=== block 1 ===
==> block_1/metal_density.png <==
The bar under the picture is 20 um long. 23 x 23 tiles, from dark purple (low) to yellow (high), scaled to the fullest tile. Values are wire area over tile area, all layers added.
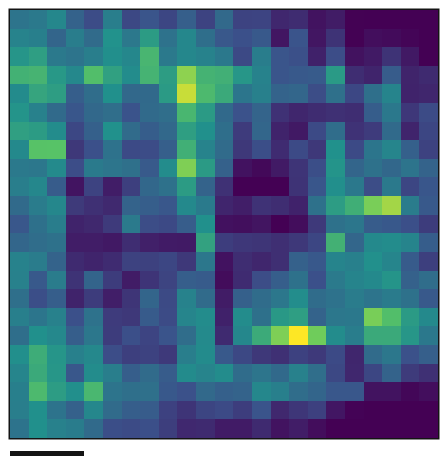

==> src/rtl/mem_arb_pkg.sv <==
// rtl/mem_arb_pkg.sv - shared types for the fetch/data memory port arbiter
package mem_arb_pkg;

  localparam int unsigned MEM_AWIDTH = 32;
  localparam int unsigned MEM_DWIDTH = 32;

  typedef enum logic {
    REQ_IMEM = 1'b0,
    REQ_DMEM = 1'b1
  } req_id_e;

  typedef struct packed {
    logic [MEM_AWIDTH-1:0]   addr;
    logic [MEM_DWIDTH-1:0]   wdata;
    logic [MEM_DWIDTH/8-1:0] wstrb;
    logic                    we;
  } mem_req_t;

  typedef struct packed {
    logic [MEM_DWIDTH-1:0] data;
    logic                  err;
  } mem_rsp_t;

endpackage

==> src/rtl/mem_arb_rsp_slot.sv <==
// rtl/mem_arb_rsp_slot.sv - one-entry registered response buffer
// Loading while draining keeps the slot full with the new response.
module mem_arb_rsp_slot #(
  parameter int DWIDTH = 32
) (
  input  logic              clk,
  input  logic              rst,
  input  logic              load_i,
  input  logic [DWIDTH-1:0] data_i,
  input  logic              err_i,
  input  logic              ready_i,
  output logic              valid_o,
  output logic [DWIDTH-1:0] data_o,
  output logic              err_o,
  output logic              drain_o
);

  logic              full_q, full_d;
  logic [DWIDTH-1:0] data_q, data_d;
  logic              err_q, err_d;

  assign drain_o = full_q & ready_i;

  always_comb begin
    full_d = full_q;
    data_d = data_q;
    err_d  = err_q;
    if (load_i) begin
      full_d = 1'b1;
      data_d = data_i;
      err_d  = err_i;
    end else if (drain_o) begin
      full_d = 1'b0;
    end
  end

  always_ff @(posedge clk) begin
    if (rst) begin
      full_q <= 1'b0;
      data_q <= '0;
      err_q  <= 1'b0;
    end else begin
      full_q <= full_d;
      data_q <= data_d;
      err_q  <= err_d;
    end
  end

  assign valid_o = full_q;
  assign data_o  = data_q;
  assign err_o   = err_q;

endmodule

==> src/rtl/mem_arbiter.sv <==
// rtl/mem_arbiter.sv - fetch/data arbiter for the unified memory port
// MEM_ARBITER_ROUND_ROBIN_EN: alternate grants on contention instead of data priority.
module mem_arbiter
  import mem_arb_pkg::*;
#(
  parameter int AWIDTH       = 32,
  parameter int DWIDTH       = 32,
  parameter int STARVE_LIMIT = 4
) (
  input  logic                clk,
  input  logic                rst,
  input  logic                i_req_valid,
  output logic                i_req_ready,
  input  logic [AWIDTH-1:0]   i_addr,
  output logic                i_rsp_valid,
  input  logic                i_rsp_ready,
  output logic [DWIDTH-1:0]   i_rsp_data,
  output logic                i_rsp_err,
  input  logic                d_req_valid,
  output logic                d_req_ready,
  input  logic [AWIDTH-1:0]   d_addr,
  input  logic                d_we,
  input  logic [DWIDTH-1:0]   d_wdata,
  input  logic [DWIDTH/8-1:0] d_wstrb,
  output logic                d_rsp_valid,
  input  logic                d_rsp_ready,
  output logic [DWIDTH-1:0]   d_rsp_data,
  output logic                d_rsp_err,
  output logic [AWIDTH-1:0]   mem_addr_o,
  output logic [DWIDTH-1:0]   mem_data_o,
  output logic [DWIDTH/8-1:0] mem_strb_o,
  output logic                mem_read_en_o,
  output logic                mem_write_en_o,
  input  logic [DWIDTH-1:0]   mem_data_i,
  input  logic                mem_vld_i
);

  if (STARVE_LIMIT < 1) begin : g_bad_limit
    $error("mem_arbiter: STARVE_LIMIT must be >= 1");
  end

  logic i_drain, d_drain, i_elig, d_elig, grant_i, grant_d;

  // A requester may be granted into a slot that is being emptied this same cycle.
  assign i_elig = i_req_valid & (~i_rsp_valid | i_drain);
  assign d_elig = d_req_valid & (~d_rsp_valid | d_drain);

`ifdef MEM_ARBITER_ROUND_ROBIN_EN
  req_id_e last_q, last_d;

  always_comb begin
    grant_i = 1'b0;
    grant_d = 1'b0;
    if (!rst) begin
      if (i_elig && d_elig) begin
        grant_d = (last_q == REQ_IMEM);
        grant_i = ~grant_d;
      end else begin
        grant_i = i_elig;
        grant_d = d_elig;
      end
    end
    last_d = last_q;
    if (grant_i)      last_d = REQ_IMEM;
    else if (grant_d) last_d = REQ_DMEM;
  end

  always_ff @(posedge clk) begin
    if (rst) last_q <= REQ_IMEM;
    else     last_q <= last_d;
  end
`else
  localparam int            SW    = $clog2(STARVE_LIMIT + 1);
  localparam logic [SW-1:0] LIMIT = SW'(STARVE_LIMIT);

  logic [SW-1:0] streak_q, streak_d;

  always_comb begin
    grant_i = 1'b0;
    grant_d = 1'b0;
    if (!rst) begin
      if (i_elig && d_elig) begin
        grant_d = (streak_q != LIMIT);
        grant_i = ~grant_d;
      end else begin
        grant_i = i_elig;
        grant_d = d_elig;
      end
    end
    // Streak counts only data wins that actually held off a waiting fetch.
    streak_d = streak_q;
    if (grant_i || !i_req_valid)
      streak_d = '0;
    else if (grant_d && i_elig && streak_q != LIMIT)
      streak_d = streak_q + 1'b1;
  end

  always_ff @(posedge clk) begin
    if (rst) streak_q <= '0;
    else     streak_q <= streak_d;
  end
`endif

  assign i_req_ready = grant_i;
  assign d_req_ready = grant_d;

  always_comb begin
    mem_addr_o     = '0;
    mem_data_o     = '0;
    mem_strb_o     = '0;
    mem_read_en_o  = 1'b0;
    mem_write_en_o = 1'b0;
    if (grant_i) begin
      mem_addr_o    = i_addr;
      mem_read_en_o = 1'b1;
    end else if (grant_d) begin
      mem_addr_o     = d_addr;
      mem_data_o     = d_wdata;
      mem_strb_o     = d_wstrb;
      mem_read_en_o  = ~d_we;
      mem_write_en_o = d_we;
    end
  end

  mem_arb_rsp_slot #(.DWIDTH(DWIDTH)) u_i_slot (
    .clk     (clk),
    .rst     (rst),
    .load_i  (grant_i),
    .data_i  (mem_data_i),
    .err_i   (~mem_vld_i),
    .ready_i (i_rsp_ready),
    .valid_o (i_rsp_valid),
    .data_o  (i_rsp_data),
    .err_o   (i_rsp_err),
    .drain_o (i_drain)
  );

  // Store acknowledgements carry no data and never flag an error.
  mem_arb_rsp_slot #(.DWIDTH(DWIDTH)) u_d_slot (
    .clk     (clk),
    .rst     (rst),
    .load_i  (grant_d),
    .data_i  (d_we ? '0 : mem_data_i),
    .err_i   (~d_we & ~mem_vld_i),
    .ready_i (d_rsp_ready),
    .valid_o (d_rsp_valid),
    .data_o  (d_rsp_data),
    .err_o   (d_rsp_err),
    .drain_o (d_drain)
  );

endmodule

==> config.mk <==
export PLATFORM = sky130hd
export DESIGN_NAME = mem_arbiter
export DESIGN_NICKNAME = d
export VERILOG_FILES = /design/src/rtl/mem_arb_pkg.sv /design/src/rtl/mem_arb_rsp_slot.sv /design/src/rtl/mem_arbiter.sv
export SDC_FILE = /design/constraint.sdc
export NUM_CORES = 1
export LEC_CHECK = 0
export CAP_MARGIN = 5
export CORE_MARGIN = 3
export CORE_UTILIZATION = 28
export CTS_CLUSTER_SIZE = 24
export DETAILED_ROUTE_END_ITERATION = 6
export PLACE_DENSITY_LB_ADDON = 0.15
export REMOVE_ABC_BUFFERS = 1
export SYNTH_ARGS = -nofsm -noshare
export SYNTH_HDL_FRONTEND = slang
export SYNTH_SLANG_ARGS = --single-unit
==> constraint.sdc <==
create_clock -name clk -period 2.1 [get_ports clk]
set_input_delay 0.315 -clock clk [delete_from_list [all_inputs] [get_ports clk]]
set_output_delay 0.315 -clock clk [all_outputs]
set_load 0.005 [all_outputs]
=== block 2 ===
## config.mk

```make
export PLATFORM = sky130hd
export DESIGN_NAME = mips_state_dump
export DESIGN_NICKNAME = d
export VERILOG_FILES = /design/src/rtl/mips_state_dump.sv
export SDC_FILE = /design/constraint.sdc
export NUM_CORES = 1
export LEC_CHECK = 0
export CORE_ASPECT_RATIO = 0.9
export CORE_UTILIZATION = 40
export CTS_CLUSTER_DIAMETER = 50
export DETAILED_ROUTE_END_ITERATION = 8
export GPL_TIMING_DRIVEN = 1
export PLACE_DENSITY = 0.77
export SKIP_LAST_GASP = 1
export SYNTH_ARGS = -nofsm -noshare
export SYNTH_HDL_FRONTEND = slang
export SYNTH_SLANG_ARGS = --single-unit
```

## constraint.sdc

```tcl
create_clock -name clk -period 3.17 [get_ports clk]
set_input_delay 0.634 -clock clk [delete_from_list [all_inputs] [get_ports clk]]
set_output_delay 0.634 -clock clk [all_outputs]
set_load 0.01 [all_outputs]
```

## src/rtl/mips_state_dump.sv

```systemverilog
// mips_state_dump
//
// Debug read-out engine for the pipelined MIPS32 core. A start pulse halts
// the core and streams its architectural state out on a valid/ready port:
// optionally every general register, then a window of data memory. Each
// word carries a source tag and its register number or memory address.
//
// Ports:
//   clk           core clock, rising edge
//   reset         asynchronous, active-low
//   start         one-cycle dump request, sampled only while idle
//   include_regs  sampled with start; 1 = dump registers before memory
//   base_addr     first data memory word, sampled with start
//   count         data memory words to dump (0..DMEM_DEPTH), sampled with start
//   halt_req      core freeze request, registered copy of busy
//   rf_addr       register file read address
//   rf_rdata      register file data, combinational from rf_addr
//   dm_rd_en      data memory read strobe
//   dm_addr       data memory read address
//   dm_rdata      data memory data, valid one cycle after dm_rd_en
//   out_valid     stream word valid
//   out_ready     consumer accepts word
//   out_data      dumped word
//   out_tag       0 = register, 1 = data memory
//   out_index     register number or (wrapped) memory address
//   out_last      final word of this dump
//   busy          dump in progress
//   done          one-cycle pulse on the edge after the final word is accepted
module mips_state_dump #(
    parameter int NREG       = 32,
    parameter int DMEM_DEPTH = 1024,
    parameter int AW         = 10,
    parameter int DW         = 32
) (
    input  logic          clk,
    input  logic          reset,
    input  logic          start,
    input  logic          include_regs,
    input  logic [AW-1:0] base_addr,
    input  logic [AW:0]   count,
    output logic          halt_req,
    output logic [4:0]    rf_addr,
    input  logic [DW-1:0] rf_rdata,
    output logic          dm_rd_en,
    output logic [AW-1:0] dm_addr,
    input  logic [DW-1:0] dm_rdata,
    output logic          out_valid,
    input  logic          out_ready,
    output logic [DW-1:0] out_data,
    output logic          out_tag,
    output logic [AW-1:0] out_index,
    output logic          out_last,
    output logic          busy,
    output logic          done
);

    typedef enum logic [2:0] {
        IDLE,
        REGS,
        MEM_REQ,
        MEM_WAIT,
        FLUSH
    } state_t;

    state_t        state;
    logic [4:0]    reg_idx;
    logic [AW:0]   mem_i;
    logic [AW:0]   cnt_r;
    logic [AW-1:0] base_r;

    logic          can_load;
    logic          last_reg;
    logic          last_mem;
    logic [AW:0]   addr_sum;

    // The output register may take a new word when empty or when its
    // current word is being accepted on this same edge.
    assign can_load = !out_valid || out_ready;

    assign last_reg = (reg_idx == 5'(NREG - 1));
    assign last_mem = (mem_i == cnt_r - (AW + 1)'(1));

    // DMEM_DEPTH is a power of two, so the modulo reduces to truncation.
    assign addr_sum = {1'b0, base_r} + mem_i;
    assign dm_addr  = AW'(addr_sum % (AW + 1)'(DMEM_DEPTH));

    assign rf_addr  = reg_idx;

    // A read is only issued when the returning word is guaranteed a free
    // output register on the following edge, so MEM_WAIT never stalls.
    assign dm_rd_en = (state == MEM_REQ) && can_load;

    always_ff @(posedge clk or negedge reset) begin
        if (!reset) begin
            state     <= IDLE;
            reg_idx   <= '0;
            mem_i     <= '0;
            cnt_r     <= '0;
            base_r    <= '0;
            halt_req  <= 1'b0;
            busy      <= 1'b0;
            done      <= 1'b0;
            out_valid <= 1'b0;
            out_data  <= '0;
            out_tag   <= 1'b0;
            out_index <= '0;
            out_last  <= 1'b0;
        end else begin
            done <= 1'b0;
            if (out_valid && out_ready) begin
                out_valid <= 1'b0;
            end

            case (state)
                IDLE: begin
                    if (start) begin
                        base_r   <= base_addr;
                        cnt_r    <= count;
                        reg_idx  <= '0;
                        mem_i    <= '0;
                        busy     <= 1'b1;
                        halt_req <= 1'b1;
                        if (include_regs) begin
                            state <= REGS;
                        end else if (count != '0) begin
                            state <= MEM_REQ;
                        end else begin
                            state <= FLUSH;
                        end
                    end
                end

                REGS: begin
                    if (can_load) begin
                        out_valid <= 1'b1;
                        out_data  <= rf_rdata;
                        out_tag   <= 1'b0;
                        out_index <= AW'(reg_idx);
                        out_last  <= last_reg && (cnt_r == '0);
                        reg_idx   <= reg_idx + 5'd1;
                        if (last_reg) begin
                            state <= (cnt_r != '0) ? MEM_REQ : FLUSH;
                        end
                    end
                end

                MEM_REQ: begin
                    if (can_load) begin
                        state <= MEM_WAIT;
                    end
                end

                MEM_WAIT: begin
                    out_valid <= 1'b1;
                    out_data  <= dm_rdata;
                    out_tag   <= 1'b1;
                    out_index <= dm_addr;
                    out_last  <= last_mem;
                    mem_i     <= mem_i + (AW + 1)'(1);
                    state     <= last_mem ? FLUSH : MEM_REQ;
                end

                FLUSH: begin
                    if (!out_valid) begin
                        state    <= IDLE;
                        busy     <= 1'b0;
                        halt_req <= 1'b0;
                        done     <= 1'b1;
                    end
                end

                default: state <= IDLE;
            endcase
        end
    end

endmodule

```

=== block 3 ===
$ cat config.mk
export PLATFORM = sky130hd
export DESIGN_NAME = debug_dump_sequencer
export DESIGN_NICKNAME = d
export VERILOG_FILES = /design/src/rtl/debug_dump_sequencer_pkg.sv /design/src/rtl/debug_dump_sequencer_word_byte_serializer.sv /design/src/rtl/debug_dump_sequencer.sv
export SDC_FILE = /design/constraint.sdc
export NUM_CORES = 1
export LEC_CHECK = 0
export CAP_MARGIN = 10
export CORE_ASPECT_RATIO = 0.7
export CORE_MARGIN = 3
export CORE_UTILIZATION = 40
export CTS_BUF_LIST = sky130_fd_sc_hd__clkbuf_8
export CTS_CLUSTER_SIZE = 8
export DETAILED_ROUTE_END_ITERATION = 12
export PLACE_DENSITY = 0.75
export SKIP_CTS_REPAIR_TIMING = 1
export SLEW_MARGIN = 20
export SYNTH_ARGS = -nofsm -noshare
export SYNTH_HDL_FRONTEND = slang
export SYNTH_SLANG_ARGS = --single-unit
$ cat constraint.sdc
create_clock -name i_clock -period 3.1 [get_ports i_clock]
set_input_delay 0.93 -clock i_clock [delete_from_list [all_inputs] [get_ports i_clock]]
set_output_delay 0.93 -clock i_clock [all_outputs]
set_load 0.005 [all_outputs]
$ cat src/rtl/debug_dump_sequencer_pkg.sv
// Shared debug-unit definitions: dump FSM encoding, dump source codes,
// host command bytes, and the FSM state record exposed for checkers.
package debug_dump_sequencer_pkg;

  typedef enum logic [2:0] {
    ST_IDLE = 3'd0,
    ST_LOAD = 3'd1,
    ST_SEND = 3'd2,
    ST_WAIT = 3'd3,
    ST_NEXT = 3'd4
  } dump_state_t;

  typedef enum logic [1:0] {
    SRC_PC = 2'd0,
    SRC_BR = 2'd1,
    SRC_DM = 2'd2
  } dump_src_t;

  // Host command bytes, decoded by the debug-unit command decoder
  localparam logic [7:0] CMD_WRITE_IM   = 8'd1;
  localparam logic [7:0] CMD_CONTINUOUS = 8'd2;
  localparam logic [7:0] CMD_STEP       = 8'd3;
  localparam logic [7:0] CMD_DUMP_BR    = 8'd4;
  localparam logic [7:0] CMD_DUMP_DM    = 8'd5;
  localparam logic [7:0] CMD_DUMP_PC    = 8'd6;

  // FSM registers grouped so a checker can bind to one signal
  typedef struct packed {
    dump_state_t state;
    dump_src_t   src;
  } fsm_dbg_t;

endpackage

$ cat src/rtl/debug_dump_sequencer_word_byte_serializer.sv
// Holds one captured word and presents it one byte at a time, MSB first.
// Loading a word rewinds the byte index to 0.
module word_byte_serializer #(
  parameter int NB_DATA = 32,
  parameter int NB_BYTE = 8
) (
  input  logic               clk,
  input  logic               rst,
  input  logic               load,
  input  logic               advance,
  input  logic [NB_DATA-1:0] word,
  output logic [NB_BYTE-1:0] byte_out,
  output logic               last_byte
);

  logic [NB_DATA-1:0] word_q;
  logic [1:0]         byte_idx;
  logic [NB_DATA-1:0] shifted;

  // Capture the word on load; step through its bytes on advance
  always_ff @(posedge clk or posedge rst) begin
    if (rst) begin
      word_q   <= '0;
      byte_idx <= '0;
    end else if (load) begin
      word_q   <= word;
      byte_idx <= '0;
    end else if (advance) begin
      byte_idx <= byte_idx + 2'd1;
    end
  end

  // Byte 0 is the top byte of the word
  always_comb begin
    shifted   = word_q << (byte_idx * NB_BYTE);
    byte_out  = shifted[NB_DATA-1 -: NB_BYTE];
    last_byte = (byte_idx == 2'd3);
  end

endmodule

$ cat src/rtl/debug_dump_sequencer.sv
// Streams PC, register-file or data-memory contents to the UART one byte
// at a time, each byte gated by the UART done handshake.
//
// Handshake: o_tx_start is a one-cycle pulse issued in SEND; o_tx_data is
// valid from that cycle and held until i_tx_done_tick is seen in WAIT.
// i_tx_done_tick is only honoured in WAIT, start requests only in IDLE.
module debug_dump_sequencer
  import debug_dump_sequencer_pkg::*;
#(
  parameter int NB_DATA = 32,
  parameter int NB_BYTE = 8,
  parameter int NB_ADDR = 5,
  parameter int N_WORDS = 32
) (
  input  logic               i_clock,
  input  logic               i_reset,
  input  logic               i_start_pc,
  input  logic               i_start_br,
  input  logic               i_start_dm,
  input  logic [NB_DATA-1:0] i_pc,
  input  logic [NB_DATA-1:0] i_rf_data,
  input  logic [NB_DATA-1:0] i_dm_data,
  input  logic               i_tx_done_tick,
  output logic [NB_ADDR-1:0] o_rf_addr,
  output logic [NB_ADDR-1:0] o_dm_addr,
  output logic               o_tx_start,
  output logic [NB_BYTE-1:0] o_tx_data,
  output logic               o_busy,
  output logic               o_done
);

  fsm_dbg_t           dbg;
  logic [NB_ADDR-1:0] word_idx;
  logic [NB_DATA-1:0] load_word;
  logic               ser_load;
  logic               ser_advance;
  logic               last_byte;
  logic               last_word;

  assign ser_load    = (dbg.state == ST_LOAD);
  assign ser_advance = (dbg.state == ST_NEXT) && !last_byte;
  assign last_word   = (dbg.src == SRC_PC) || (word_idx == NB_ADDR'(N_WORDS - 1));

  // Select the word captured in LOAD; read ports are combinational on the address
  always_comb begin
    case (dbg.src)
      SRC_BR:  load_word = i_rf_data;
      SRC_DM:  load_word = i_dm_data;
      default: load_word = i_pc;
    endcase
  end

  word_byte_serializer #(
    .NB_DATA (NB_DATA),
    .NB_BYTE (NB_BYTE)
  ) u_serializer (
    .clk       (i_clock),
    .rst       (i_reset),
    .load      (ser_load),
    .advance   (ser_advance),
    .word      (load_word),
    .byte_out  (o_tx_data),
    .last_byte (last_byte)
  );

  // Dump FSM with registered strobes, busy flag and read addresses
  always_ff @(posedge i_clock or posedge i_reset) begin
    if (i_reset) begin
      dbg.state  <= ST_IDLE;
      dbg.src    <= SRC_PC;
      word_idx   <= '0;
      o_rf_addr  <= '0;
      o_dm_addr  <= '0;
      o_tx_start <= 1'b0;
      o_busy     <= 1'b0;
      o_done     <= 1'b0;
    end else begin
      o_tx_start <= 1'b0;
      o_done     <= 1'b0;
      case (dbg.state)
        ST_IDLE: begin
          if (i_start_pc || i_start_br || i_start_dm) begin
            // PC > BR > DM; losing requests are simply dropped
            dbg.src   <= i_start_pc ? SRC_PC : (i_start_br ? SRC_BR : SRC_DM);
            dbg.state <= ST_LOAD;
            word_idx  <= '0;
            o_rf_addr <= '0;
            o_dm_addr <= '0;
            o_busy    <= 1'b1;
          end
        end
        ST_LOAD: begin
          dbg.state  <= ST_SEND;
          o_tx_start <= 1'b1;
        end
        ST_SEND: begin
          dbg.state <= ST_WAIT;
        end
        ST_WAIT: begin
          if (i_tx_done_tick) dbg.state <= ST_NEXT;
        end
        ST_NEXT: begin
          if (!last_byte) begin
            dbg.state  <= ST_SEND;
            o_tx_start <= 1'b1;
          end else if (last_word) begin
            dbg.state <= ST_IDLE;
            word_idx  <= '0;
            o_rf_addr <= '0;
            o_dm_addr <= '0;
            o_busy    <= 1'b0;
            o_done    <= 1'b1;
          end else begin
            dbg.state <= ST_LOAD;
            word_idx  <= word_idx + NB_ADDR'(1);
            if (dbg.src == SRC_BR) o_rf_addr <= word_idx + NB_ADDR'(1);
            if (dbg.src == SRC_DM) o_dm_addr <= word_idx + NB_ADDR'(1);
          end
        end
        default: dbg.state <= ST_IDLE;
      endcase
    end
  end

endmodule

=== block 4 ===
<file path="src/rtl/vstu_burst_gen_pkg.sv">
// Shared types for the unit-stride store burst generator: the burst descriptor
// handed to the store unit, the AXI size/burst encodings and the FSM state type.
package vstu_burst_gen_pkg;

  localparam int unsigned PkgAddrWidth = 64;

  typedef logic [2:0] size_t;
  typedef logic [1:0] burst_t;

  localparam burst_t BURST_INCR = 2'b01;

  // Burst descriptor telling the store unit how to pack the W beats.
  typedef struct packed {
    logic [PkgAddrWidth-1:0] addr;
    logic [7:0]              len;
    size_t                   size;
    logic                    is_load;
  } addrgen_axi_req_t;

  typedef enum logic {
    IDLE  = 1'b0,
    ISSUE = 1'b1
  } vstu_bgen_state_e;

endpackage

</file>
<file path="src/rtl/vstu_burst_calc.sv">
// Combinational sizing of the next burst from the current address and the
// remaining byte count. A burst is limited by the remaining bytes, the next
// 4 KiB boundary and MaxBurstLen beats counted from the aligned beat base.
// Ports:
//   page_off_i  address bits [11:0] of the burst start
//   rem_i       bytes still to be stored (non-zero while issuing)
//   bb_o        bytes covered by this burst
//   len_o       AXI len (beats-1)
//   split4k_o   burst was cut short by the 4 KiB boundary
module vstu_burst_calc #(
  parameter int unsigned BeatBytes   = 16,
  parameter int unsigned MaxBurstLen = 256,
  parameter int unsigned NBytesWidth = 32
) (
  input  logic [11:0]            page_off_i,
  input  logic [NBytesWidth-1:0] rem_i,
  output logic [NBytesWidth-1:0] bb_o,
  output logic [7:0]             len_o,
  output logic                   split4k_o
);

  localparam int unsigned OffW  = $clog2(BeatBytes);
  localparam int unsigned CapW  = $clog2(MaxBurstLen * BeatBytes) + 1;
  localparam int unsigned BaseW = (NBytesWidth > CapW) ? NBytesWidth : CapW;
  // One spare bit above every operand so off+bb+BeatBytes-1 cannot overflow.
  localparam int unsigned WideW = ((BaseW > 13) ? BaseW : 13) + 1;

  logic [WideW-1:0] off_w, to4k_w, cap_w, rem_w, bb_w, beats_w;

  always_comb begin
    off_w   = WideW'(page_off_i[OffW-1:0]);
    to4k_w  = WideW'(4096) - WideW'(page_off_i);
    cap_w   = WideW'(MaxBurstLen * BeatBytes) - off_w;
    rem_w   = WideW'(rem_i);
    bb_w    = rem_w;
    if (to4k_w < bb_w) bb_w = to4k_w;
    if (cap_w < bb_w)  bb_w = cap_w;
    beats_w = (off_w + bb_w + WideW'(BeatBytes - 1)) >> OffW;
    len_o     = 8'(beats_w - WideW'(1));
    bb_o      = NBytesWidth'(bb_w);
    split4k_o = (bb_w == to4k_w) && (to4k_w < rem_w);
  end

endmodule

</file>
<file path="src/rtl/vstu_burst_gen.sv">
// Unit-stride store burst generator. Splits one store request into AXI INCR
// bursts (MaxBurstLen and 4 KiB limited) and forks each burst onto the AW
// channel and the store-unit descriptor channel.
// Ports:
//   clk_i, rst_ni                clock, async active-low reset
//   req_addr_i/nbytes_i/valid_i  store request; req_ready_o high in IDLE
//   aw_*_o / aw_ready_i          AXI write address channel
//   addrgen_req_o/valid_o/ready_i burst descriptor for the store unit
//   busy_o                       request in progress
// Optional: define VSTU_BURST_PERF_EN to add perf_bursts_o (completed bursts)
// and perf_splits4k_o (bursts cut by a 4 KiB boundary).
module vstu_burst_gen
  import vstu_burst_gen_pkg::*;
#(
  parameter int unsigned AxiAddrWidth = 64,
  parameter int unsigned AxiDataWidth = 128,
  parameter int unsigned MaxBurstLen  = 256,
  parameter int unsigned NBytesWidth  = 32
) (
  input  logic                    clk_i,
  input  logic                    rst_ni,
  input  logic [AxiAddrWidth-1:0] req_addr_i,
  input  logic [NBytesWidth-1:0]  req_nbytes_i,
  input  logic                    req_valid_i,
  output logic                    req_ready_o,
  output logic [AxiAddrWidth-1:0] aw_addr_o,
  output logic [7:0]              aw_len_o,
  output logic [2:0]              aw_size_o,
  output logic [1:0]              aw_burst_o,
  output logic                    aw_valid_o,
  input  logic                    aw_ready_i,
  output addrgen_axi_req_t        addrgen_req_o,
  output logic                    addrgen_valid_o,
  input  logic                    addrgen_ready_i,
  output logic                    busy_o
`ifdef VSTU_BURST_PERF_EN
  ,
  output logic [31:0]             perf_bursts_o,
  output logic [31:0]             perf_splits4k_o
`endif
);

  localparam int unsigned BeatBytes = AxiDataWidth / 8;
  localparam size_t       BeatSize  = 3'($clog2(BeatBytes));

  vstu_bgen_state_e        state_q, state_d;
  logic [AxiAddrWidth-1:0] addr_q, addr_d;
  logic [NBytesWidth-1:0]  rem_q, rem_d;
  logic                    aw_sent_q, aw_sent_d;
  logic                    ag_sent_q, ag_sent_d;

  logic [NBytesWidth-1:0]  bb;
  logic [7:0]              len;
  logic                    split4k;
  logic                    fork_done_c;

  vstu_burst_calc #(
    .BeatBytes   (BeatBytes),
    .MaxBurstLen (MaxBurstLen),
    .NBytesWidth (NBytesWidth)
  ) i_calc (
    .page_off_i (addr_q[11:0]),
    .rem_i      (rem_q),
    .bb_o       (bb),
    .len_o      (len),
    .split4k_o  (split4k)
  );

  // Outputs decode flops only; addr_q/rem_q hold until both handshakes are
  // done, so the presented burst stays stable while any valid is high.
  assign req_ready_o     = (state_q == IDLE);
  assign busy_o          = (state_q == ISSUE);
  assign aw_valid_o      = busy_o && !aw_sent_q;
  assign addrgen_valid_o = busy_o && !ag_sent_q;
  assign aw_addr_o       = addr_q;
  assign aw_len_o        = len;
  assign aw_size_o       = BeatSize;
  assign aw_burst_o      = BURST_INCR;

  always_comb begin
    addrgen_req_o         = '0;
    addrgen_req_o.addr    = PkgAddrWidth'(addr_q);
    addrgen_req_o.len     = len;
    addrgen_req_o.size    = BeatSize;
    addrgen_req_o.is_load = 1'b0;
  end

  // Next state: request capture and the AW/addrgen fork.
  always_comb begin
    logic aw_done, ag_done;
    state_d     = state_q;
    addr_d      = addr_q;
    rem_d       = rem_q;
    aw_sent_d   = aw_sent_q;
    ag_sent_d   = ag_sent_q;
    fork_done_c = 1'b0;
    aw_done     = aw_sent_q || (aw_valid_o && aw_ready_i);
    ag_done     = ag_sent_q || (addrgen_valid_o && addrgen_ready_i);
    unique case (state_q)
      IDLE: begin
        if (req_valid_i) begin
          addr_d = req_addr_i;
          rem_d  = req_nbytes_i;
          if (req_nbytes_i != '0) state_d = ISSUE;
        end
      end
      ISSUE: begin
        if (aw_done && ag_done) begin
          fork_done_c = 1'b1;
          addr_d      = addr_q + AxiAddrWidth'(bb);
          rem_d       = rem_q - bb;
          aw_sent_d   = 1'b0;
          ag_sent_d   = 1'b0;
          if (rem_q == bb) state_d = IDLE;
        end else begin
          aw_sent_d = aw_done;
          ag_sent_d = ag_done;
        end
      end
      default: state_d = IDLE;
    endcase
  end

  always_ff @(posedge clk_i or negedge rst_ni) begin
    if (!rst_ni) begin
      state_q   <= IDLE;
      addr_q    <= '0;
      rem_q     <= '0;
      aw_sent_q <= 1'b0;
      ag_sent_q <= 1'b0;
    end else begin
      state_q   <= state_d;
      addr_q    <= addr_d;
      rem_q     <= rem_d;
      aw_sent_q <= aw_sent_d;
      ag_sent_q <= ag_sent_d;
    end
  end

`ifdef VSTU_BURST_PERF_EN
  logic [31:0] perf_bursts_q, perf_splits4k_q;

  // Free-running wrap-around counters of completed forks and 4 KiB splits.
  always_ff @(posedge clk_i or negedge rst_ni) begin
    if (!rst_ni) begin
      perf_bursts_q   <= '0;
      perf_splits4k_q <= '0;
    end else if (fork_done_c) begin
      perf_bursts_q <= perf_bursts_q + 32'd1;
      if (split4k) perf_splits4k_q <= perf_splits4k_q + 32'd1;
    end
  end

  assign perf_bursts_o   = perf_bursts_q;
  assign perf_splits4k_o = perf_splits4k_q;
`else
  logic unused_split4k;
  assign unused_split4k = split4k;
`endif

endmodule

</file>
<file path="config.mk">
export PLATFORM = sky130hd
export DESIGN_NAME = vstu_burst_gen
export DESIGN_NICKNAME = d
export VERILOG_FILES = /design/src/rtl/vstu_burst_gen_pkg.sv /design/src/rtl/vstu_burst_calc.sv /design/src/rtl/vstu_burst_gen.sv
export SDC_FILE = /design/constraint.sdc
export NUM_CORES = 1
export LEC_CHECK = 0
export ABC_CLOCK_PERIOD_IN_PS = 10700
export CAP_MARGIN = 10
export CORE_ASPECT_RATIO = 1.1
export CORE_MARGIN = 2
export CORE_UTILIZATION = 48
export CTS_CLUSTER_DIAMETER = 60
export CTS_CLUSTER_SIZE = 24
export DETAILED_ROUTE_END_ITERATION = 8
export HOLD_SLACK_MARGIN = 0.08
export PLACE_DENSITY = 0.89
export SYNTH_ARGS = -nofsm -noshare
export SYNTH_HDL_FRONTEND = slang
export SYNTH_HIERARCHICAL = 1
export SYNTH_SLANG_ARGS = --single-unit
</file>
<file path="constraint.sdc">
create_clock -name clk_i -period 10.7 [get_ports clk_i]
set_clock_uncertainty 0.1 [all_clocks]
set_input_delay 2.14 -clock clk_i [delete_from_list [all_inputs] [get_ports clk_i]]
set_output_delay 2.14 -clock clk_i [all_outputs]
set_load 0.05 [all_outputs]
</file>

==> screenshots <==
Signal metal coverage by tile.
picture 1
The bar under the picture is 20 um long. 22 x 16 tiles, from dark purple (low) to yellow (high), scaled to the fullest tile. Values are wire area over tile area, all layers added.
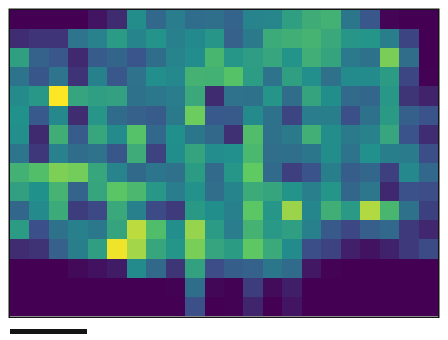
picture 2
The bar under the picture is 50 um long. 30 x 33 tiles, from dark purple (low) to yellow (high), scaled to the fullest tile. Values are wire area over tile area, all layers added.
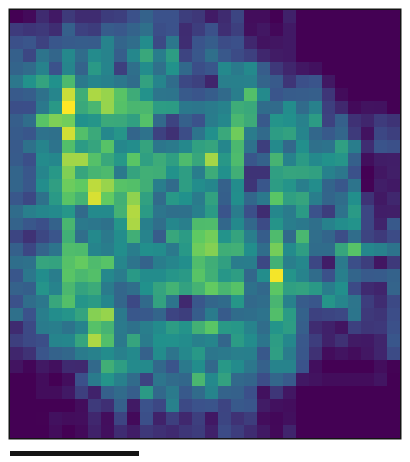
picture 3
The bar under the picture is 20 um long. 23 x 21 tiles, from dark purple (low) to yellow (high), scaled to the fullest tile. Values are wire area over tile area, all layers added.
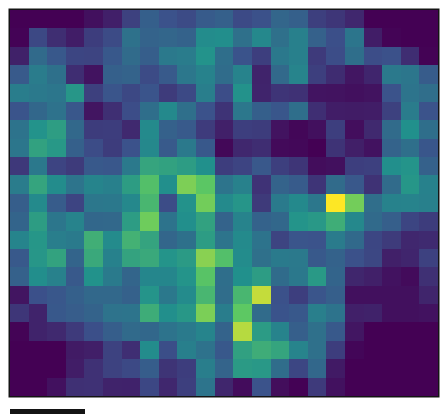
Of these, smallest die: picture 1
Of these, largest die: picture 2
Picture 3 comes from block 2.
Picture 1 comes from block 3.
Picture 2 comes from block 4.

==> block_4/flops_by_reg.png <==
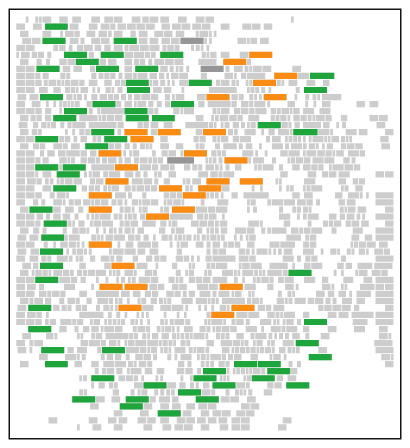
Key: `rem_q` = orange [placed flops 32]; `aw_addr_o` = green [placed flops 64, where widely spread]
Another 3 sequential cells are not colored.
Layout Utilization: 0.607
Reg area: 2480 um^2

==> impl_metrics.json, block 4 <==
{
  "finalClockPeriodUsage": 0.967,
  "pin_count": 258,
  "hp-start": "rem_q[21]",
  "core-area_um2": 23500,
  "syn2layout_area_growth_pct": 25.0,
  "cp.required_ns": 8.46,
  "syn_inst": 1460,
  "dp.cells": 1894,
  "hpwlAfterDp_um": 28000,
  "portBuffers": 248,
  "nMultiInputCombCells": 1140,
  "sh_comb_area": 0.550,
  "n_fill_cell": 2046,
  "grt_max_degree": 82,
  "die-area_um2": 25000,
  "r2r_end": "aw_addr_o[52]",
  "dieWidth_um": 151,
  "r2r_slack_ns": 1.98,
  "antenna_found_initial": 0,
  "grt_pass1_vias": 11300,
  "ys_warn_count": 6,
  "cts.path.max_buffers": 2,
  "netlist_area_um2": 11400,
  "fp-row-count": 59,
  "setup_ws_ns": 0.358,
  "avgSynthCellArea_um2": 7.80,
  "cap_violations": 0,
  "comb_area_um2": 7840,
  "cts_hold_buffers": 0,
  "stdcell_count": 1921,
  "num-nonclk-buffers": 286,
  "setup_tns_ns": 0,
  "bufAreaShareNonClock": 0.205,
  "cp-end-kind": "primary output",
  "status": "finished, final reports clean"
}
-- block 4: placed cells by master (no fill, tap or decap), types with 33 or more instances in the layout --
cell type and n:
mux2i_1 41, a21oi_1 120, nand2_1 125, ha_1 93, nor2_1 93, clkdlybuf4s50_1 230, inv_1 73, dfrtp_1 96
xnor2_1 60, o21ai_0 69, o21ai_1 33, buf_4 40, a211oi_1 42, a21o_1 36
-- block 4: worst max-delay path, delay by kind of cell, from the launching register on --
kind	cells	cell delay (ns)
AND-OR/OR-AND	14	2.80
XOR/XNOR	2	0.36
adder cells (fa/ha/maj)	5	1.13
buffers and inverters	5	0.47
flip-flops	1	0.47
multiplexers	2	0.66
AND/OR/NAND/NOR	9	1.88
-- block 4: metal layers --
| metal | wire, um | track usage | vias to the layer above |
|---|---|---|---|
| met1 | 14800 | 0.360 | 5510 |
| met5 | 0 | 0 | - |
| met4 | 1610 | 0.135 | 0 |
| met2 | 18400 | 0.518 | 566 |
| li1 | - | - | 5474 |
| met3 | 2670 | 0.0321 | 113 |
-- block 4: flip-flops by register name, indices dropped and copies added, names as in the netlist --
| signal | flops |
|---|---|
| aw_addr_o | 64 |
| rem_q | 32 |
| ag_sent_q | 1 |
| aw_sent_q | 1 |
| busy_o | 1 |
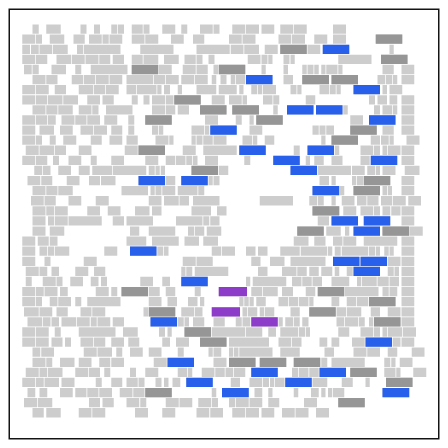
(block_1/flops_by_reg.png)
Key: `streak_q` = purple [placed flops 3]; `u_d_slot.data_o` = blue [placed flops 32]
Layout Utilization: 0.630

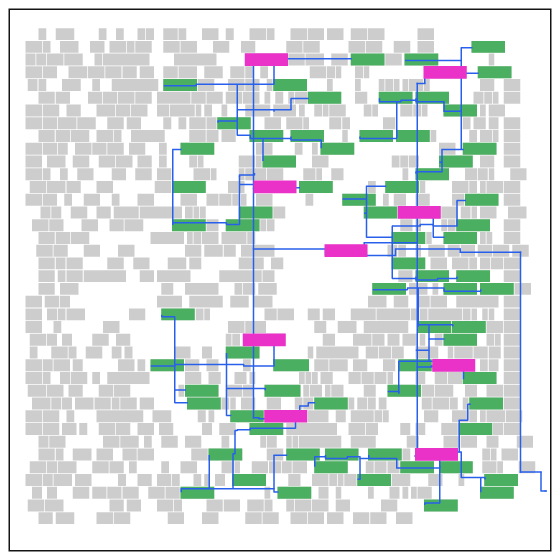
(block_1/clk_routes.png)
Key: clock drivers = magenta [count 9]; clock wires = blue [length 958 um]; flip-flops = green [count 71]
There are 10 routed clock nets.
clock latency (worst-skew pair): 0.34 ns
Worst Skew: 0.00590 ns

About block_1/metal_density.png:
4.7% of the tiles are nearly empty. The mean over all tiles is 0.20. The emptiest ninth of the die: north-east. 12% of the tiles are over half the peak. The densest ninth of the die: north-west. The fullest tile reaches 0.66.
GRT Util Overall: 0.229
final WL: 16400 um
Via Count: 4215
drt wl/cell: 18.8 um

==> impl_metrics.json, block 1 <==
{
  "inverters": 4,
  "hpwlAfterDp_um": 11900,
  "r2r_slack_ns": -0.05,
  "core-area_um2": 11600,
  "cap_violations": 0,
  "fp_util": 0.289,
  "dominant_cells": "buffers",
  "r2r_start": "streak_q[1]",
  "fmax_ghz": 0.386,
  "setup_violations": 94,
  "xor_area_frac": 0,
  "setup_ws_ns": -0.493,
  "dp.cells": 825,
  "grt_pass1_wl_um": 23300,
  "final_hold_viol_count": 0,
  "simple_gate_area_frac": 0.283,
  "holdPathEnd": "streak_q[0]",
  "routed_via_density": 4.83,
  "numCtsBuffers": 9,
  "worstSetupStartpointType": "register",
  "clk_pin_slew_ns": 0.05,
  "ys_seq_frac": 0.425,
  "syn2layout_area_growth_pct": 118,
  "n_fill_cell": 1024,
  "clk_share": 0.0411,
  "status": "finished, violations left",
  "sh_seq_area": 0.196,
  "tightest_slew_ns": 0.473,
  "setup_tns_ns": -30.25,
  "grt_pass1_vias": 4216,
  "dieWidth_um": 115,
  "layout_top_cell": "clkdlybuf4s50_1",
  "top_usage_layer": "met2",
  "cts_resized": 318,
  "yosysCellCount": 406,
  "edf_count": 0,
  "cp.required_ns": 1.78,
  "first_iter_violations": 398,
  "gp_congestion": 0.837,
  "violations": "negative setup slack",
  "synthFlopType": "dfxtp_1",
  "ys_area_um2": 3350,
  "final_area_um2": 7280,
  "hp-start": "rst",
  "crit_start": "streak_q[1]",
  "antenna_found_initial": 1
}
block 1: flip-flops by register name (all words and copies together) (netlist names):
name,cells
u_d_slot.valid_o,1
u_i_slot.err_o,1
u_i_slot.valid_o,1
u_d_slot.err_o,1
u_d_slot.data_o,32
streak_q,3
u_i_slot.data_o,32
block 1: critical path, stage by stage (launching register included):
cell,delay [ns]
dfxtp_2,0.33
inv_2,0.05
ha_4,0.15
and2_4,0.15
a311o_2,0.40
nor2_4,0.12
buf_12,0.11
buf_8,0.10
buf_12,0.10
buf_12,0.11
buf_16,0.10
a22o_1,0.12
buf_2,0.11
block 1: metal layers:
| metal | part of all wire | wire length [um] |
|---|---|---|
| met5 | 0.0012 | 20 |
| met4 | 0.030 | 497 |
| met3 | 0.082 | 1340 |
| met2 | 0.53 | 8690 |
| met1 | 0.36 | 5810 |
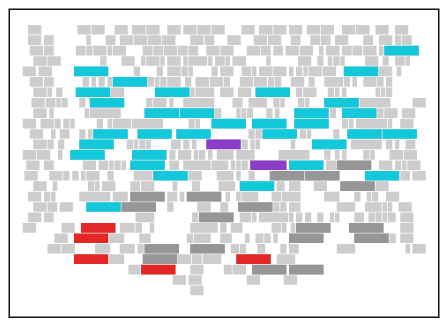
(block_3/flops_by_reg.png)
Key: `o_dm_addr` = red [placed flops 5, where south-west]; `u_serializer.word_q` = cyan [placed flops 32]; `u_serializer.byte_idx` = purple [placed flops 2]
Another 18 sequential cells are not colored.
Reg area: 1430 um^2
sequential share of cell area: 0.312
Layout Utilization: 0.614

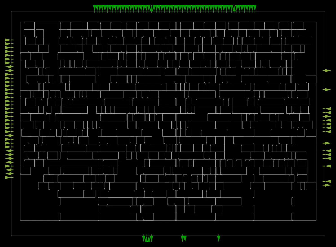
(block_3/placement.png)
FFs & Latches: 57
row count: 26

==> impl_metrics.json, block 3 <==
{
  "r2r_slack_ns": 0.66,
  "cts_tree": "yes",
  "netlist_area_um2": 3120,
  "drive_above_1_share": 0.107,
  "clk_latency_ns": 0.34,
  "slew_violations": 0,
  "dominant_cells": "logic gates",
  "hp-start": "u_serializer.word_q[3]",
  "first_iter_violations": 165,
  "common_cells": "o21ai_0, nand2_1, dfrtp_1",
  "cp.required_ns": 2.17,
  "area_leaders": "dfrtp_1, o21ai_0, nand2_1",
  "sh_comb_area": 0.338,
  "avgSynthCellArea_um2": 9.35,
  "layout_top_cells": "clkdlybuf4s50_1, o21ai_0, nand2_1, dfrtp_1, a22oi_1",
  "ys_sh_aoi": 0.249,
  "cap_violations": 0,
  "wl_um": 8810,
  "syn2layout_area_growth_pct": 46.3,
  "final_hold_viol_count": 0,
  "r2r_start": "word_idx[0]",
  "layout_top_cell": "clkdlybuf4s50_1",
  "met3WireLength_um": 706,
  "worstSetupStartpointType": "register",
  "routed_via_density": 5.31,
  "worstPathArrival_ns": 1.95,
  "rsz0062_at_grt": "no",
  "status": "finished, final reports clean",
  "vias": 2903,
  "inverters": 5,
  "clk_share": 0.0394,
  "cts.path.max_buffers": 2,
  "bufAreaShareNonClock": 0.280
}
-- block 3: metrics by stage --
step / std cells / area [um^2] / worst slack, ns / hold slack, ns / utilization
floorplan: 334 / 3120 / 0.770 / 0.444 / -
global placement: 532 / 4390 / 0.348 / 0.456 / 0.589
detailed placement: 532 / 4390 / 0.312 / 0.466 / 0.589
CTS: 547 / 4570 / 0.0719 / 0.481 / 0.613
global route: 547 / 4570 / 0.136 / 0.505 / 0.614
finish: 547 / 4570 / 0.223 / 0.478 / 0.614
-- block 3: worst max-delay path, cell delays in order, from the launching register on --
cell,delay [ns]
dfrtp_1,0.56
mux4_2,0.55
clkdlybuf4s50_1,0.50
-- block 3: worst max path at each step --
stage	start	to	slack (ns)	depth (start not counted)
after floorplan	i_reset	dbg[0]	0.77	1
after global placement	i_start_br	o_rf_addr[0]	0.35	5
after detailed placement	i_start_br	o_rf_addr[1]	0.31	5
after CTS	u_serializer.byte_idx[0]	o_tx_data[4]	0.07	2
after global routing	u_serializer.byte_idx[1]	o_tx_data[0]	0.14	2
final	u_serializer.byte_idx[1]	o_tx_data[0]	0.22	2
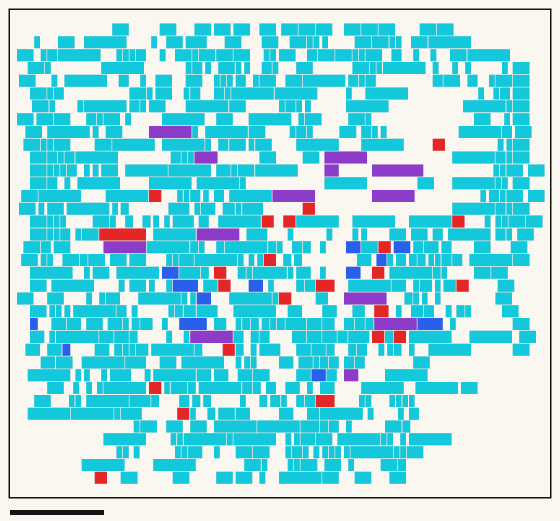
(block_2/sizes.png)
The bar under the picture is 20 um long.
Key: _0 and _1 cells = cyan [cells 643, share 93%, most used nand2_1]; _2 cells = blue [cells 13, share 1.9%]; _6 and larger = purple [cells 13, share 1.9%, most used clkbuf_16]; _3 and _4 cells = red [cells 23, share 3.3%, most used buf_4]
final setup margin: 0.0969 ns
Area growth syn-to-layout: 45.2%
Signal buffers: 170
final instance area: 6640 um^2

==> impl_metrics.json, block 2 <==
{
  "hpwlAfterDp_um": 9590,
  "skew_ns": 0.00720,
  "final_hold_viol_count": 0,
  "stdcell_count": 844,
  "synth_top_cell_by_area": "dfrtp_1",
  "drc_errors": 0,
  "placed_cell_area_um2": 6300,
  "clk_pin_slew_ns": 0.07,
  "cts_hold_buffers": 0,
  "core-area_um2": 11000,
  "holdWs_ns": 0.287,
  "cts_tree": "yes",
  "ys_warn_count": 0,
  "top_cell_area_share": 0.476,
  "status": "finished, final reports clean",
  "ys_seq_frac": 0.476,
  "cp.required_ns": 2.54,
  "setup_tns_ns": 0,
  "ys_ff": 87,
  "cp_slowest_cell": "ha_1",
  "worstSetupStartpointType": "register",
  "r2r_slack_ns": 0.67,
  "async_reset_ff_frac": 1.00,
  "drt-pass1-iter-count": 4,
  "grt_pass1_vias": 4270,
  "top_usage_layer": "met2",
  "edf_count": 0,
  "first_iter_violations": 212,
  "yosysCellCount": 538,
  "layout.nets": 791,
  "critPathKind": "register to primary output",
  "ant_nets": 0,
  "n_antenna_cell": 0,
  "path_buffers": 1,
  "grt_max_degree": 44,
  "common_cells": "nand2_1, dfrtp_1, nor2_1",
  "die_y_um": 103
}
-- block 2: layout make-up --
type	count	area, um^2	share of cell area
multi-input cells	410	2280	0.344
flip-flops and latches	87	2180	0.328
repair buffers	170	1650	0.248
clock buffers	11	243	0.0366
well taps	152	190	0.0286
clock inverters	5	63.8	0.00961
inverters	9	33.8	0.00509
-- block 2: worst register-to-register path, cell delays in order, from the launching register on --
cell	delay [ns]
dfrtp_1	0.47
or4_4	0.62
o311a_1	0.37
o31a_1	0.32
or4_4	0.54
o21ai_2	0.12
-- block 2: logic make-up after synthesis --
kind of cell	Yosys count	synth area share
and+or+nand+nor	278	0.261
AOI/OAI and AO/OA	92	0.135
DFF	87	0.476
buffers and inverters	41	0.0361
xor gates and xnor gates	21	0.0402
adders and majority gates	14	0.0400
muxes	5	0.0109

=== block 5 ===
<file path="src/rtl/acc_dummy_if.sv">
// acc_dummy_if: request/response handshake bundle of the dummy accelerator.
// master = offloading core side, slave = accelerator side.
interface acc_dummy_if #(
    parameter int unsigned DataWidth = 32,
    parameter int unsigned NumRs     = 3,
    parameter int unsigned IdWidth   = 5
);
    logic                       req_valid_i;
    logic                       req_ready_o;
    logic [31:0]                req_instr_i;
    logic [NumRs*DataWidth-1:0] req_rs_i;
    logic [IdWidth-1:0]         req_id_i;
    logic                       rsp_valid_o;
    logic                       rsp_ready_i;
    logic [DataWidth-1:0]       rsp_data_o;
    logic [IdWidth-1:0]         rsp_id_o;
    logic                       rsp_error_o;

    modport master (
        output req_valid_i, req_instr_i, req_rs_i, req_id_i, rsp_ready_i,
        input  req_ready_o, rsp_valid_o, rsp_data_o, rsp_id_o, rsp_error_o
    );

    modport slave (
        input  req_valid_i, req_instr_i, req_rs_i, req_id_i, rsp_ready_i,
        output req_ready_o, rsp_valid_o, rsp_data_o, rsp_id_o, rsp_error_o
    );
endinterface

</file>
<file path="src/rtl/acc_dummy_accel.sv">
// acc_dummy_accel: add/sub/xor/add3 offload unit, fixed latency, FIFO responses.
// ACC_DUMMY_ERR_RSP_EN: illegal requests return an error response instead of being dropped.
module acc_dummy_accel #(
    parameter int unsigned DataWidth = 32,
    parameter int unsigned NumRs     = 3,
    parameter int unsigned AccAddr   = 0,
    parameter int unsigned Latency   = 2,
    parameter int unsigned Depth     = 4,
    parameter int unsigned IdWidth   = 5
) (
    input logic        clk_i,
    input logic        rst_ni,
    acc_dummy_if.slave bus
);
    localparam int unsigned     PtrW     = $clog2(Depth);
    localparam int unsigned     OccW     = $clog2(Depth + 1);
    localparam logic [OccW-1:0] DepthCnt = OccW'(Depth);
    localparam logic [4:0]      AccNum   = 5'(AccAddr);

    logic [4:0]             acc_num;
    logic                   wb;
    logic [2:0]             op;
    logic [3*DataWidth-1:0] rs_pad;
    logic [DataWidth-1:0]   rs0, rs1, rs2;
    logic [DataWidth-1:0]   result;
    logic                   op_ok;
    logic                   legal;
    logic                   accept;
    logic                   ins;
    logic [DataWidth-1:0]   ins_data;
    logic                   unused_bits;

    assign acc_num = bus.req_instr_i[31:27];
    assign wb      = bus.req_instr_i[13];
    assign op      = bus.req_instr_i[2:0];
    assign unused_bits = ^{bus.req_instr_i[26:14], bus.req_instr_i[12:3]};

    // rs2 reads as zero when only two operands exist
    assign rs_pad = (3*DataWidth)'(bus.req_rs_i);
    assign rs0    = rs_pad[DataWidth-1:0];
    assign rs1    = rs_pad[2*DataWidth-1:DataWidth];
    assign rs2    = rs_pad[3*DataWidth-1:2*DataWidth];

    always_comb begin
        op_ok  = 1'b1;
        result = '0;
        case (op)
            3'd0: result = rs0 + rs1;
            3'd1: result = rs0 - rs1;
            3'd2: result = rs0 ^ rs1;
            3'd3: begin
                result = rs0 + rs1 + rs2;
                op_ok  = (NumRs > 2);
            end
            default: op_ok = 1'b0;
        endcase
    end

    assign legal = op_ok && (acc_num == AccNum);

    logic [OccW-1:0] occ;
    logic            pop;
    logic            rsp_vld;

    assign bus.req_ready_o = (occ < DepthCnt);
    assign accept = bus.req_valid_i && bus.req_ready_o;
    assign pop    = rsp_vld && bus.rsp_ready_i;

    always_ff @(posedge clk_i or negedge rst_ni) begin
        if (!rst_ni) begin
            occ <= '0;
        end else begin
            case ({ins, pop})
                2'b10:   occ <= occ + OccW'(1);
                2'b01:   occ <= occ - OccW'(1);
                default: occ <= occ;
            endcase
        end
    end

    logic [Latency-1:0]   pipe_vld;
    logic [DataWidth-1:0] pipe_data [Latency];
    logic [IdWidth-1:0]   pipe_id   [Latency];

    always_ff @(posedge clk_i or negedge rst_ni) begin
        if (!rst_ni) begin
            pipe_vld <= '0;
            for (int k = 0; k < int'(Latency); k++) begin
                pipe_data[k] <= '0;
                pipe_id[k]   <= '0;
            end
        end else begin
            pipe_vld[0]  <= ins;
            pipe_data[0] <= ins_data;
            pipe_id[0]   <= bus.req_id_i;
            for (int k = 1; k < int'(Latency); k++) begin
                pipe_vld[k]  <= pipe_vld[k-1];
                pipe_data[k] <= pipe_data[k-1];
                pipe_id[k]   <= pipe_id[k-1];
            end
        end
    end

    // occupancy covers in-flight entries, so the buffer always has room here
    logic                 push;
    logic [PtrW-1:0]      wr_ptr, rd_ptr;
    logic [OccW-1:0]      buf_cnt;
    logic [DataWidth-1:0] mem_data [Depth];
    logic [IdWidth-1:0]   mem_id   [Depth];

    assign push = pipe_vld[Latency-1];

    always_ff @(posedge clk_i or negedge rst_ni) begin
        if (!rst_ni) begin
            wr_ptr  <= '0;
            rd_ptr  <= '0;
            buf_cnt <= '0;
            for (int i = 0; i < int'(Depth); i++) begin
                mem_data[i] <= '0;
                mem_id[i]   <= '0;
            end
        end else begin
            if (push) begin
                mem_data[wr_ptr] <= pipe_data[Latency-1];
                mem_id[wr_ptr]   <= pipe_id[Latency-1];
                wr_ptr           <= wr_ptr + PtrW'(1);
            end
            if (pop) begin
                rd_ptr <= rd_ptr + PtrW'(1);
            end
            case ({push, pop})
                2'b10:   buf_cnt <= buf_cnt + OccW'(1);
                2'b01:   buf_cnt <= buf_cnt - OccW'(1);
                default: buf_cnt <= buf_cnt;
            endcase
        end
    end

    assign rsp_vld         = (buf_cnt != '0);
    assign bus.rsp_valid_o = rsp_vld;
    assign bus.rsp_data_o  = rsp_vld ? mem_data[rd_ptr] : '0;
    assign bus.rsp_id_o    = rsp_vld ? mem_id[rd_ptr] : '0;

`ifdef ACC_DUMMY_ERR_RSP_EN
    logic               ins_err;
    logic [Latency-1:0] pipe_err;
    logic [Depth-1:0]   mem_err;

    assign ins      = accept && (!legal || wb);
    assign ins_data = legal ? result : '0;
    assign ins_err  = !legal;

    always_ff @(posedge clk_i or negedge rst_ni) begin
        if (!rst_ni) begin
            pipe_err <= '0;
            mem_err  <= '0;
        end else begin
            pipe_err[0] <= ins_err;
            for (int k = 1; k < int'(Latency); k++) begin
                pipe_err[k] <= pipe_err[k-1];
            end
            if (push) begin
                mem_err[wr_ptr] <= pipe_err[Latency-1];
            end
        end
    end

    assign bus.rsp_error_o = rsp_vld && mem_err[rd_ptr];
`else
    assign ins      = accept && legal && wb;
    assign ins_data = result;

    assign bus.rsp_error_o = 1'b0;
`endif

endmodule
</file>
<file path="src/flat_wrapper.sv">
// flat-port wrapper written by rule: the top's interface ports become plain ports
module acc_dummy_accel_flat 
#(
    parameter int unsigned DataWidth = 32,
    parameter int unsigned NumRs     = 3,
    parameter int unsigned AccAddr   = 0,
    parameter int unsigned Latency   = 2,
    parameter int unsigned Depth     = 4,
    parameter int unsigned IdWidth   = 5
)
  (clk_i, rst_ni, bus_req_valid_i, bus_req_instr_i, bus_req_rs_i, bus_req_id_i, bus_rsp_ready_i, bus_req_ready_o, bus_rsp_valid_o, bus_rsp_data_o, bus_rsp_id_o, bus_rsp_error_o);
  acc_dummy_if #(.DataWidth(DataWidth), .NumRs(NumRs), .IdWidth(IdWidth)) bus_i ();
  input logic clk_i;
  input logic rst_ni;
  input wire logic [$bits(bus_i.req_valid_i)-1:0] bus_req_valid_i;
  input wire logic [$bits(bus_i.req_instr_i)-1:0] bus_req_instr_i;
  input wire logic [$bits(bus_i.req_rs_i)-1:0] bus_req_rs_i;
  input wire logic [$bits(bus_i.req_id_i)-1:0] bus_req_id_i;
  input wire logic [$bits(bus_i.rsp_ready_i)-1:0] bus_rsp_ready_i;
  output wire logic [$bits(bus_i.req_ready_o)-1:0] bus_req_ready_o;
  output wire logic [$bits(bus_i.rsp_valid_o)-1:0] bus_rsp_valid_o;
  output wire logic [$bits(bus_i.rsp_data_o)-1:0] bus_rsp_data_o;
  output wire logic [$bits(bus_i.rsp_id_o)-1:0] bus_rsp_id_o;
  output wire logic [$bits(bus_i.rsp_error_o)-1:0] bus_rsp_error_o;
  assign bus_i.req_valid_i = bus_req_valid_i;
  assign bus_i.req_instr_i = bus_req_instr_i;
  assign bus_i.req_rs_i = bus_req_rs_i;
  assign bus_i.req_id_i = bus_req_id_i;
  assign bus_i.rsp_ready_i = bus_rsp_ready_i;
  assign bus_req_ready_o = bus_i.req_ready_o;
  assign bus_rsp_valid_o = bus_i.rsp_valid_o;
  assign bus_rsp_data_o = bus_i.rsp_data_o;
  assign bus_rsp_id_o = bus_i.rsp_id_o;
  assign bus_rsp_error_o = bus_i.rsp_error_o;
  acc_dummy_accel #(.DataWidth(DataWidth), .NumRs(NumRs), .AccAddr(AccAddr), .Latency(Latency), .Depth(Depth), .IdWidth(IdWidth)) u_core (.clk_i(clk_i), .rst_ni(rst_ni), .bus(bus_i));
endmodule
</file>
<file path="config.mk">
export PLATFORM = sky130hd
export DESIGN_NAME = acc_dummy_accel_flat
export DESIGN_NICKNAME = d
export VERILOG_FILES = /design/src/rtl/acc_dummy_if.sv /design/src/rtl/acc_dummy_accel.sv /design/src/flat_wrapper.sv
export SDC_FILE = /design/constraint.sdc
export NUM_CORES = 1
export LEC_CHECK = 0
export CORE_MARGIN = 3
export CORE_UTILIZATION = 55
export DETAILED_ROUTE_END_ITERATION = 7
export MAX_ROUTING_LAYER = met4
export PLACE_DENSITY = 0.85
export REMOVE_ABC_BUFFERS = 1
export SLEW_MARGIN = 0
export SYNTH_ARGS = -nofsm -noshare
export SYNTH_HDL_FRONTEND = slang
export SYNTH_SLANG_ARGS = --single-unit
</file>
<file path="constraint.sdc">
create_clock -name clk_i -period 3.2 [get_ports clk_i]
set_input_delay 0.8 -clock clk_i [delete_from_list [all_inputs] [get_ports clk_i]]
set_output_delay 0.8 -clock clk_i [all_outputs]
set_load 0.05 [all_outputs]
</file>
=== block 6 ===
### src/rtl/usb4_deskew_pkg.sv
// Shared types and defaults for the two-lane deskew block.
package usb4_deskew_pkg;
  localparam int         DEF_DEPTH  = 8;
  localparam logic [7:0] DEF_MARKER = 8'hF0;

  typedef enum logic [1:0] {
    IDLE   = 2'd0,
    SEARCH = 2'd1,
    LOCKED = 2'd2,
    ERROR  = 2'd3
  } dsk_state_t;
endpackage

### src/rtl/lane_deskew_if.sv
// Byte-lane bundle between the decoder and the deskew stage.
interface lane_deskew_if;
  logic       enable_deskew;
  logic [7:0] lane_0_rx;
  logic [7:0] lane_1_rx;
  logic       data_os;
  logic [7:0] lane_0_out;
  logic [7:0] lane_1_out;
  logic       data_os_out;
  logic       out_valid;
  logic       deskew_done;
  logic       deskew_err;

  modport master (
    output enable_deskew, lane_0_rx, lane_1_rx, data_os,
    input  lane_0_out, lane_1_out, data_os_out, out_valid, deskew_done, deskew_err
  );
  modport slave (
    input  enable_deskew, lane_0_rx, lane_1_rx, data_os,
    output lane_0_out, lane_1_out, data_os_out, out_valid, deskew_done, deskew_err
  );
endinterface

### src/rtl/deskew_lane_buffer.sv
// One lane's circular skew buffer: write pointer, marker detect with
// latched marker slot, and a read pointer that starts at that slot.
// A read of the slot being written this cycle bypasses to the input, so
// the later lane of a pair sees one cycle of latency.
module deskew_lane_buffer import usb4_deskew_pkg::*; #(
  parameter int         DEPTH  = DEF_DEPTH,
  parameter logic [7:0] MARKER = DEF_MARKER,
  parameter int         W      = 9
) (
  input  logic         enc_clk,
  input  logic         rst,
  input  logic         wr_en,
  input  logic [W-1:0] din,
  input  logic         os_in,
  input  logic         srch_en,
  input  logic         clr_found,
  input  logic         rd_start,
  input  logic         rd_adv,
  output logic         hit,
  output logic         found,
  output logic [W-1:0] rd_word
);
  localparam int PW = $clog2(DEPTH);

  logic [W-1:0]  mem [DEPTH];
  logic [PW-1:0] wptr, rptr, pos, rd_addr;

  assign hit     = srch_en && !found && !os_in && (din[7:0] == MARKER);
  assign rd_addr = rd_start ? (found ? pos : wptr) : rptr;
  assign rd_word = (rd_addr == wptr) ? din : mem[rd_addr];

  // skew storage, written every enabled cycle
  always_ff @(posedge enc_clk)
    if (wr_en) mem[wptr] <= din;

  // write/read pointers; pointer arithmetic wraps modulo DEPTH
  always_ff @(posedge enc_clk or negedge rst)
    if (!rst) begin
      wptr <= '0;
      rptr <= '0;
    end else if (!wr_en) begin
      wptr <= '0;
      rptr <= '0;
    end else begin
      wptr <= wptr + 1'b1;
      if (rd_adv) rptr <= rd_addr + 1'b1;
    end

  // first marker of a search latches its slot; later ones are ignored
  always_ff @(posedge enc_clk or negedge rst)
    if (!rst) begin
      found <= 1'b0;
      pos   <= '0;
    end else if (clr_found) begin
      found <= 1'b0;
      pos   <= '0;
    end else if (hit) begin
      found <= 1'b1;
      pos   <= wptr;
    end
endmodule

### src/rtl/lane_deskew.sv
// Two-lane deskew: finds MARKER on each lane, measures the skew and
// replays both lanes aligned from the marker onward.
// Optional: DESKEW_RELOCK_CHECK_EN flags a marker read out on only one
// lane while locked and drops back to search.
module lane_deskew import usb4_deskew_pkg::*; #(
  parameter int         DEPTH  = DEF_DEPTH,
  parameter logic [7:0] MARKER = DEF_MARKER
) (
  input logic         enc_clk,
  input logic         rst,
  lane_deskew_if.slave bus
);
  localparam int            PW      = $clog2(DEPTH);
  localparam logic [PW-1:0] CNT_MAX = PW'(DEPTH - 2);

  dsk_state_t    state, nxt;
  logic          en, hit0, hit1, f0, f1;
  logic          lock_go, rd_adv, clr_found, srch_en, relock_bad;
  logic [8:0]    w0;
  logic [7:0]    w1;
  logic [PW-1:0] cnt;

  assign en      = bus.enable_deskew;
  assign srch_en = (state == SEARCH);

  deskew_lane_buffer #(.DEPTH(DEPTH), .MARKER(MARKER), .W(9)) u_lane0 (
    .enc_clk(enc_clk), .rst(rst), .wr_en(en),
    .din({bus.data_os, bus.lane_0_rx}), .os_in(bus.data_os),
    .srch_en(srch_en), .clr_found(clr_found), .rd_start(lock_go), .rd_adv(rd_adv),
    .hit(hit0), .found(f0), .rd_word(w0)
  );

  deskew_lane_buffer #(.DEPTH(DEPTH), .MARKER(MARKER), .W(8)) u_lane1 (
    .enc_clk(enc_clk), .rst(rst), .wr_en(en),
    .din(bus.lane_1_rx), .os_in(bus.data_os),
    .srch_en(srch_en), .clr_found(clr_found), .rd_start(lock_go), .rd_adv(rd_adv),
    .hit(hit1), .found(f1), .rd_word(w1)
  );

`ifdef DESKEW_RELOCK_CHECK_EN
  assign relock_bad = bus.out_valid && !bus.data_os_out &&
                      ((bus.lane_0_out == MARKER) != (bus.lane_1_out == MARKER));
`else
  assign relock_bad = 1'b0;
`endif

  // state register
  always_ff @(posedge enc_clk or negedge rst)
    if (!rst) state <= IDLE;
    else      state <= nxt;

  // next state; dropping enable always returns to idle
  always_comb begin
    nxt = state;
    if (!en) nxt = IDLE;
    else begin
      case (state)
        IDLE:    nxt = SEARCH;
        SEARCH:  if ((f0 || hit0) && (f1 || hit1))  nxt = LOCKED;
                 else if ((f0 ^ f1) && cnt == CNT_MAX) nxt = ERROR;
        LOCKED:  if (relock_bad) nxt = ERROR;
        ERROR:   nxt = SEARCH;
        default: nxt = IDLE;
      endcase
    end
  end

  // state-derived controls and status
  always_comb begin
    lock_go         = (state == SEARCH) && (nxt == LOCKED);
    rd_adv          = lock_go || ((state == LOCKED) && (nxt == LOCKED));
    clr_found       = !en || (state == ERROR);
    bus.deskew_done = (state == LOCKED);
    bus.deskew_err  = (state == ERROR);
  end

  // skew counter: starts at first found lane, counts until the other shows
  always_ff @(posedge enc_clk or negedge rst)
    if (!rst)                               cnt <= '0;
    else if (!en || state != SEARCH)        cnt <= '0;
    else if (!f0 && !f1 && (hit0 ^ hit1))   cnt <= PW'(1);
    else if (f0 ^ f1)                       cnt <= cnt + 1'b1;

  // aligned output register; bytes hold when not advancing
  always_ff @(posedge enc_clk or negedge rst)
    if (!rst) begin
      bus.lane_0_out  <= '0;
      bus.lane_1_out  <= '0;
      bus.data_os_out <= 1'b0;
      bus.out_valid   <= 1'b0;
    end else begin
      bus.out_valid <= rd_adv;
      if (rd_adv) begin
        bus.lane_0_out  <= w0[7:0];
        bus.lane_1_out  <= w1;
        bus.data_os_out <= w0[8];
      end
    end
endmodule

### src/flat_wrapper.sv
// flat-port wrapper written by rule: the top's interface ports become plain ports
module lane_deskew_flat import usb4_deskew_pkg::*;
#(
  parameter int         DEPTH  = DEF_DEPTH,
  parameter logic [7:0] MARKER = DEF_MARKER
)
  (enc_clk, rst, bus_enable_deskew, bus_lane_0_rx, bus_lane_1_rx, bus_data_os, bus_lane_0_out, bus_lane_1_out, bus_data_os_out, bus_out_valid, bus_deskew_done, bus_deskew_err);
  lane_deskew_if bus_i ();
  input logic enc_clk;
  input logic rst;
  input wire logic [$bits(bus_i.enable_deskew)-1:0] bus_enable_deskew;
  input wire logic [$bits(bus_i.lane_0_rx)-1:0] bus_lane_0_rx;
  input wire logic [$bits(bus_i.lane_1_rx)-1:0] bus_lane_1_rx;
  input wire logic [$bits(bus_i.data_os)-1:0] bus_data_os;
  output wire logic [$bits(bus_i.lane_0_out)-1:0] bus_lane_0_out;
  output wire logic [$bits(bus_i.lane_1_out)-1:0] bus_lane_1_out;
  output wire logic [$bits(bus_i.data_os_out)-1:0] bus_data_os_out;
  output wire logic [$bits(bus_i.out_valid)-1:0] bus_out_valid;
  output wire logic [$bits(bus_i.deskew_done)-1:0] bus_deskew_done;
  output wire logic [$bits(bus_i.deskew_err)-1:0] bus_deskew_err;
  assign bus_i.enable_deskew = bus_enable_deskew;
  assign bus_i.lane_0_rx = bus_lane_0_rx;
  assign bus_i.lane_1_rx = bus_lane_1_rx;
  assign bus_i.data_os = bus_data_os;
  assign bus_lane_0_out = bus_i.lane_0_out;
  assign bus_lane_1_out = bus_i.lane_1_out;
  assign bus_data_os_out = bus_i.data_os_out;
  assign bus_out_valid = bus_i.out_valid;
  assign bus_deskew_done = bus_i.deskew_done;
  assign bus_deskew_err = bus_i.deskew_err;
  lane_deskew #(.DEPTH(DEPTH), .MARKER(MARKER)) u_core (.enc_clk(enc_clk), .rst(rst), .bus(bus_i));
endmodule
### config.mk
export PLATFORM = sky130hd
export DESIGN_NAME = lane_deskew_flat
export DESIGN_NICKNAME = d
export VERILOG_FILES = /design/src/rtl/usb4_deskew_pkg.sv /design/src/rtl/lane_deskew_if.sv /design/src/rtl/deskew_lane_buffer.sv /design/src/rtl/lane_deskew.sv /design/src/flat_wrapper.sv
export SDC_FILE = /design/constraint.sdc
export NUM_CORES = 1
export LEC_CHECK = 0
export ABC_CLOCK_PERIOD_IN_PS = 3100
export CAP_MARGIN = 40
export CORE_MARGIN = 5
export CORE_UTILIZATION = 54
export DETAILED_ROUTE_END_ITERATION = 6
export MAX_ROUTING_LAYER = met4
export PLACE_DENSITY = 0.77
export SYNTH_ARGS = -nofsm -noshare
export SYNTH_HDL_FRONTEND = slang
export SYNTH_SLANG_ARGS = --single-unit
### constraint.sdc
create_clock -name enc_clk -period 3.1 [get_ports enc_clk]
set_clock_uncertainty 0.1 [all_clocks]
set_input_delay 0.62 -clock enc_clk [delete_from_list [all_inputs] [get_ports enc_clk]]
set_output_delay 0.62 -clock enc_clk [all_outputs]
set_load 0.05 [all_outputs]
=== block 7 ===
[src/rtl/bus_timer_responder_if.sv]
// Bus bundle between a core (master) and the timer register window (slave).
`timescale 1ns/1ps

interface bus_timer_responder_if;
    logic [31:0] bus_addr;
    logic [31:0] bus_wrdata;
    logic        bus_wren;
    logic        bus_rden;
    logic [31:0] bus_rddata;
    logic        bus_sel;

    modport master (
        output bus_addr,
        output bus_wrdata,
        output bus_wren,
        output bus_rden,
        input  bus_rddata,
        input  bus_sel
    );

    modport slave (
        input  bus_addr,
        input  bus_wrdata,
        input  bus_wren,
        input  bus_rden,
        output bus_rddata,
        output bus_sel
    );
endinterface

[src/rtl/bus_timer_responder.sv]
// Memory-mapped prescaled timer with compare match flag and level interrupt.
// Register window (word offsets): 0 CTRL, 1 PRESCALE, 2 COUNT, 3 COMPARE, 4 STATUS.
`timescale 1ns/1ps

module bus_timer_responder #(
    parameter logic [31:0] BASE_ADDR = 32'h1001_0000
) (
    input  logic                        clk,
    input  logic                        rst,
    bus_timer_responder_if.slave        bus,
    output logic                        irq
);

    localparam logic [2:0] OFF_CTRL     = 3'd0;
    localparam logic [2:0] OFF_PRESCALE = 3'd1;
    localparam logic [2:0] OFF_COUNT    = 3'd2;
    localparam logic [2:0] OFF_COMPARE  = 3'd3;
    localparam logic [2:0] OFF_STATUS   = 3'd4;

    logic [2:0]  ctrl_q;
    logic [15:0] prescale_q;
    logic [31:0] count_q;
    logic [31:0] compare_q;
    logic        status_q;
    logic [15:0] pcnt_q;

    logic        sel;
    logic [2:0]  word_off;
    logic        wr_hit;
    logic        wr_ctrl;
    logic        wr_prescale;
    logic        wr_count;
    logic        wr_compare;
    logic        wr_status;
    logic        enable;
    logic        auto_reload;
    logic        irq_en;
    logic        tick;
    logic        match_set;
    logic        unused_addr_bits;

    // Address bits [1:0] carry no meaning for this word-only window.
    assign unused_addr_bits = ^bus.bus_addr[1:0];

    assign sel      = (bus.bus_addr[31:5] == BASE_ADDR[31:5]);
    assign word_off = bus.bus_addr[4:2];
    assign wr_hit   = bus.bus_wren & sel;

    assign wr_ctrl     = wr_hit && (word_off == OFF_CTRL);
    assign wr_prescale = wr_hit && (word_off == OFF_PRESCALE);
    assign wr_count    = wr_hit && (word_off == OFF_COUNT);
    assign wr_compare  = wr_hit && (word_off == OFF_COMPARE);
    assign wr_status   = wr_hit && (word_off == OFF_STATUS);

    assign enable      = ctrl_q[0];
    assign auto_reload = ctrl_q[1];
    assign irq_en      = ctrl_q[2];

    // A software write to COUNT discards the tick's effect, including match detection.
    assign tick      = enable && (pcnt_q == prescale_q);
    assign match_set = tick && (count_q == compare_q) && !wr_count;

    assign bus.bus_sel = sel;
    assign irq         = status_q & irq_en;

    // Combinational read mux; unmapped offsets and non-read cycles return zero.
    always_comb begin
        bus.bus_rddata = 32'h0;
        if (bus.bus_rden && sel) begin
            case (word_off)
                OFF_CTRL:     bus.bus_rddata = {29'h0, ctrl_q};
                OFF_PRESCALE: bus.bus_rddata = {16'h0, prescale_q};
                OFF_COUNT:    bus.bus_rddata = count_q;
                OFF_COMPARE:  bus.bus_rddata = compare_q;
                OFF_STATUS:   bus.bus_rddata = {31'h0, status_q};
                default:      bus.bus_rddata = 32'h0;
            endcase
        end
    end

    // Control and configuration registers written straight from the bus.
    always_ff @(posedge clk or negedge rst) begin
        if (!rst) begin
            ctrl_q     <= 3'b000;
            prescale_q <= 16'h0;
            compare_q  <= 32'h0;
        end else begin
            if (wr_ctrl) begin
                ctrl_q <= bus.bus_wrdata[2:0];
            end
            if (wr_prescale) begin
                prescale_q <= bus.bus_wrdata[15:0];
            end
            if (wr_compare) begin
                compare_q <= bus.bus_wrdata;
            end
        end
    end

    // Prescale counter; restarts whenever a new prescale value is written.
    always_ff @(posedge clk or negedge rst) begin
        if (!rst) begin
            pcnt_q <= 16'h0;
        end else if (wr_prescale) begin
            pcnt_q <= 16'h0;
        end else if (enable) begin
            pcnt_q <= tick ? 16'h0 : pcnt_q + 16'd1;
        end
    end

    // Main counter; software writes override tick updates in the same cycle.
    always_ff @(posedge clk or negedge rst) begin
        if (!rst) begin
            count_q <= 32'h0;
        end else if (wr_count) begin
            count_q <= bus.bus_wrdata;
        end else if (tick) begin
            if ((count_q == compare_q) && auto_reload) begin
                count_q <= 32'h0;
            end else begin
                count_q <= count_q + 32'd1;
            end
        end
    end

    // Sticky match flag; a new match beats a simultaneous write-1-to-clear.
    always_ff @(posedge clk or negedge rst) begin
        if (!rst) begin
            status_q <= 1'b0;
        end else if (match_set) begin
            status_q <= 1'b1;
        end else if (wr_status && bus.bus_wrdata[0]) begin
            status_q <= 1'b0;
        end
    end

endmodule

[src/flat_wrapper.sv]
// flat-port wrapper written by rule: the top's interface ports become plain ports
module bus_timer_responder_flat 
#(
    parameter logic [31:0] BASE_ADDR = 32'h1001_0000
)
  (clk, rst, irq, bus_bus_addr, bus_bus_wrdata, bus_bus_wren, bus_bus_rden, bus_bus_rddata, bus_bus_sel);
  bus_timer_responder_if bus_i ();
  input  logic clk;
  input  logic rst;
  output logic irq;
  input wire logic [$bits(bus_i.bus_addr)-1:0] bus_bus_addr;
  input wire logic [$bits(bus_i.bus_wrdata)-1:0] bus_bus_wrdata;
  input wire logic [$bits(bus_i.bus_wren)-1:0] bus_bus_wren;
  input wire logic [$bits(bus_i.bus_rden)-1:0] bus_bus_rden;
  output wire logic [$bits(bus_i.bus_rddata)-1:0] bus_bus_rddata;
  output wire logic [$bits(bus_i.bus_sel)-1:0] bus_bus_sel;
  assign bus_i.bus_addr = bus_bus_addr;
  assign bus_i.bus_wrdata = bus_bus_wrdata;
  assign bus_i.bus_wren = bus_bus_wren;
  assign bus_i.bus_rden = bus_bus_rden;
  assign bus_bus_rddata = bus_i.bus_rddata;
  assign bus_bus_sel = bus_i.bus_sel;
  bus_timer_responder #(.BASE_ADDR(BASE_ADDR)) u_core (.clk(clk), .rst(rst), .bus(bus_i), .irq(irq));
endmodule
[config.mk]
export PLATFORM = sky130hd
export DESIGN_NAME = bus_timer_responder_flat
export DESIGN_NICKNAME = d
export VERILOG_FILES = /design/src/rtl/bus_timer_responder_if.sv /design/src/rtl/bus_timer_responder.sv /design/src/flat_wrapper.sv
export SDC_FILE = /design/constraint.sdc
export NUM_CORES = 1
export LEC_CHECK = 0
export ABC_AREA = 1
export CAP_MARGIN = 20
export CORE_ASPECT_RATIO = 1.75
export CORE_MARGIN = 8
export CORE_UTILIZATION = 52
export DETAILED_ROUTE_END_ITERATION = 6
export DONT_BUFFER_PORTS = 1
export GPL_ROUTABILITY_DRIVEN = 0
export GPL_TIMING_DRIVEN = 1
export PLACE_DENSITY_LB_ADDON = 0.15
export SETUP_SLACK_MARGIN = 0.2
export SLEW_MARGIN = 20
export SYNTH_ARGS = -nofsm -noshare
export SYNTH_HDL_FRONTEND = slang
export SYNTH_SLANG_ARGS = --single-unit
[constraint.sdc]
create_clock -name clk -period 4.6 [get_ports clk]
set_input_delay 0.92 -clock clk [delete_from_list [all_inputs] [get_ports clk]]
set_output_delay 0.92 -clock clk [all_outputs]
set_load 0.02 [all_outputs]
=== block 8 ===
[src/rtl/serial_rx_decoder_if.sv]
// Signal bundle between the serial calculator link/consumer and serial_rx_decoder.
// The master side drives the serial line and ACK; the slave side is the decoder.
interface serial_rx_decoder_if #(
  parameter int WIDTH = 16
);
  logic             D_OUT;
  logic             D_OUT_VALID;
  logic             CLK_Tx;
  logic             ACK;
  logic [WIDTH-1:0] DATA_OUT;
  logic             DATA_READY;
  logic             RX_BUSY;
  logic             FRAME_ERR;
  logic             OVERRUN;

  modport master (
    output D_OUT, D_OUT_VALID, CLK_Tx, ACK,
    input  DATA_OUT, DATA_READY, RX_BUSY, FRAME_ERR, OVERRUN
  );

  modport slave (
    input  D_OUT, D_OUT_VALID, CLK_Tx, ACK,
    output DATA_OUT, DATA_READY, RX_BUSY, FRAME_ERR, OVERRUN
  );
endinterface

[src/rtl/serial_rx_decoder.sv]
// Deserialises MSB-first frames sampled on rising edges of CLK_Tx (as seen in the
// CLK domain) and holds the last complete word until the consumer acknowledges it.
module serial_rx_decoder #(
  parameter int WIDTH = 16
) (
  input  logic             CLK,
  input  logic             RESET,
  serial_rx_decoder_if.slave rx
);

  localparam int CW = $clog2(WIDTH + 1);
  localparam logic [CW-1:0] LAST = CW'(WIDTH);

  typedef enum logic [1:0] {IDLE, SHIFT, WAIT_LOW} state_t;

  state_t           state;
  logic             clk_tx_q;
  logic [WIDTH-1:0] shreg;
  logic [WIDTH-1:0] data_q;
  logic [CW-1:0]    cnt;
  logic             ready_q;
  logic             busy_q;
  logic             ferr_q;
  logic             ovr_q;

  logic             sample;
  logic             take;
  logic             done;
  logic [WIDTH-1:0] shift_next;
  logic [CW-1:0]    cnt_next;

  // shreg and cnt are kept at zero outside SHIFT, so the same shift path loads bit 1.
  assign sample     = rx.CLK_Tx & ~clk_tx_q;
  assign take       = sample & rx.D_OUT_VALID & (state != WAIT_LOW);
  assign shift_next = (shreg << 1) | WIDTH'(rx.D_OUT);
  assign cnt_next   = cnt + CW'(1);
  assign done       = take & (cnt_next == LAST);

  always_ff @(posedge CLK) begin
    if (RESET) begin
      state    <= IDLE;
      clk_tx_q <= 1'b0;
      shreg    <= '0;
      cnt      <= '0;
      data_q   <= '0;
      ready_q  <= 1'b0;
      busy_q   <= 1'b0;
      ferr_q   <= 1'b0;
      ovr_q    <= 1'b0;
    end else begin
      clk_tx_q <= rx.CLK_Tx;
      ferr_q   <= 1'b0;
      ovr_q    <= 1'b0;

      if (ready_q && rx.ACK)
        ready_q <= 1'b0;

      // A completing frame takes priority over the ACK clear above.
      if (done) begin
        if (!ready_q || rx.ACK) begin
          data_q  <= shift_next;
          ready_q <= 1'b1;
        end else begin
          ovr_q <= 1'b1;
        end
      end

      case (state)
        IDLE, SHIFT: begin
          if (state == SHIFT && !rx.D_OUT_VALID) begin
            ferr_q <= 1'b1;
            shreg  <= '0;
            cnt    <= '0;
            busy_q <= 1'b0;
            state  <= IDLE;
          end else if (done) begin
            shreg  <= '0;
            cnt    <= '0;
            busy_q <= 1'b0;
            state  <= WAIT_LOW;
          end else if (take) begin
            shreg  <= shift_next;
            cnt    <= cnt_next;
            busy_q <= 1'b1;
            state  <= SHIFT;
          end
        end
        WAIT_LOW: begin
          if (!rx.D_OUT_VALID)
            state <= IDLE;
        end
        default: begin
          shreg  <= '0;
          cnt    <= '0;
          busy_q <= 1'b0;
          state  <= IDLE;
        end
      endcase
    end
  end

  assign rx.DATA_OUT   = data_q;
  assign rx.DATA_READY = ready_q;
  assign rx.RX_BUSY    = busy_q;
  assign rx.FRAME_ERR  = ferr_q;
  assign rx.OVERRUN    = ovr_q;

endmodule
[src/flat_wrapper.sv]
// flat-port wrapper written by rule: the top's interface ports become plain ports
module serial_rx_decoder_flat 
#(
  parameter int WIDTH = 16
)
  (CLK, RESET, rx_D_OUT, rx_D_OUT_VALID, rx_CLK_Tx, rx_ACK, rx_DATA_OUT, rx_DATA_READY, rx_RX_BUSY, rx_FRAME_ERR, rx_OVERRUN);
  serial_rx_decoder_if #(.WIDTH(WIDTH)) rx_i ();
  input  logic CLK;
  input  logic RESET;
  input wire logic [$bits(rx_i.D_OUT)-1:0] rx_D_OUT;
  input wire logic [$bits(rx_i.D_OUT_VALID)-1:0] rx_D_OUT_VALID;
  input wire logic [$bits(rx_i.CLK_Tx)-1:0] rx_CLK_Tx;
  input wire logic [$bits(rx_i.ACK)-1:0] rx_ACK;
  output wire logic [$bits(rx_i.DATA_OUT)-1:0] rx_DATA_OUT;
  output wire logic [$bits(rx_i.DATA_READY)-1:0] rx_DATA_READY;
  output wire logic [$bits(rx_i.RX_BUSY)-1:0] rx_RX_BUSY;
  output wire logic [$bits(rx_i.FRAME_ERR)-1:0] rx_FRAME_ERR;
  output wire logic [$bits(rx_i.OVERRUN)-1:0] rx_OVERRUN;
  assign rx_i.D_OUT = rx_D_OUT;
  assign rx_i.D_OUT_VALID = rx_D_OUT_VALID;
  assign rx_i.CLK_Tx = rx_CLK_Tx;
  assign rx_i.ACK = rx_ACK;
  assign rx_DATA_OUT = rx_i.DATA_OUT;
  assign rx_DATA_READY = rx_i.DATA_READY;
  assign rx_RX_BUSY = rx_i.RX_BUSY;
  assign rx_FRAME_ERR = rx_i.FRAME_ERR;
  assign rx_OVERRUN = rx_i.OVERRUN;
  serial_rx_decoder #(.WIDTH(WIDTH)) u_core (.CLK(CLK), .RESET(RESET), .rx(rx_i));
endmodule
[config.mk]
export PLATFORM = sky130hd
export DESIGN_NAME = serial_rx_decoder_flat
export DESIGN_NICKNAME = d
export VERILOG_FILES = /design/src/rtl/serial_rx_decoder_if.sv /design/src/rtl/serial_rx_decoder.sv /design/src/flat_wrapper.sv
export SDC_FILE = /design/constraint.sdc
export NUM_CORES = 1
export LEC_CHECK = 0
export ABC_AREA = 1
export CORE_MARGIN = 2
export CORE_UTILIZATION = 48
export DETAILED_ROUTE_END_ITERATION = 10
export PLACE_DENSITY = 0.74
export SYNTH_ARGS = -nofsm -noshare
export SYNTH_HDL_FRONTEND = slang
export SYNTH_SLANG_ARGS = --single-unit
[constraint.sdc]
create_clock -name CLK -period 1.5 [get_ports CLK]
set_input_delay 0.3 -clock CLK [delete_from_list [all_inputs] [get_ports CLK]]
set_output_delay 0.3 -clock CLK [all_outputs]
set_load 0.02 [all_outputs]
==> block_6/clk_routes.png <==
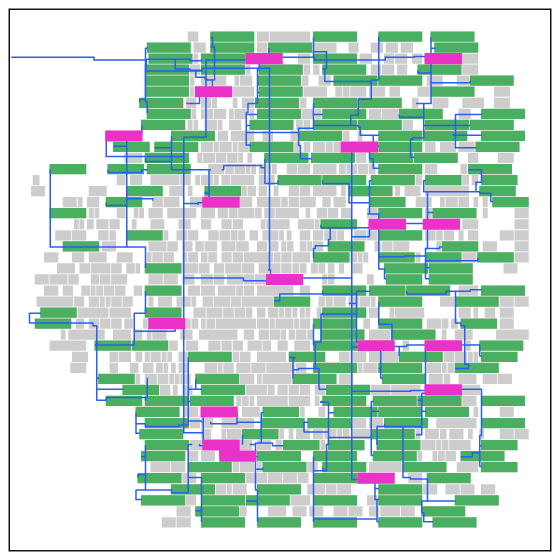
Key: clock wires = blue [length 1890 um]; clock drivers = magenta [count 17]; flip-flops = green [count 179]
There are 18 routed clock nets.
clock latency (worst-skew pair): 0.43 ns
Clk pwr share: 0.283

==> impl_metrics.json, block 6 <==
{
  "slew_headroom": 0.543,
  "p_seq_frac": 0.401,
  "critPathKind": "register to register",
  "setup_violations": 1,
  "synthFlopType": "edfxtp_1",
  "holdPathEnd": "u_core.bus.lane_0_out[6]",
  "edf_count": 136,
  "status": "finished, violations left",
  "r2r_end": "u_core.bus.lane_0_out[3]",
  "clock_buffers": 18,
  "cap_violations": 0,
  "met3_usage": 0.0555,
  "die_y_um": 133,
  "r2r_slack_ns": -0.003,
  "finalClockPeriodUsage": 1.00,
  "synth_cell_types": 63,
  "maxPowerGroup": "sequential cells",
  "ys_sh_aoi": 0.102,
  "htree_num_levels": 4,
  "die-area_um2": 17700,
  "inverters": 24,
  "logic_family": "simple AND/OR/NAND/NOR gates",
  "nMultiInputCombCells": 395,
  "dp.cells": 925,
  "ant_nets": 0,
  "pin_count": 40,
  "cp_slowest_cell": "or3_4",
  "antenna_found_initial": 0,
  "finalCriticalPeriod_ns": 3.10,
  "cts_tree": "yes",
  "tool_warnings": 33,
  "clk_share": 0.0525,
  "setup_ws_ns": -0.00309,
  "cts.path.max_buffers": 2,
  "portBuffers": 39,
  "setup_tns_ns": -0.00309,
  "p_sw_uw": 2360,
  "violations": "negative setup slack",
  "taps": 188,
  "ys_warn_count": 0,
  "sh_comb_area": 0.299
}
[block 6: cell families (layout without fill, tap and decap cells)]
group | after synthesis | count (layout)
DFF | 179 | 179
AOI/OAI and AO/OA | 110 | 110
and+or+nand+nor | 193 | 193
muxes | 66 | 66
adders and majority gates | 12 | 12
buffers and inverters | 58 | 214
xor gates and xnor gates | 14 | 14
[block 6: tightest hold or removal path, cell delays in order, from the launching register on]
cell,delay (ns)
dfrtp_1,0.34
nand2_1,0.05
o221ai_1,0.06
[block 6: cells in the final DEF (no fill, tap or decap), drive strengths merged, types with 9 or more instances in the layout]
cell and count:
nor2 32, nand3 43, mux2i 47, dfrtp 43
mux2 19, inv 28, a32oi 9, ha 12
buf 119, o221ai 18, xor2 9, a22oi 18
nand2b 9, clkdlybuf4s50 29, nor3 13, o211ai 9
clkbuf 18, o21ai 19, edfxtp 136, nand2 63
[block 6: routing by layer]
metal | up-vias | share of wire | wire [um]
met3 | 39 | 0.069 | 1450
met1 | 3054 | 0.42 | 8900
met4 | 0 | 0.019 | 406
met5 | - | 0 | 0
met2 | 275 | 0.49 | 10500
li1 | 2694 | - | -
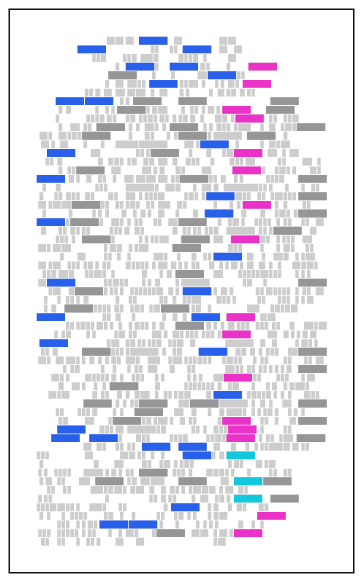
(block_7/flops_by_reg.png)
Key: `u_core.ctrl_q` = cyan [placed flops 3]; `u_core.prescale_q` = magenta [placed flops 16]; `u_core.compare_q` = blue [placed flops 32]
Another 49 sequential cells are not colored.
seq pwr: 878 uW
sequential share of cell area: 0.307
Layout Utilization: 0.555
Reg area: 2500 um^2

==> impl_metrics.json, block 7 <==
{
  "ys_area_um2": 7700,
  "r2r_slack_ns": 2.18,
  "final_hold_viol_count": 0,
  "worstPathArrival_ns": 2.58,
  "top_layer": "met4",
  "status": "finished, final reports clean",
  "r2r_start": "u_core.count_q[17]",
  "clock_buffers": 11,
  "pwr_density_cell_nw_per_um2": 211,
  "clk_latency_ns": 0.36,
  "ys_sh_aoi": 0.0636,
  "clkPwrFrac": 0.469,
  "ant_nets": 0,
  "slew_headroom": 0.339,
  "num-nonclk-buffers": 38,
  "path_cells": "inv_1 > nand3_1 > inv_1 > buf_4 > a22oi_1 > nor2_1 > buf_4"
}
[block 7: placed cells by master, fill, tap and decap left out, types with 5 or more instances in the layout]
cell type / synthesis / layout
o21ai_0: 36 / 36
clkinv_1: 5 / 5
o21ai_1: 6 / 6
nand3b_1: 5 / 5
dfrtp_1: 100 / 100
xnor2_1: 31 / 31
nand4_1: 24 / 24
clkbuf_16: 0 / 9
nor3_1: 10 / 10
a31oi_1: 13 / 13
nor2_1: 137 / 137
nor2_2: 10 / 10
inv_1: 124 / 124
nand3_1: 103 / 103
a21oi_1: 6 / 6
buf_4: 2 / 38
nand2_1: 471 / 471
xor2_1: 24 / 24
a22oi_1: 16 / 16
inv_2: 13 / 13
[block 7: metrics by stage]
stage               utilization  hold slack [ns]  setup WS [ns]
detailed placement        0.534            0.473           1.11
floorplan                     -            0.453           1.43
global route              0.555            0.249          0.938
finish                    0.555            0.256           1.10
CTS                       0.555            0.253           1.10
global placement          0.534            0.467           1.10
[block 7: flip-flops by register name (all words and copies together) (netlist names)]
register and cells:
u_core.compare_q 32, u_core.count_q 32, u_core.prescale_q 16, u_core.status_q 1
u_core.pcnt_q 16, u_core.ctrl_q 3
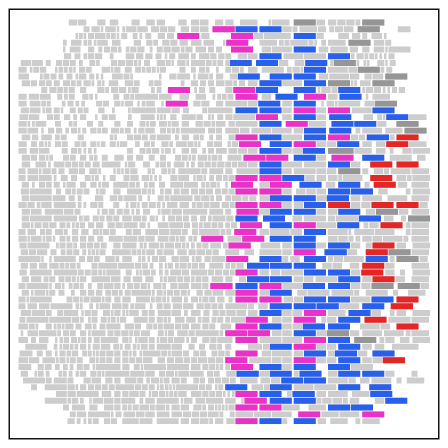
(block_5/flops_by_reg.png)
Key: `u_core.pipe_data` = magenta [placed flops 64, where a column down the middle]; `u_core.mem_data` = blue [placed flops 128]; `u_core.mem_id` = red [placed flops 20, where east]
Another 22 sequential cells are not colored.
seq pwr: 3390 uW
sequential share of cell area: 0.262
Reg area: 5860 um^2
Layout Utilization: 0.824

==> impl_metrics.json, block 5 <==
{
  "grt_pass1_vias": 14600,
  "finalCriticalPeriod_ns": 4.65,
  "dominant_cells": "logic gates",
  "finalClockPeriodUsage": 1.45,
  "synth_top_cell_by_area": "dfrtp_1",
  "setup_violations": 25,
  "violations": "negative setup slack",
  "ys_seq_frac": 0.385,
  "inverters": 84,
  "clkPwrFrac": 0.246,
  "cap_violations": 0,
  "path_buffers": 2,
  "status": "finished, violations left",
  "ys_ff": 234,
  "setup_ws_ns": -1.45,
  "grt_max_degree": 93,
  "yosysCellCount": 1464,
  "layout_top_cells": "buf_4, dfrtp_1, mux2_2, a21oi_1, nor2_1",
  "cp.required_ns": 3.65,
  "dp.cells": 2226,
  "crit_end": "u_core.pipe_data[61]"
}
-- block 5: stage by stage --
stage	TNS (ns)	total power [uW]	hold slack, ns	instance area [um^2]
floorplan	-33.95	5480	0.331	14900
global placement	-47.21	7130	0.332	19700
detailed placement	-48.88	7230	0.335	19700
CTS	-18.15	10500	0.320	21800
global route	-25.37	11400	0.350	22300
finish	-22.89	10900	0.269	22300
-- block 5: cell families (layout without fill, tap and decap cells) --
family          after synthesis  count (layout)  share of synthesized area
compound gates              364             364                      0.162
xor+xnor                     79              79                     0.0455
fa+ha+maj                   106             106                     0.0896
buf+inv                     164             655                     0.0419
flops                       234             234                      0.385
mux                         192             192                      0.169
other cells                   1               2                   0.000246
simple gates                324             324                      0.107
-- block 5: power by group through the flow --
stage / Combinational [uW] / Clock [uW] / Sequential [uW]
after floorplan: 1990 / 0 / 3480
after global placement: 3740 / 0 / 3390
after detailed placement: 3810 / 0 / 3420
after CTS: 4370 / 2700 / 3380
after global routing: 5150 / 2820 / 3410
final: 4860 / 2690 / 3390
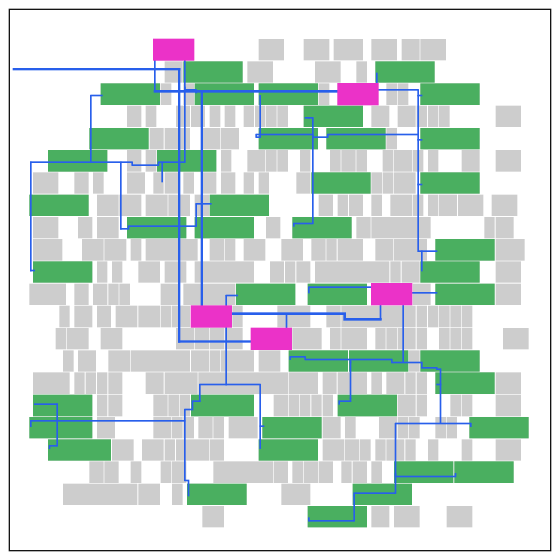
(block_8/clk_routes.png)
Key: clock drivers = magenta [count 5]; flip-flops = green [count 43]; clock wires = blue [length 480 um]
There are 6 routed clock nets. Position of the flops: widely spread.
Worst Skew: 0.00592 ns
Clk. pwr: 856 uW
Clk pwr share: 0.395

==> impl_metrics.json, block 8 <==
{
  "status": "finished, violations left",
  "n_antenna_cell": 0,
  "setup_violations": 8,
  "final_area_um2": 2550,
  "holdPathEnd": "u_core.clk_tx_q",
  "routed_via_density": 5.13,
  "synthFlopType": "dfxtp_1",
  "violations": "negative setup slack",
  "fp-row-count": 22,
  "sh_seq_area": 0.339,
  "setup_ws_ns": -0.0157,
  "nMultiInputCombCells": 166,
  "clk_pin_slew_ns": 0.08,
  "pwr_density_cell_nw_per_um2": 849,
  "dr_wl_met2_um": 2260
}
block 8: cell families after synthesis:
logic type / count (synthesis) / share of synthesized area
buffers and inverters: 43 / 0.100
and+or+nand+nor: 137 / 0.353
adders and majority gates: 1 / 0.00677
AOI/OAI and AO/OA: 27 / 0.0745
DFF: 43 / 0.466
block 8: power breakdown:
| group | switching, uW | leakage (uW) | total (uW) | internal, uW |
|---|---|---|---|---|
| combinational | 83.8 | 0.000648 | 153 | 68.9 |
| clock | 368 | 0.0000513 | 856 | 488 |
| sequential | 7.85 | 0.000348 | 1160 | 1150 |
| total | 460 | 0.00105 | 2170 | 1710 |
block 8: how the worst max path moves through the flow:
| stage | from | slack, ns | endpoint |
|---|---|---|---|
| after floorplan | u_core.cnt[0] | 0.04 | u_core.rx.DATA_OUT[0] |
| after global placement | rx_D_OUT_VALID | -0.25 | u_core.rx.DATA_OUT[8] |
| after detailed placement | rx_D_OUT_VALID | -0.31 | u_core.rx.DATA_OUT[5] |
| after CTS | rx_D_OUT_VALID | 0.004 | u_core.rx.DATA_OUT[14] |
| after global routing | u_core.cnt[1] | -0.08 | u_core.rx.DATA_OUT[10] |
| final | u_core.cnt[1] | -0.02 | u_core.rx.DATA_OUT[12] |

==> screenshots <==
Signal wires on met4.
Plate I
The bar under the picture is 20 um long. Supply wires on this layer in gray.
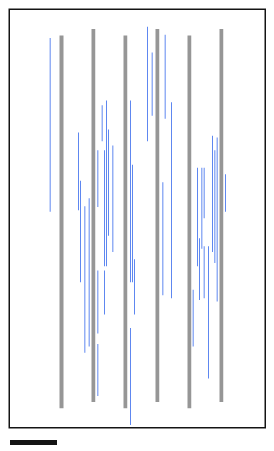
Plate II
The bar under the picture is 50 um long. Supply wires on this layer in gray.
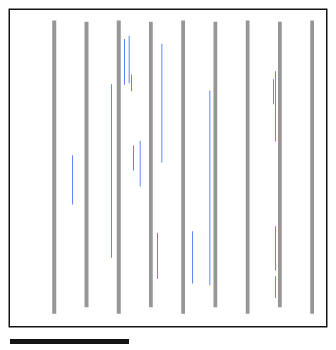
Plate III
The bar under the picture is 50 um long. Supply wires on this layer in gray.
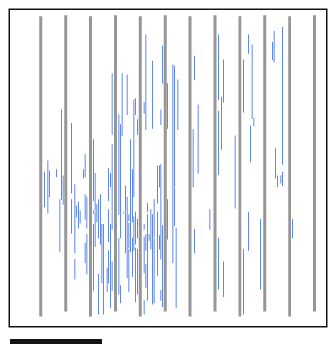
The one with the largest die is Plate III.
- Plate I = block 7
- Plate III = block 5
- Plate II = block 6



## Gallery

Cell placement.
panel A
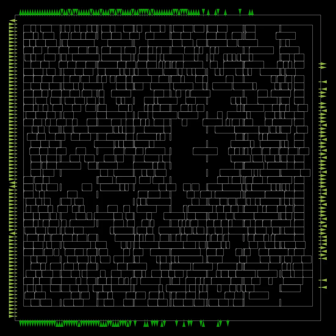
panel B
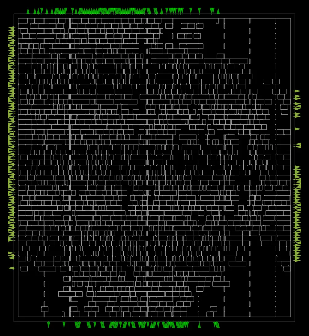
panel C
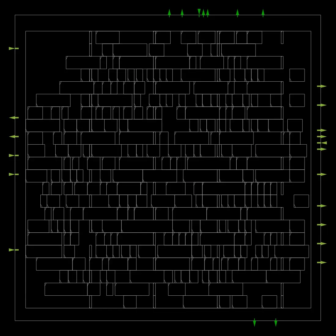
panel D
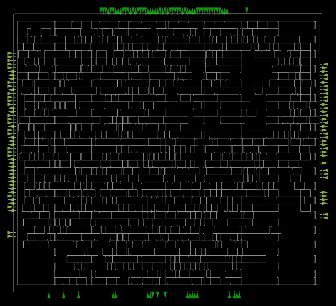
panel E
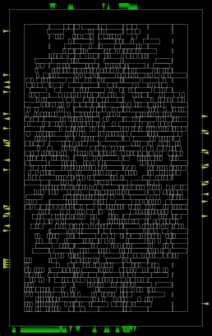
panel F
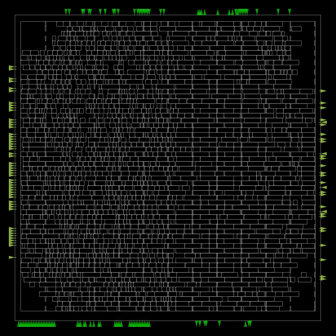
Block 1 is panel A.
Block 8 is panel C.
Block 5 is panel F.
Block 2 is panel D.
Block 7 is panel E.
Block 4 is panel B.


==> screenshots <==
Register map, names as in the netlist.
(a)
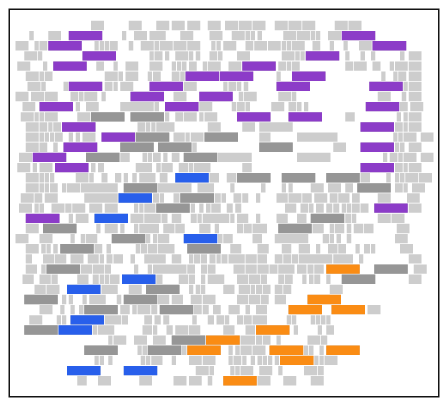
(b)
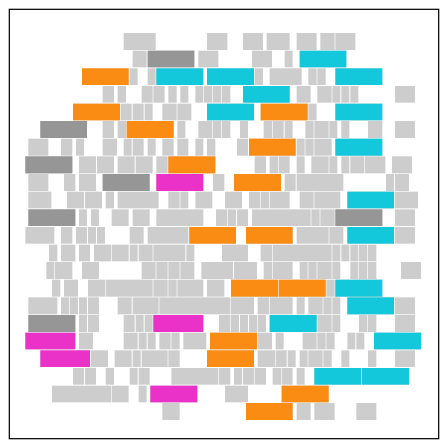
(c)
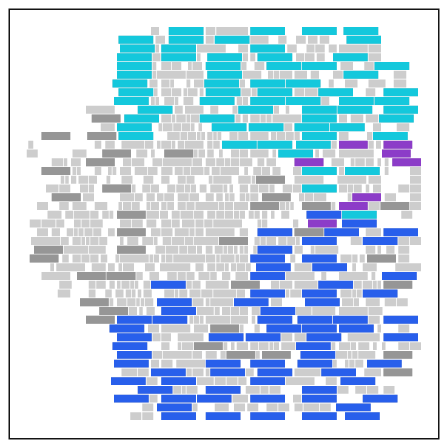
Of these, most cells: (c)
- (a) = block 2
- (b) = block 8
- (c) = block 6

Power is estimated from default activity; no workload was simulated.
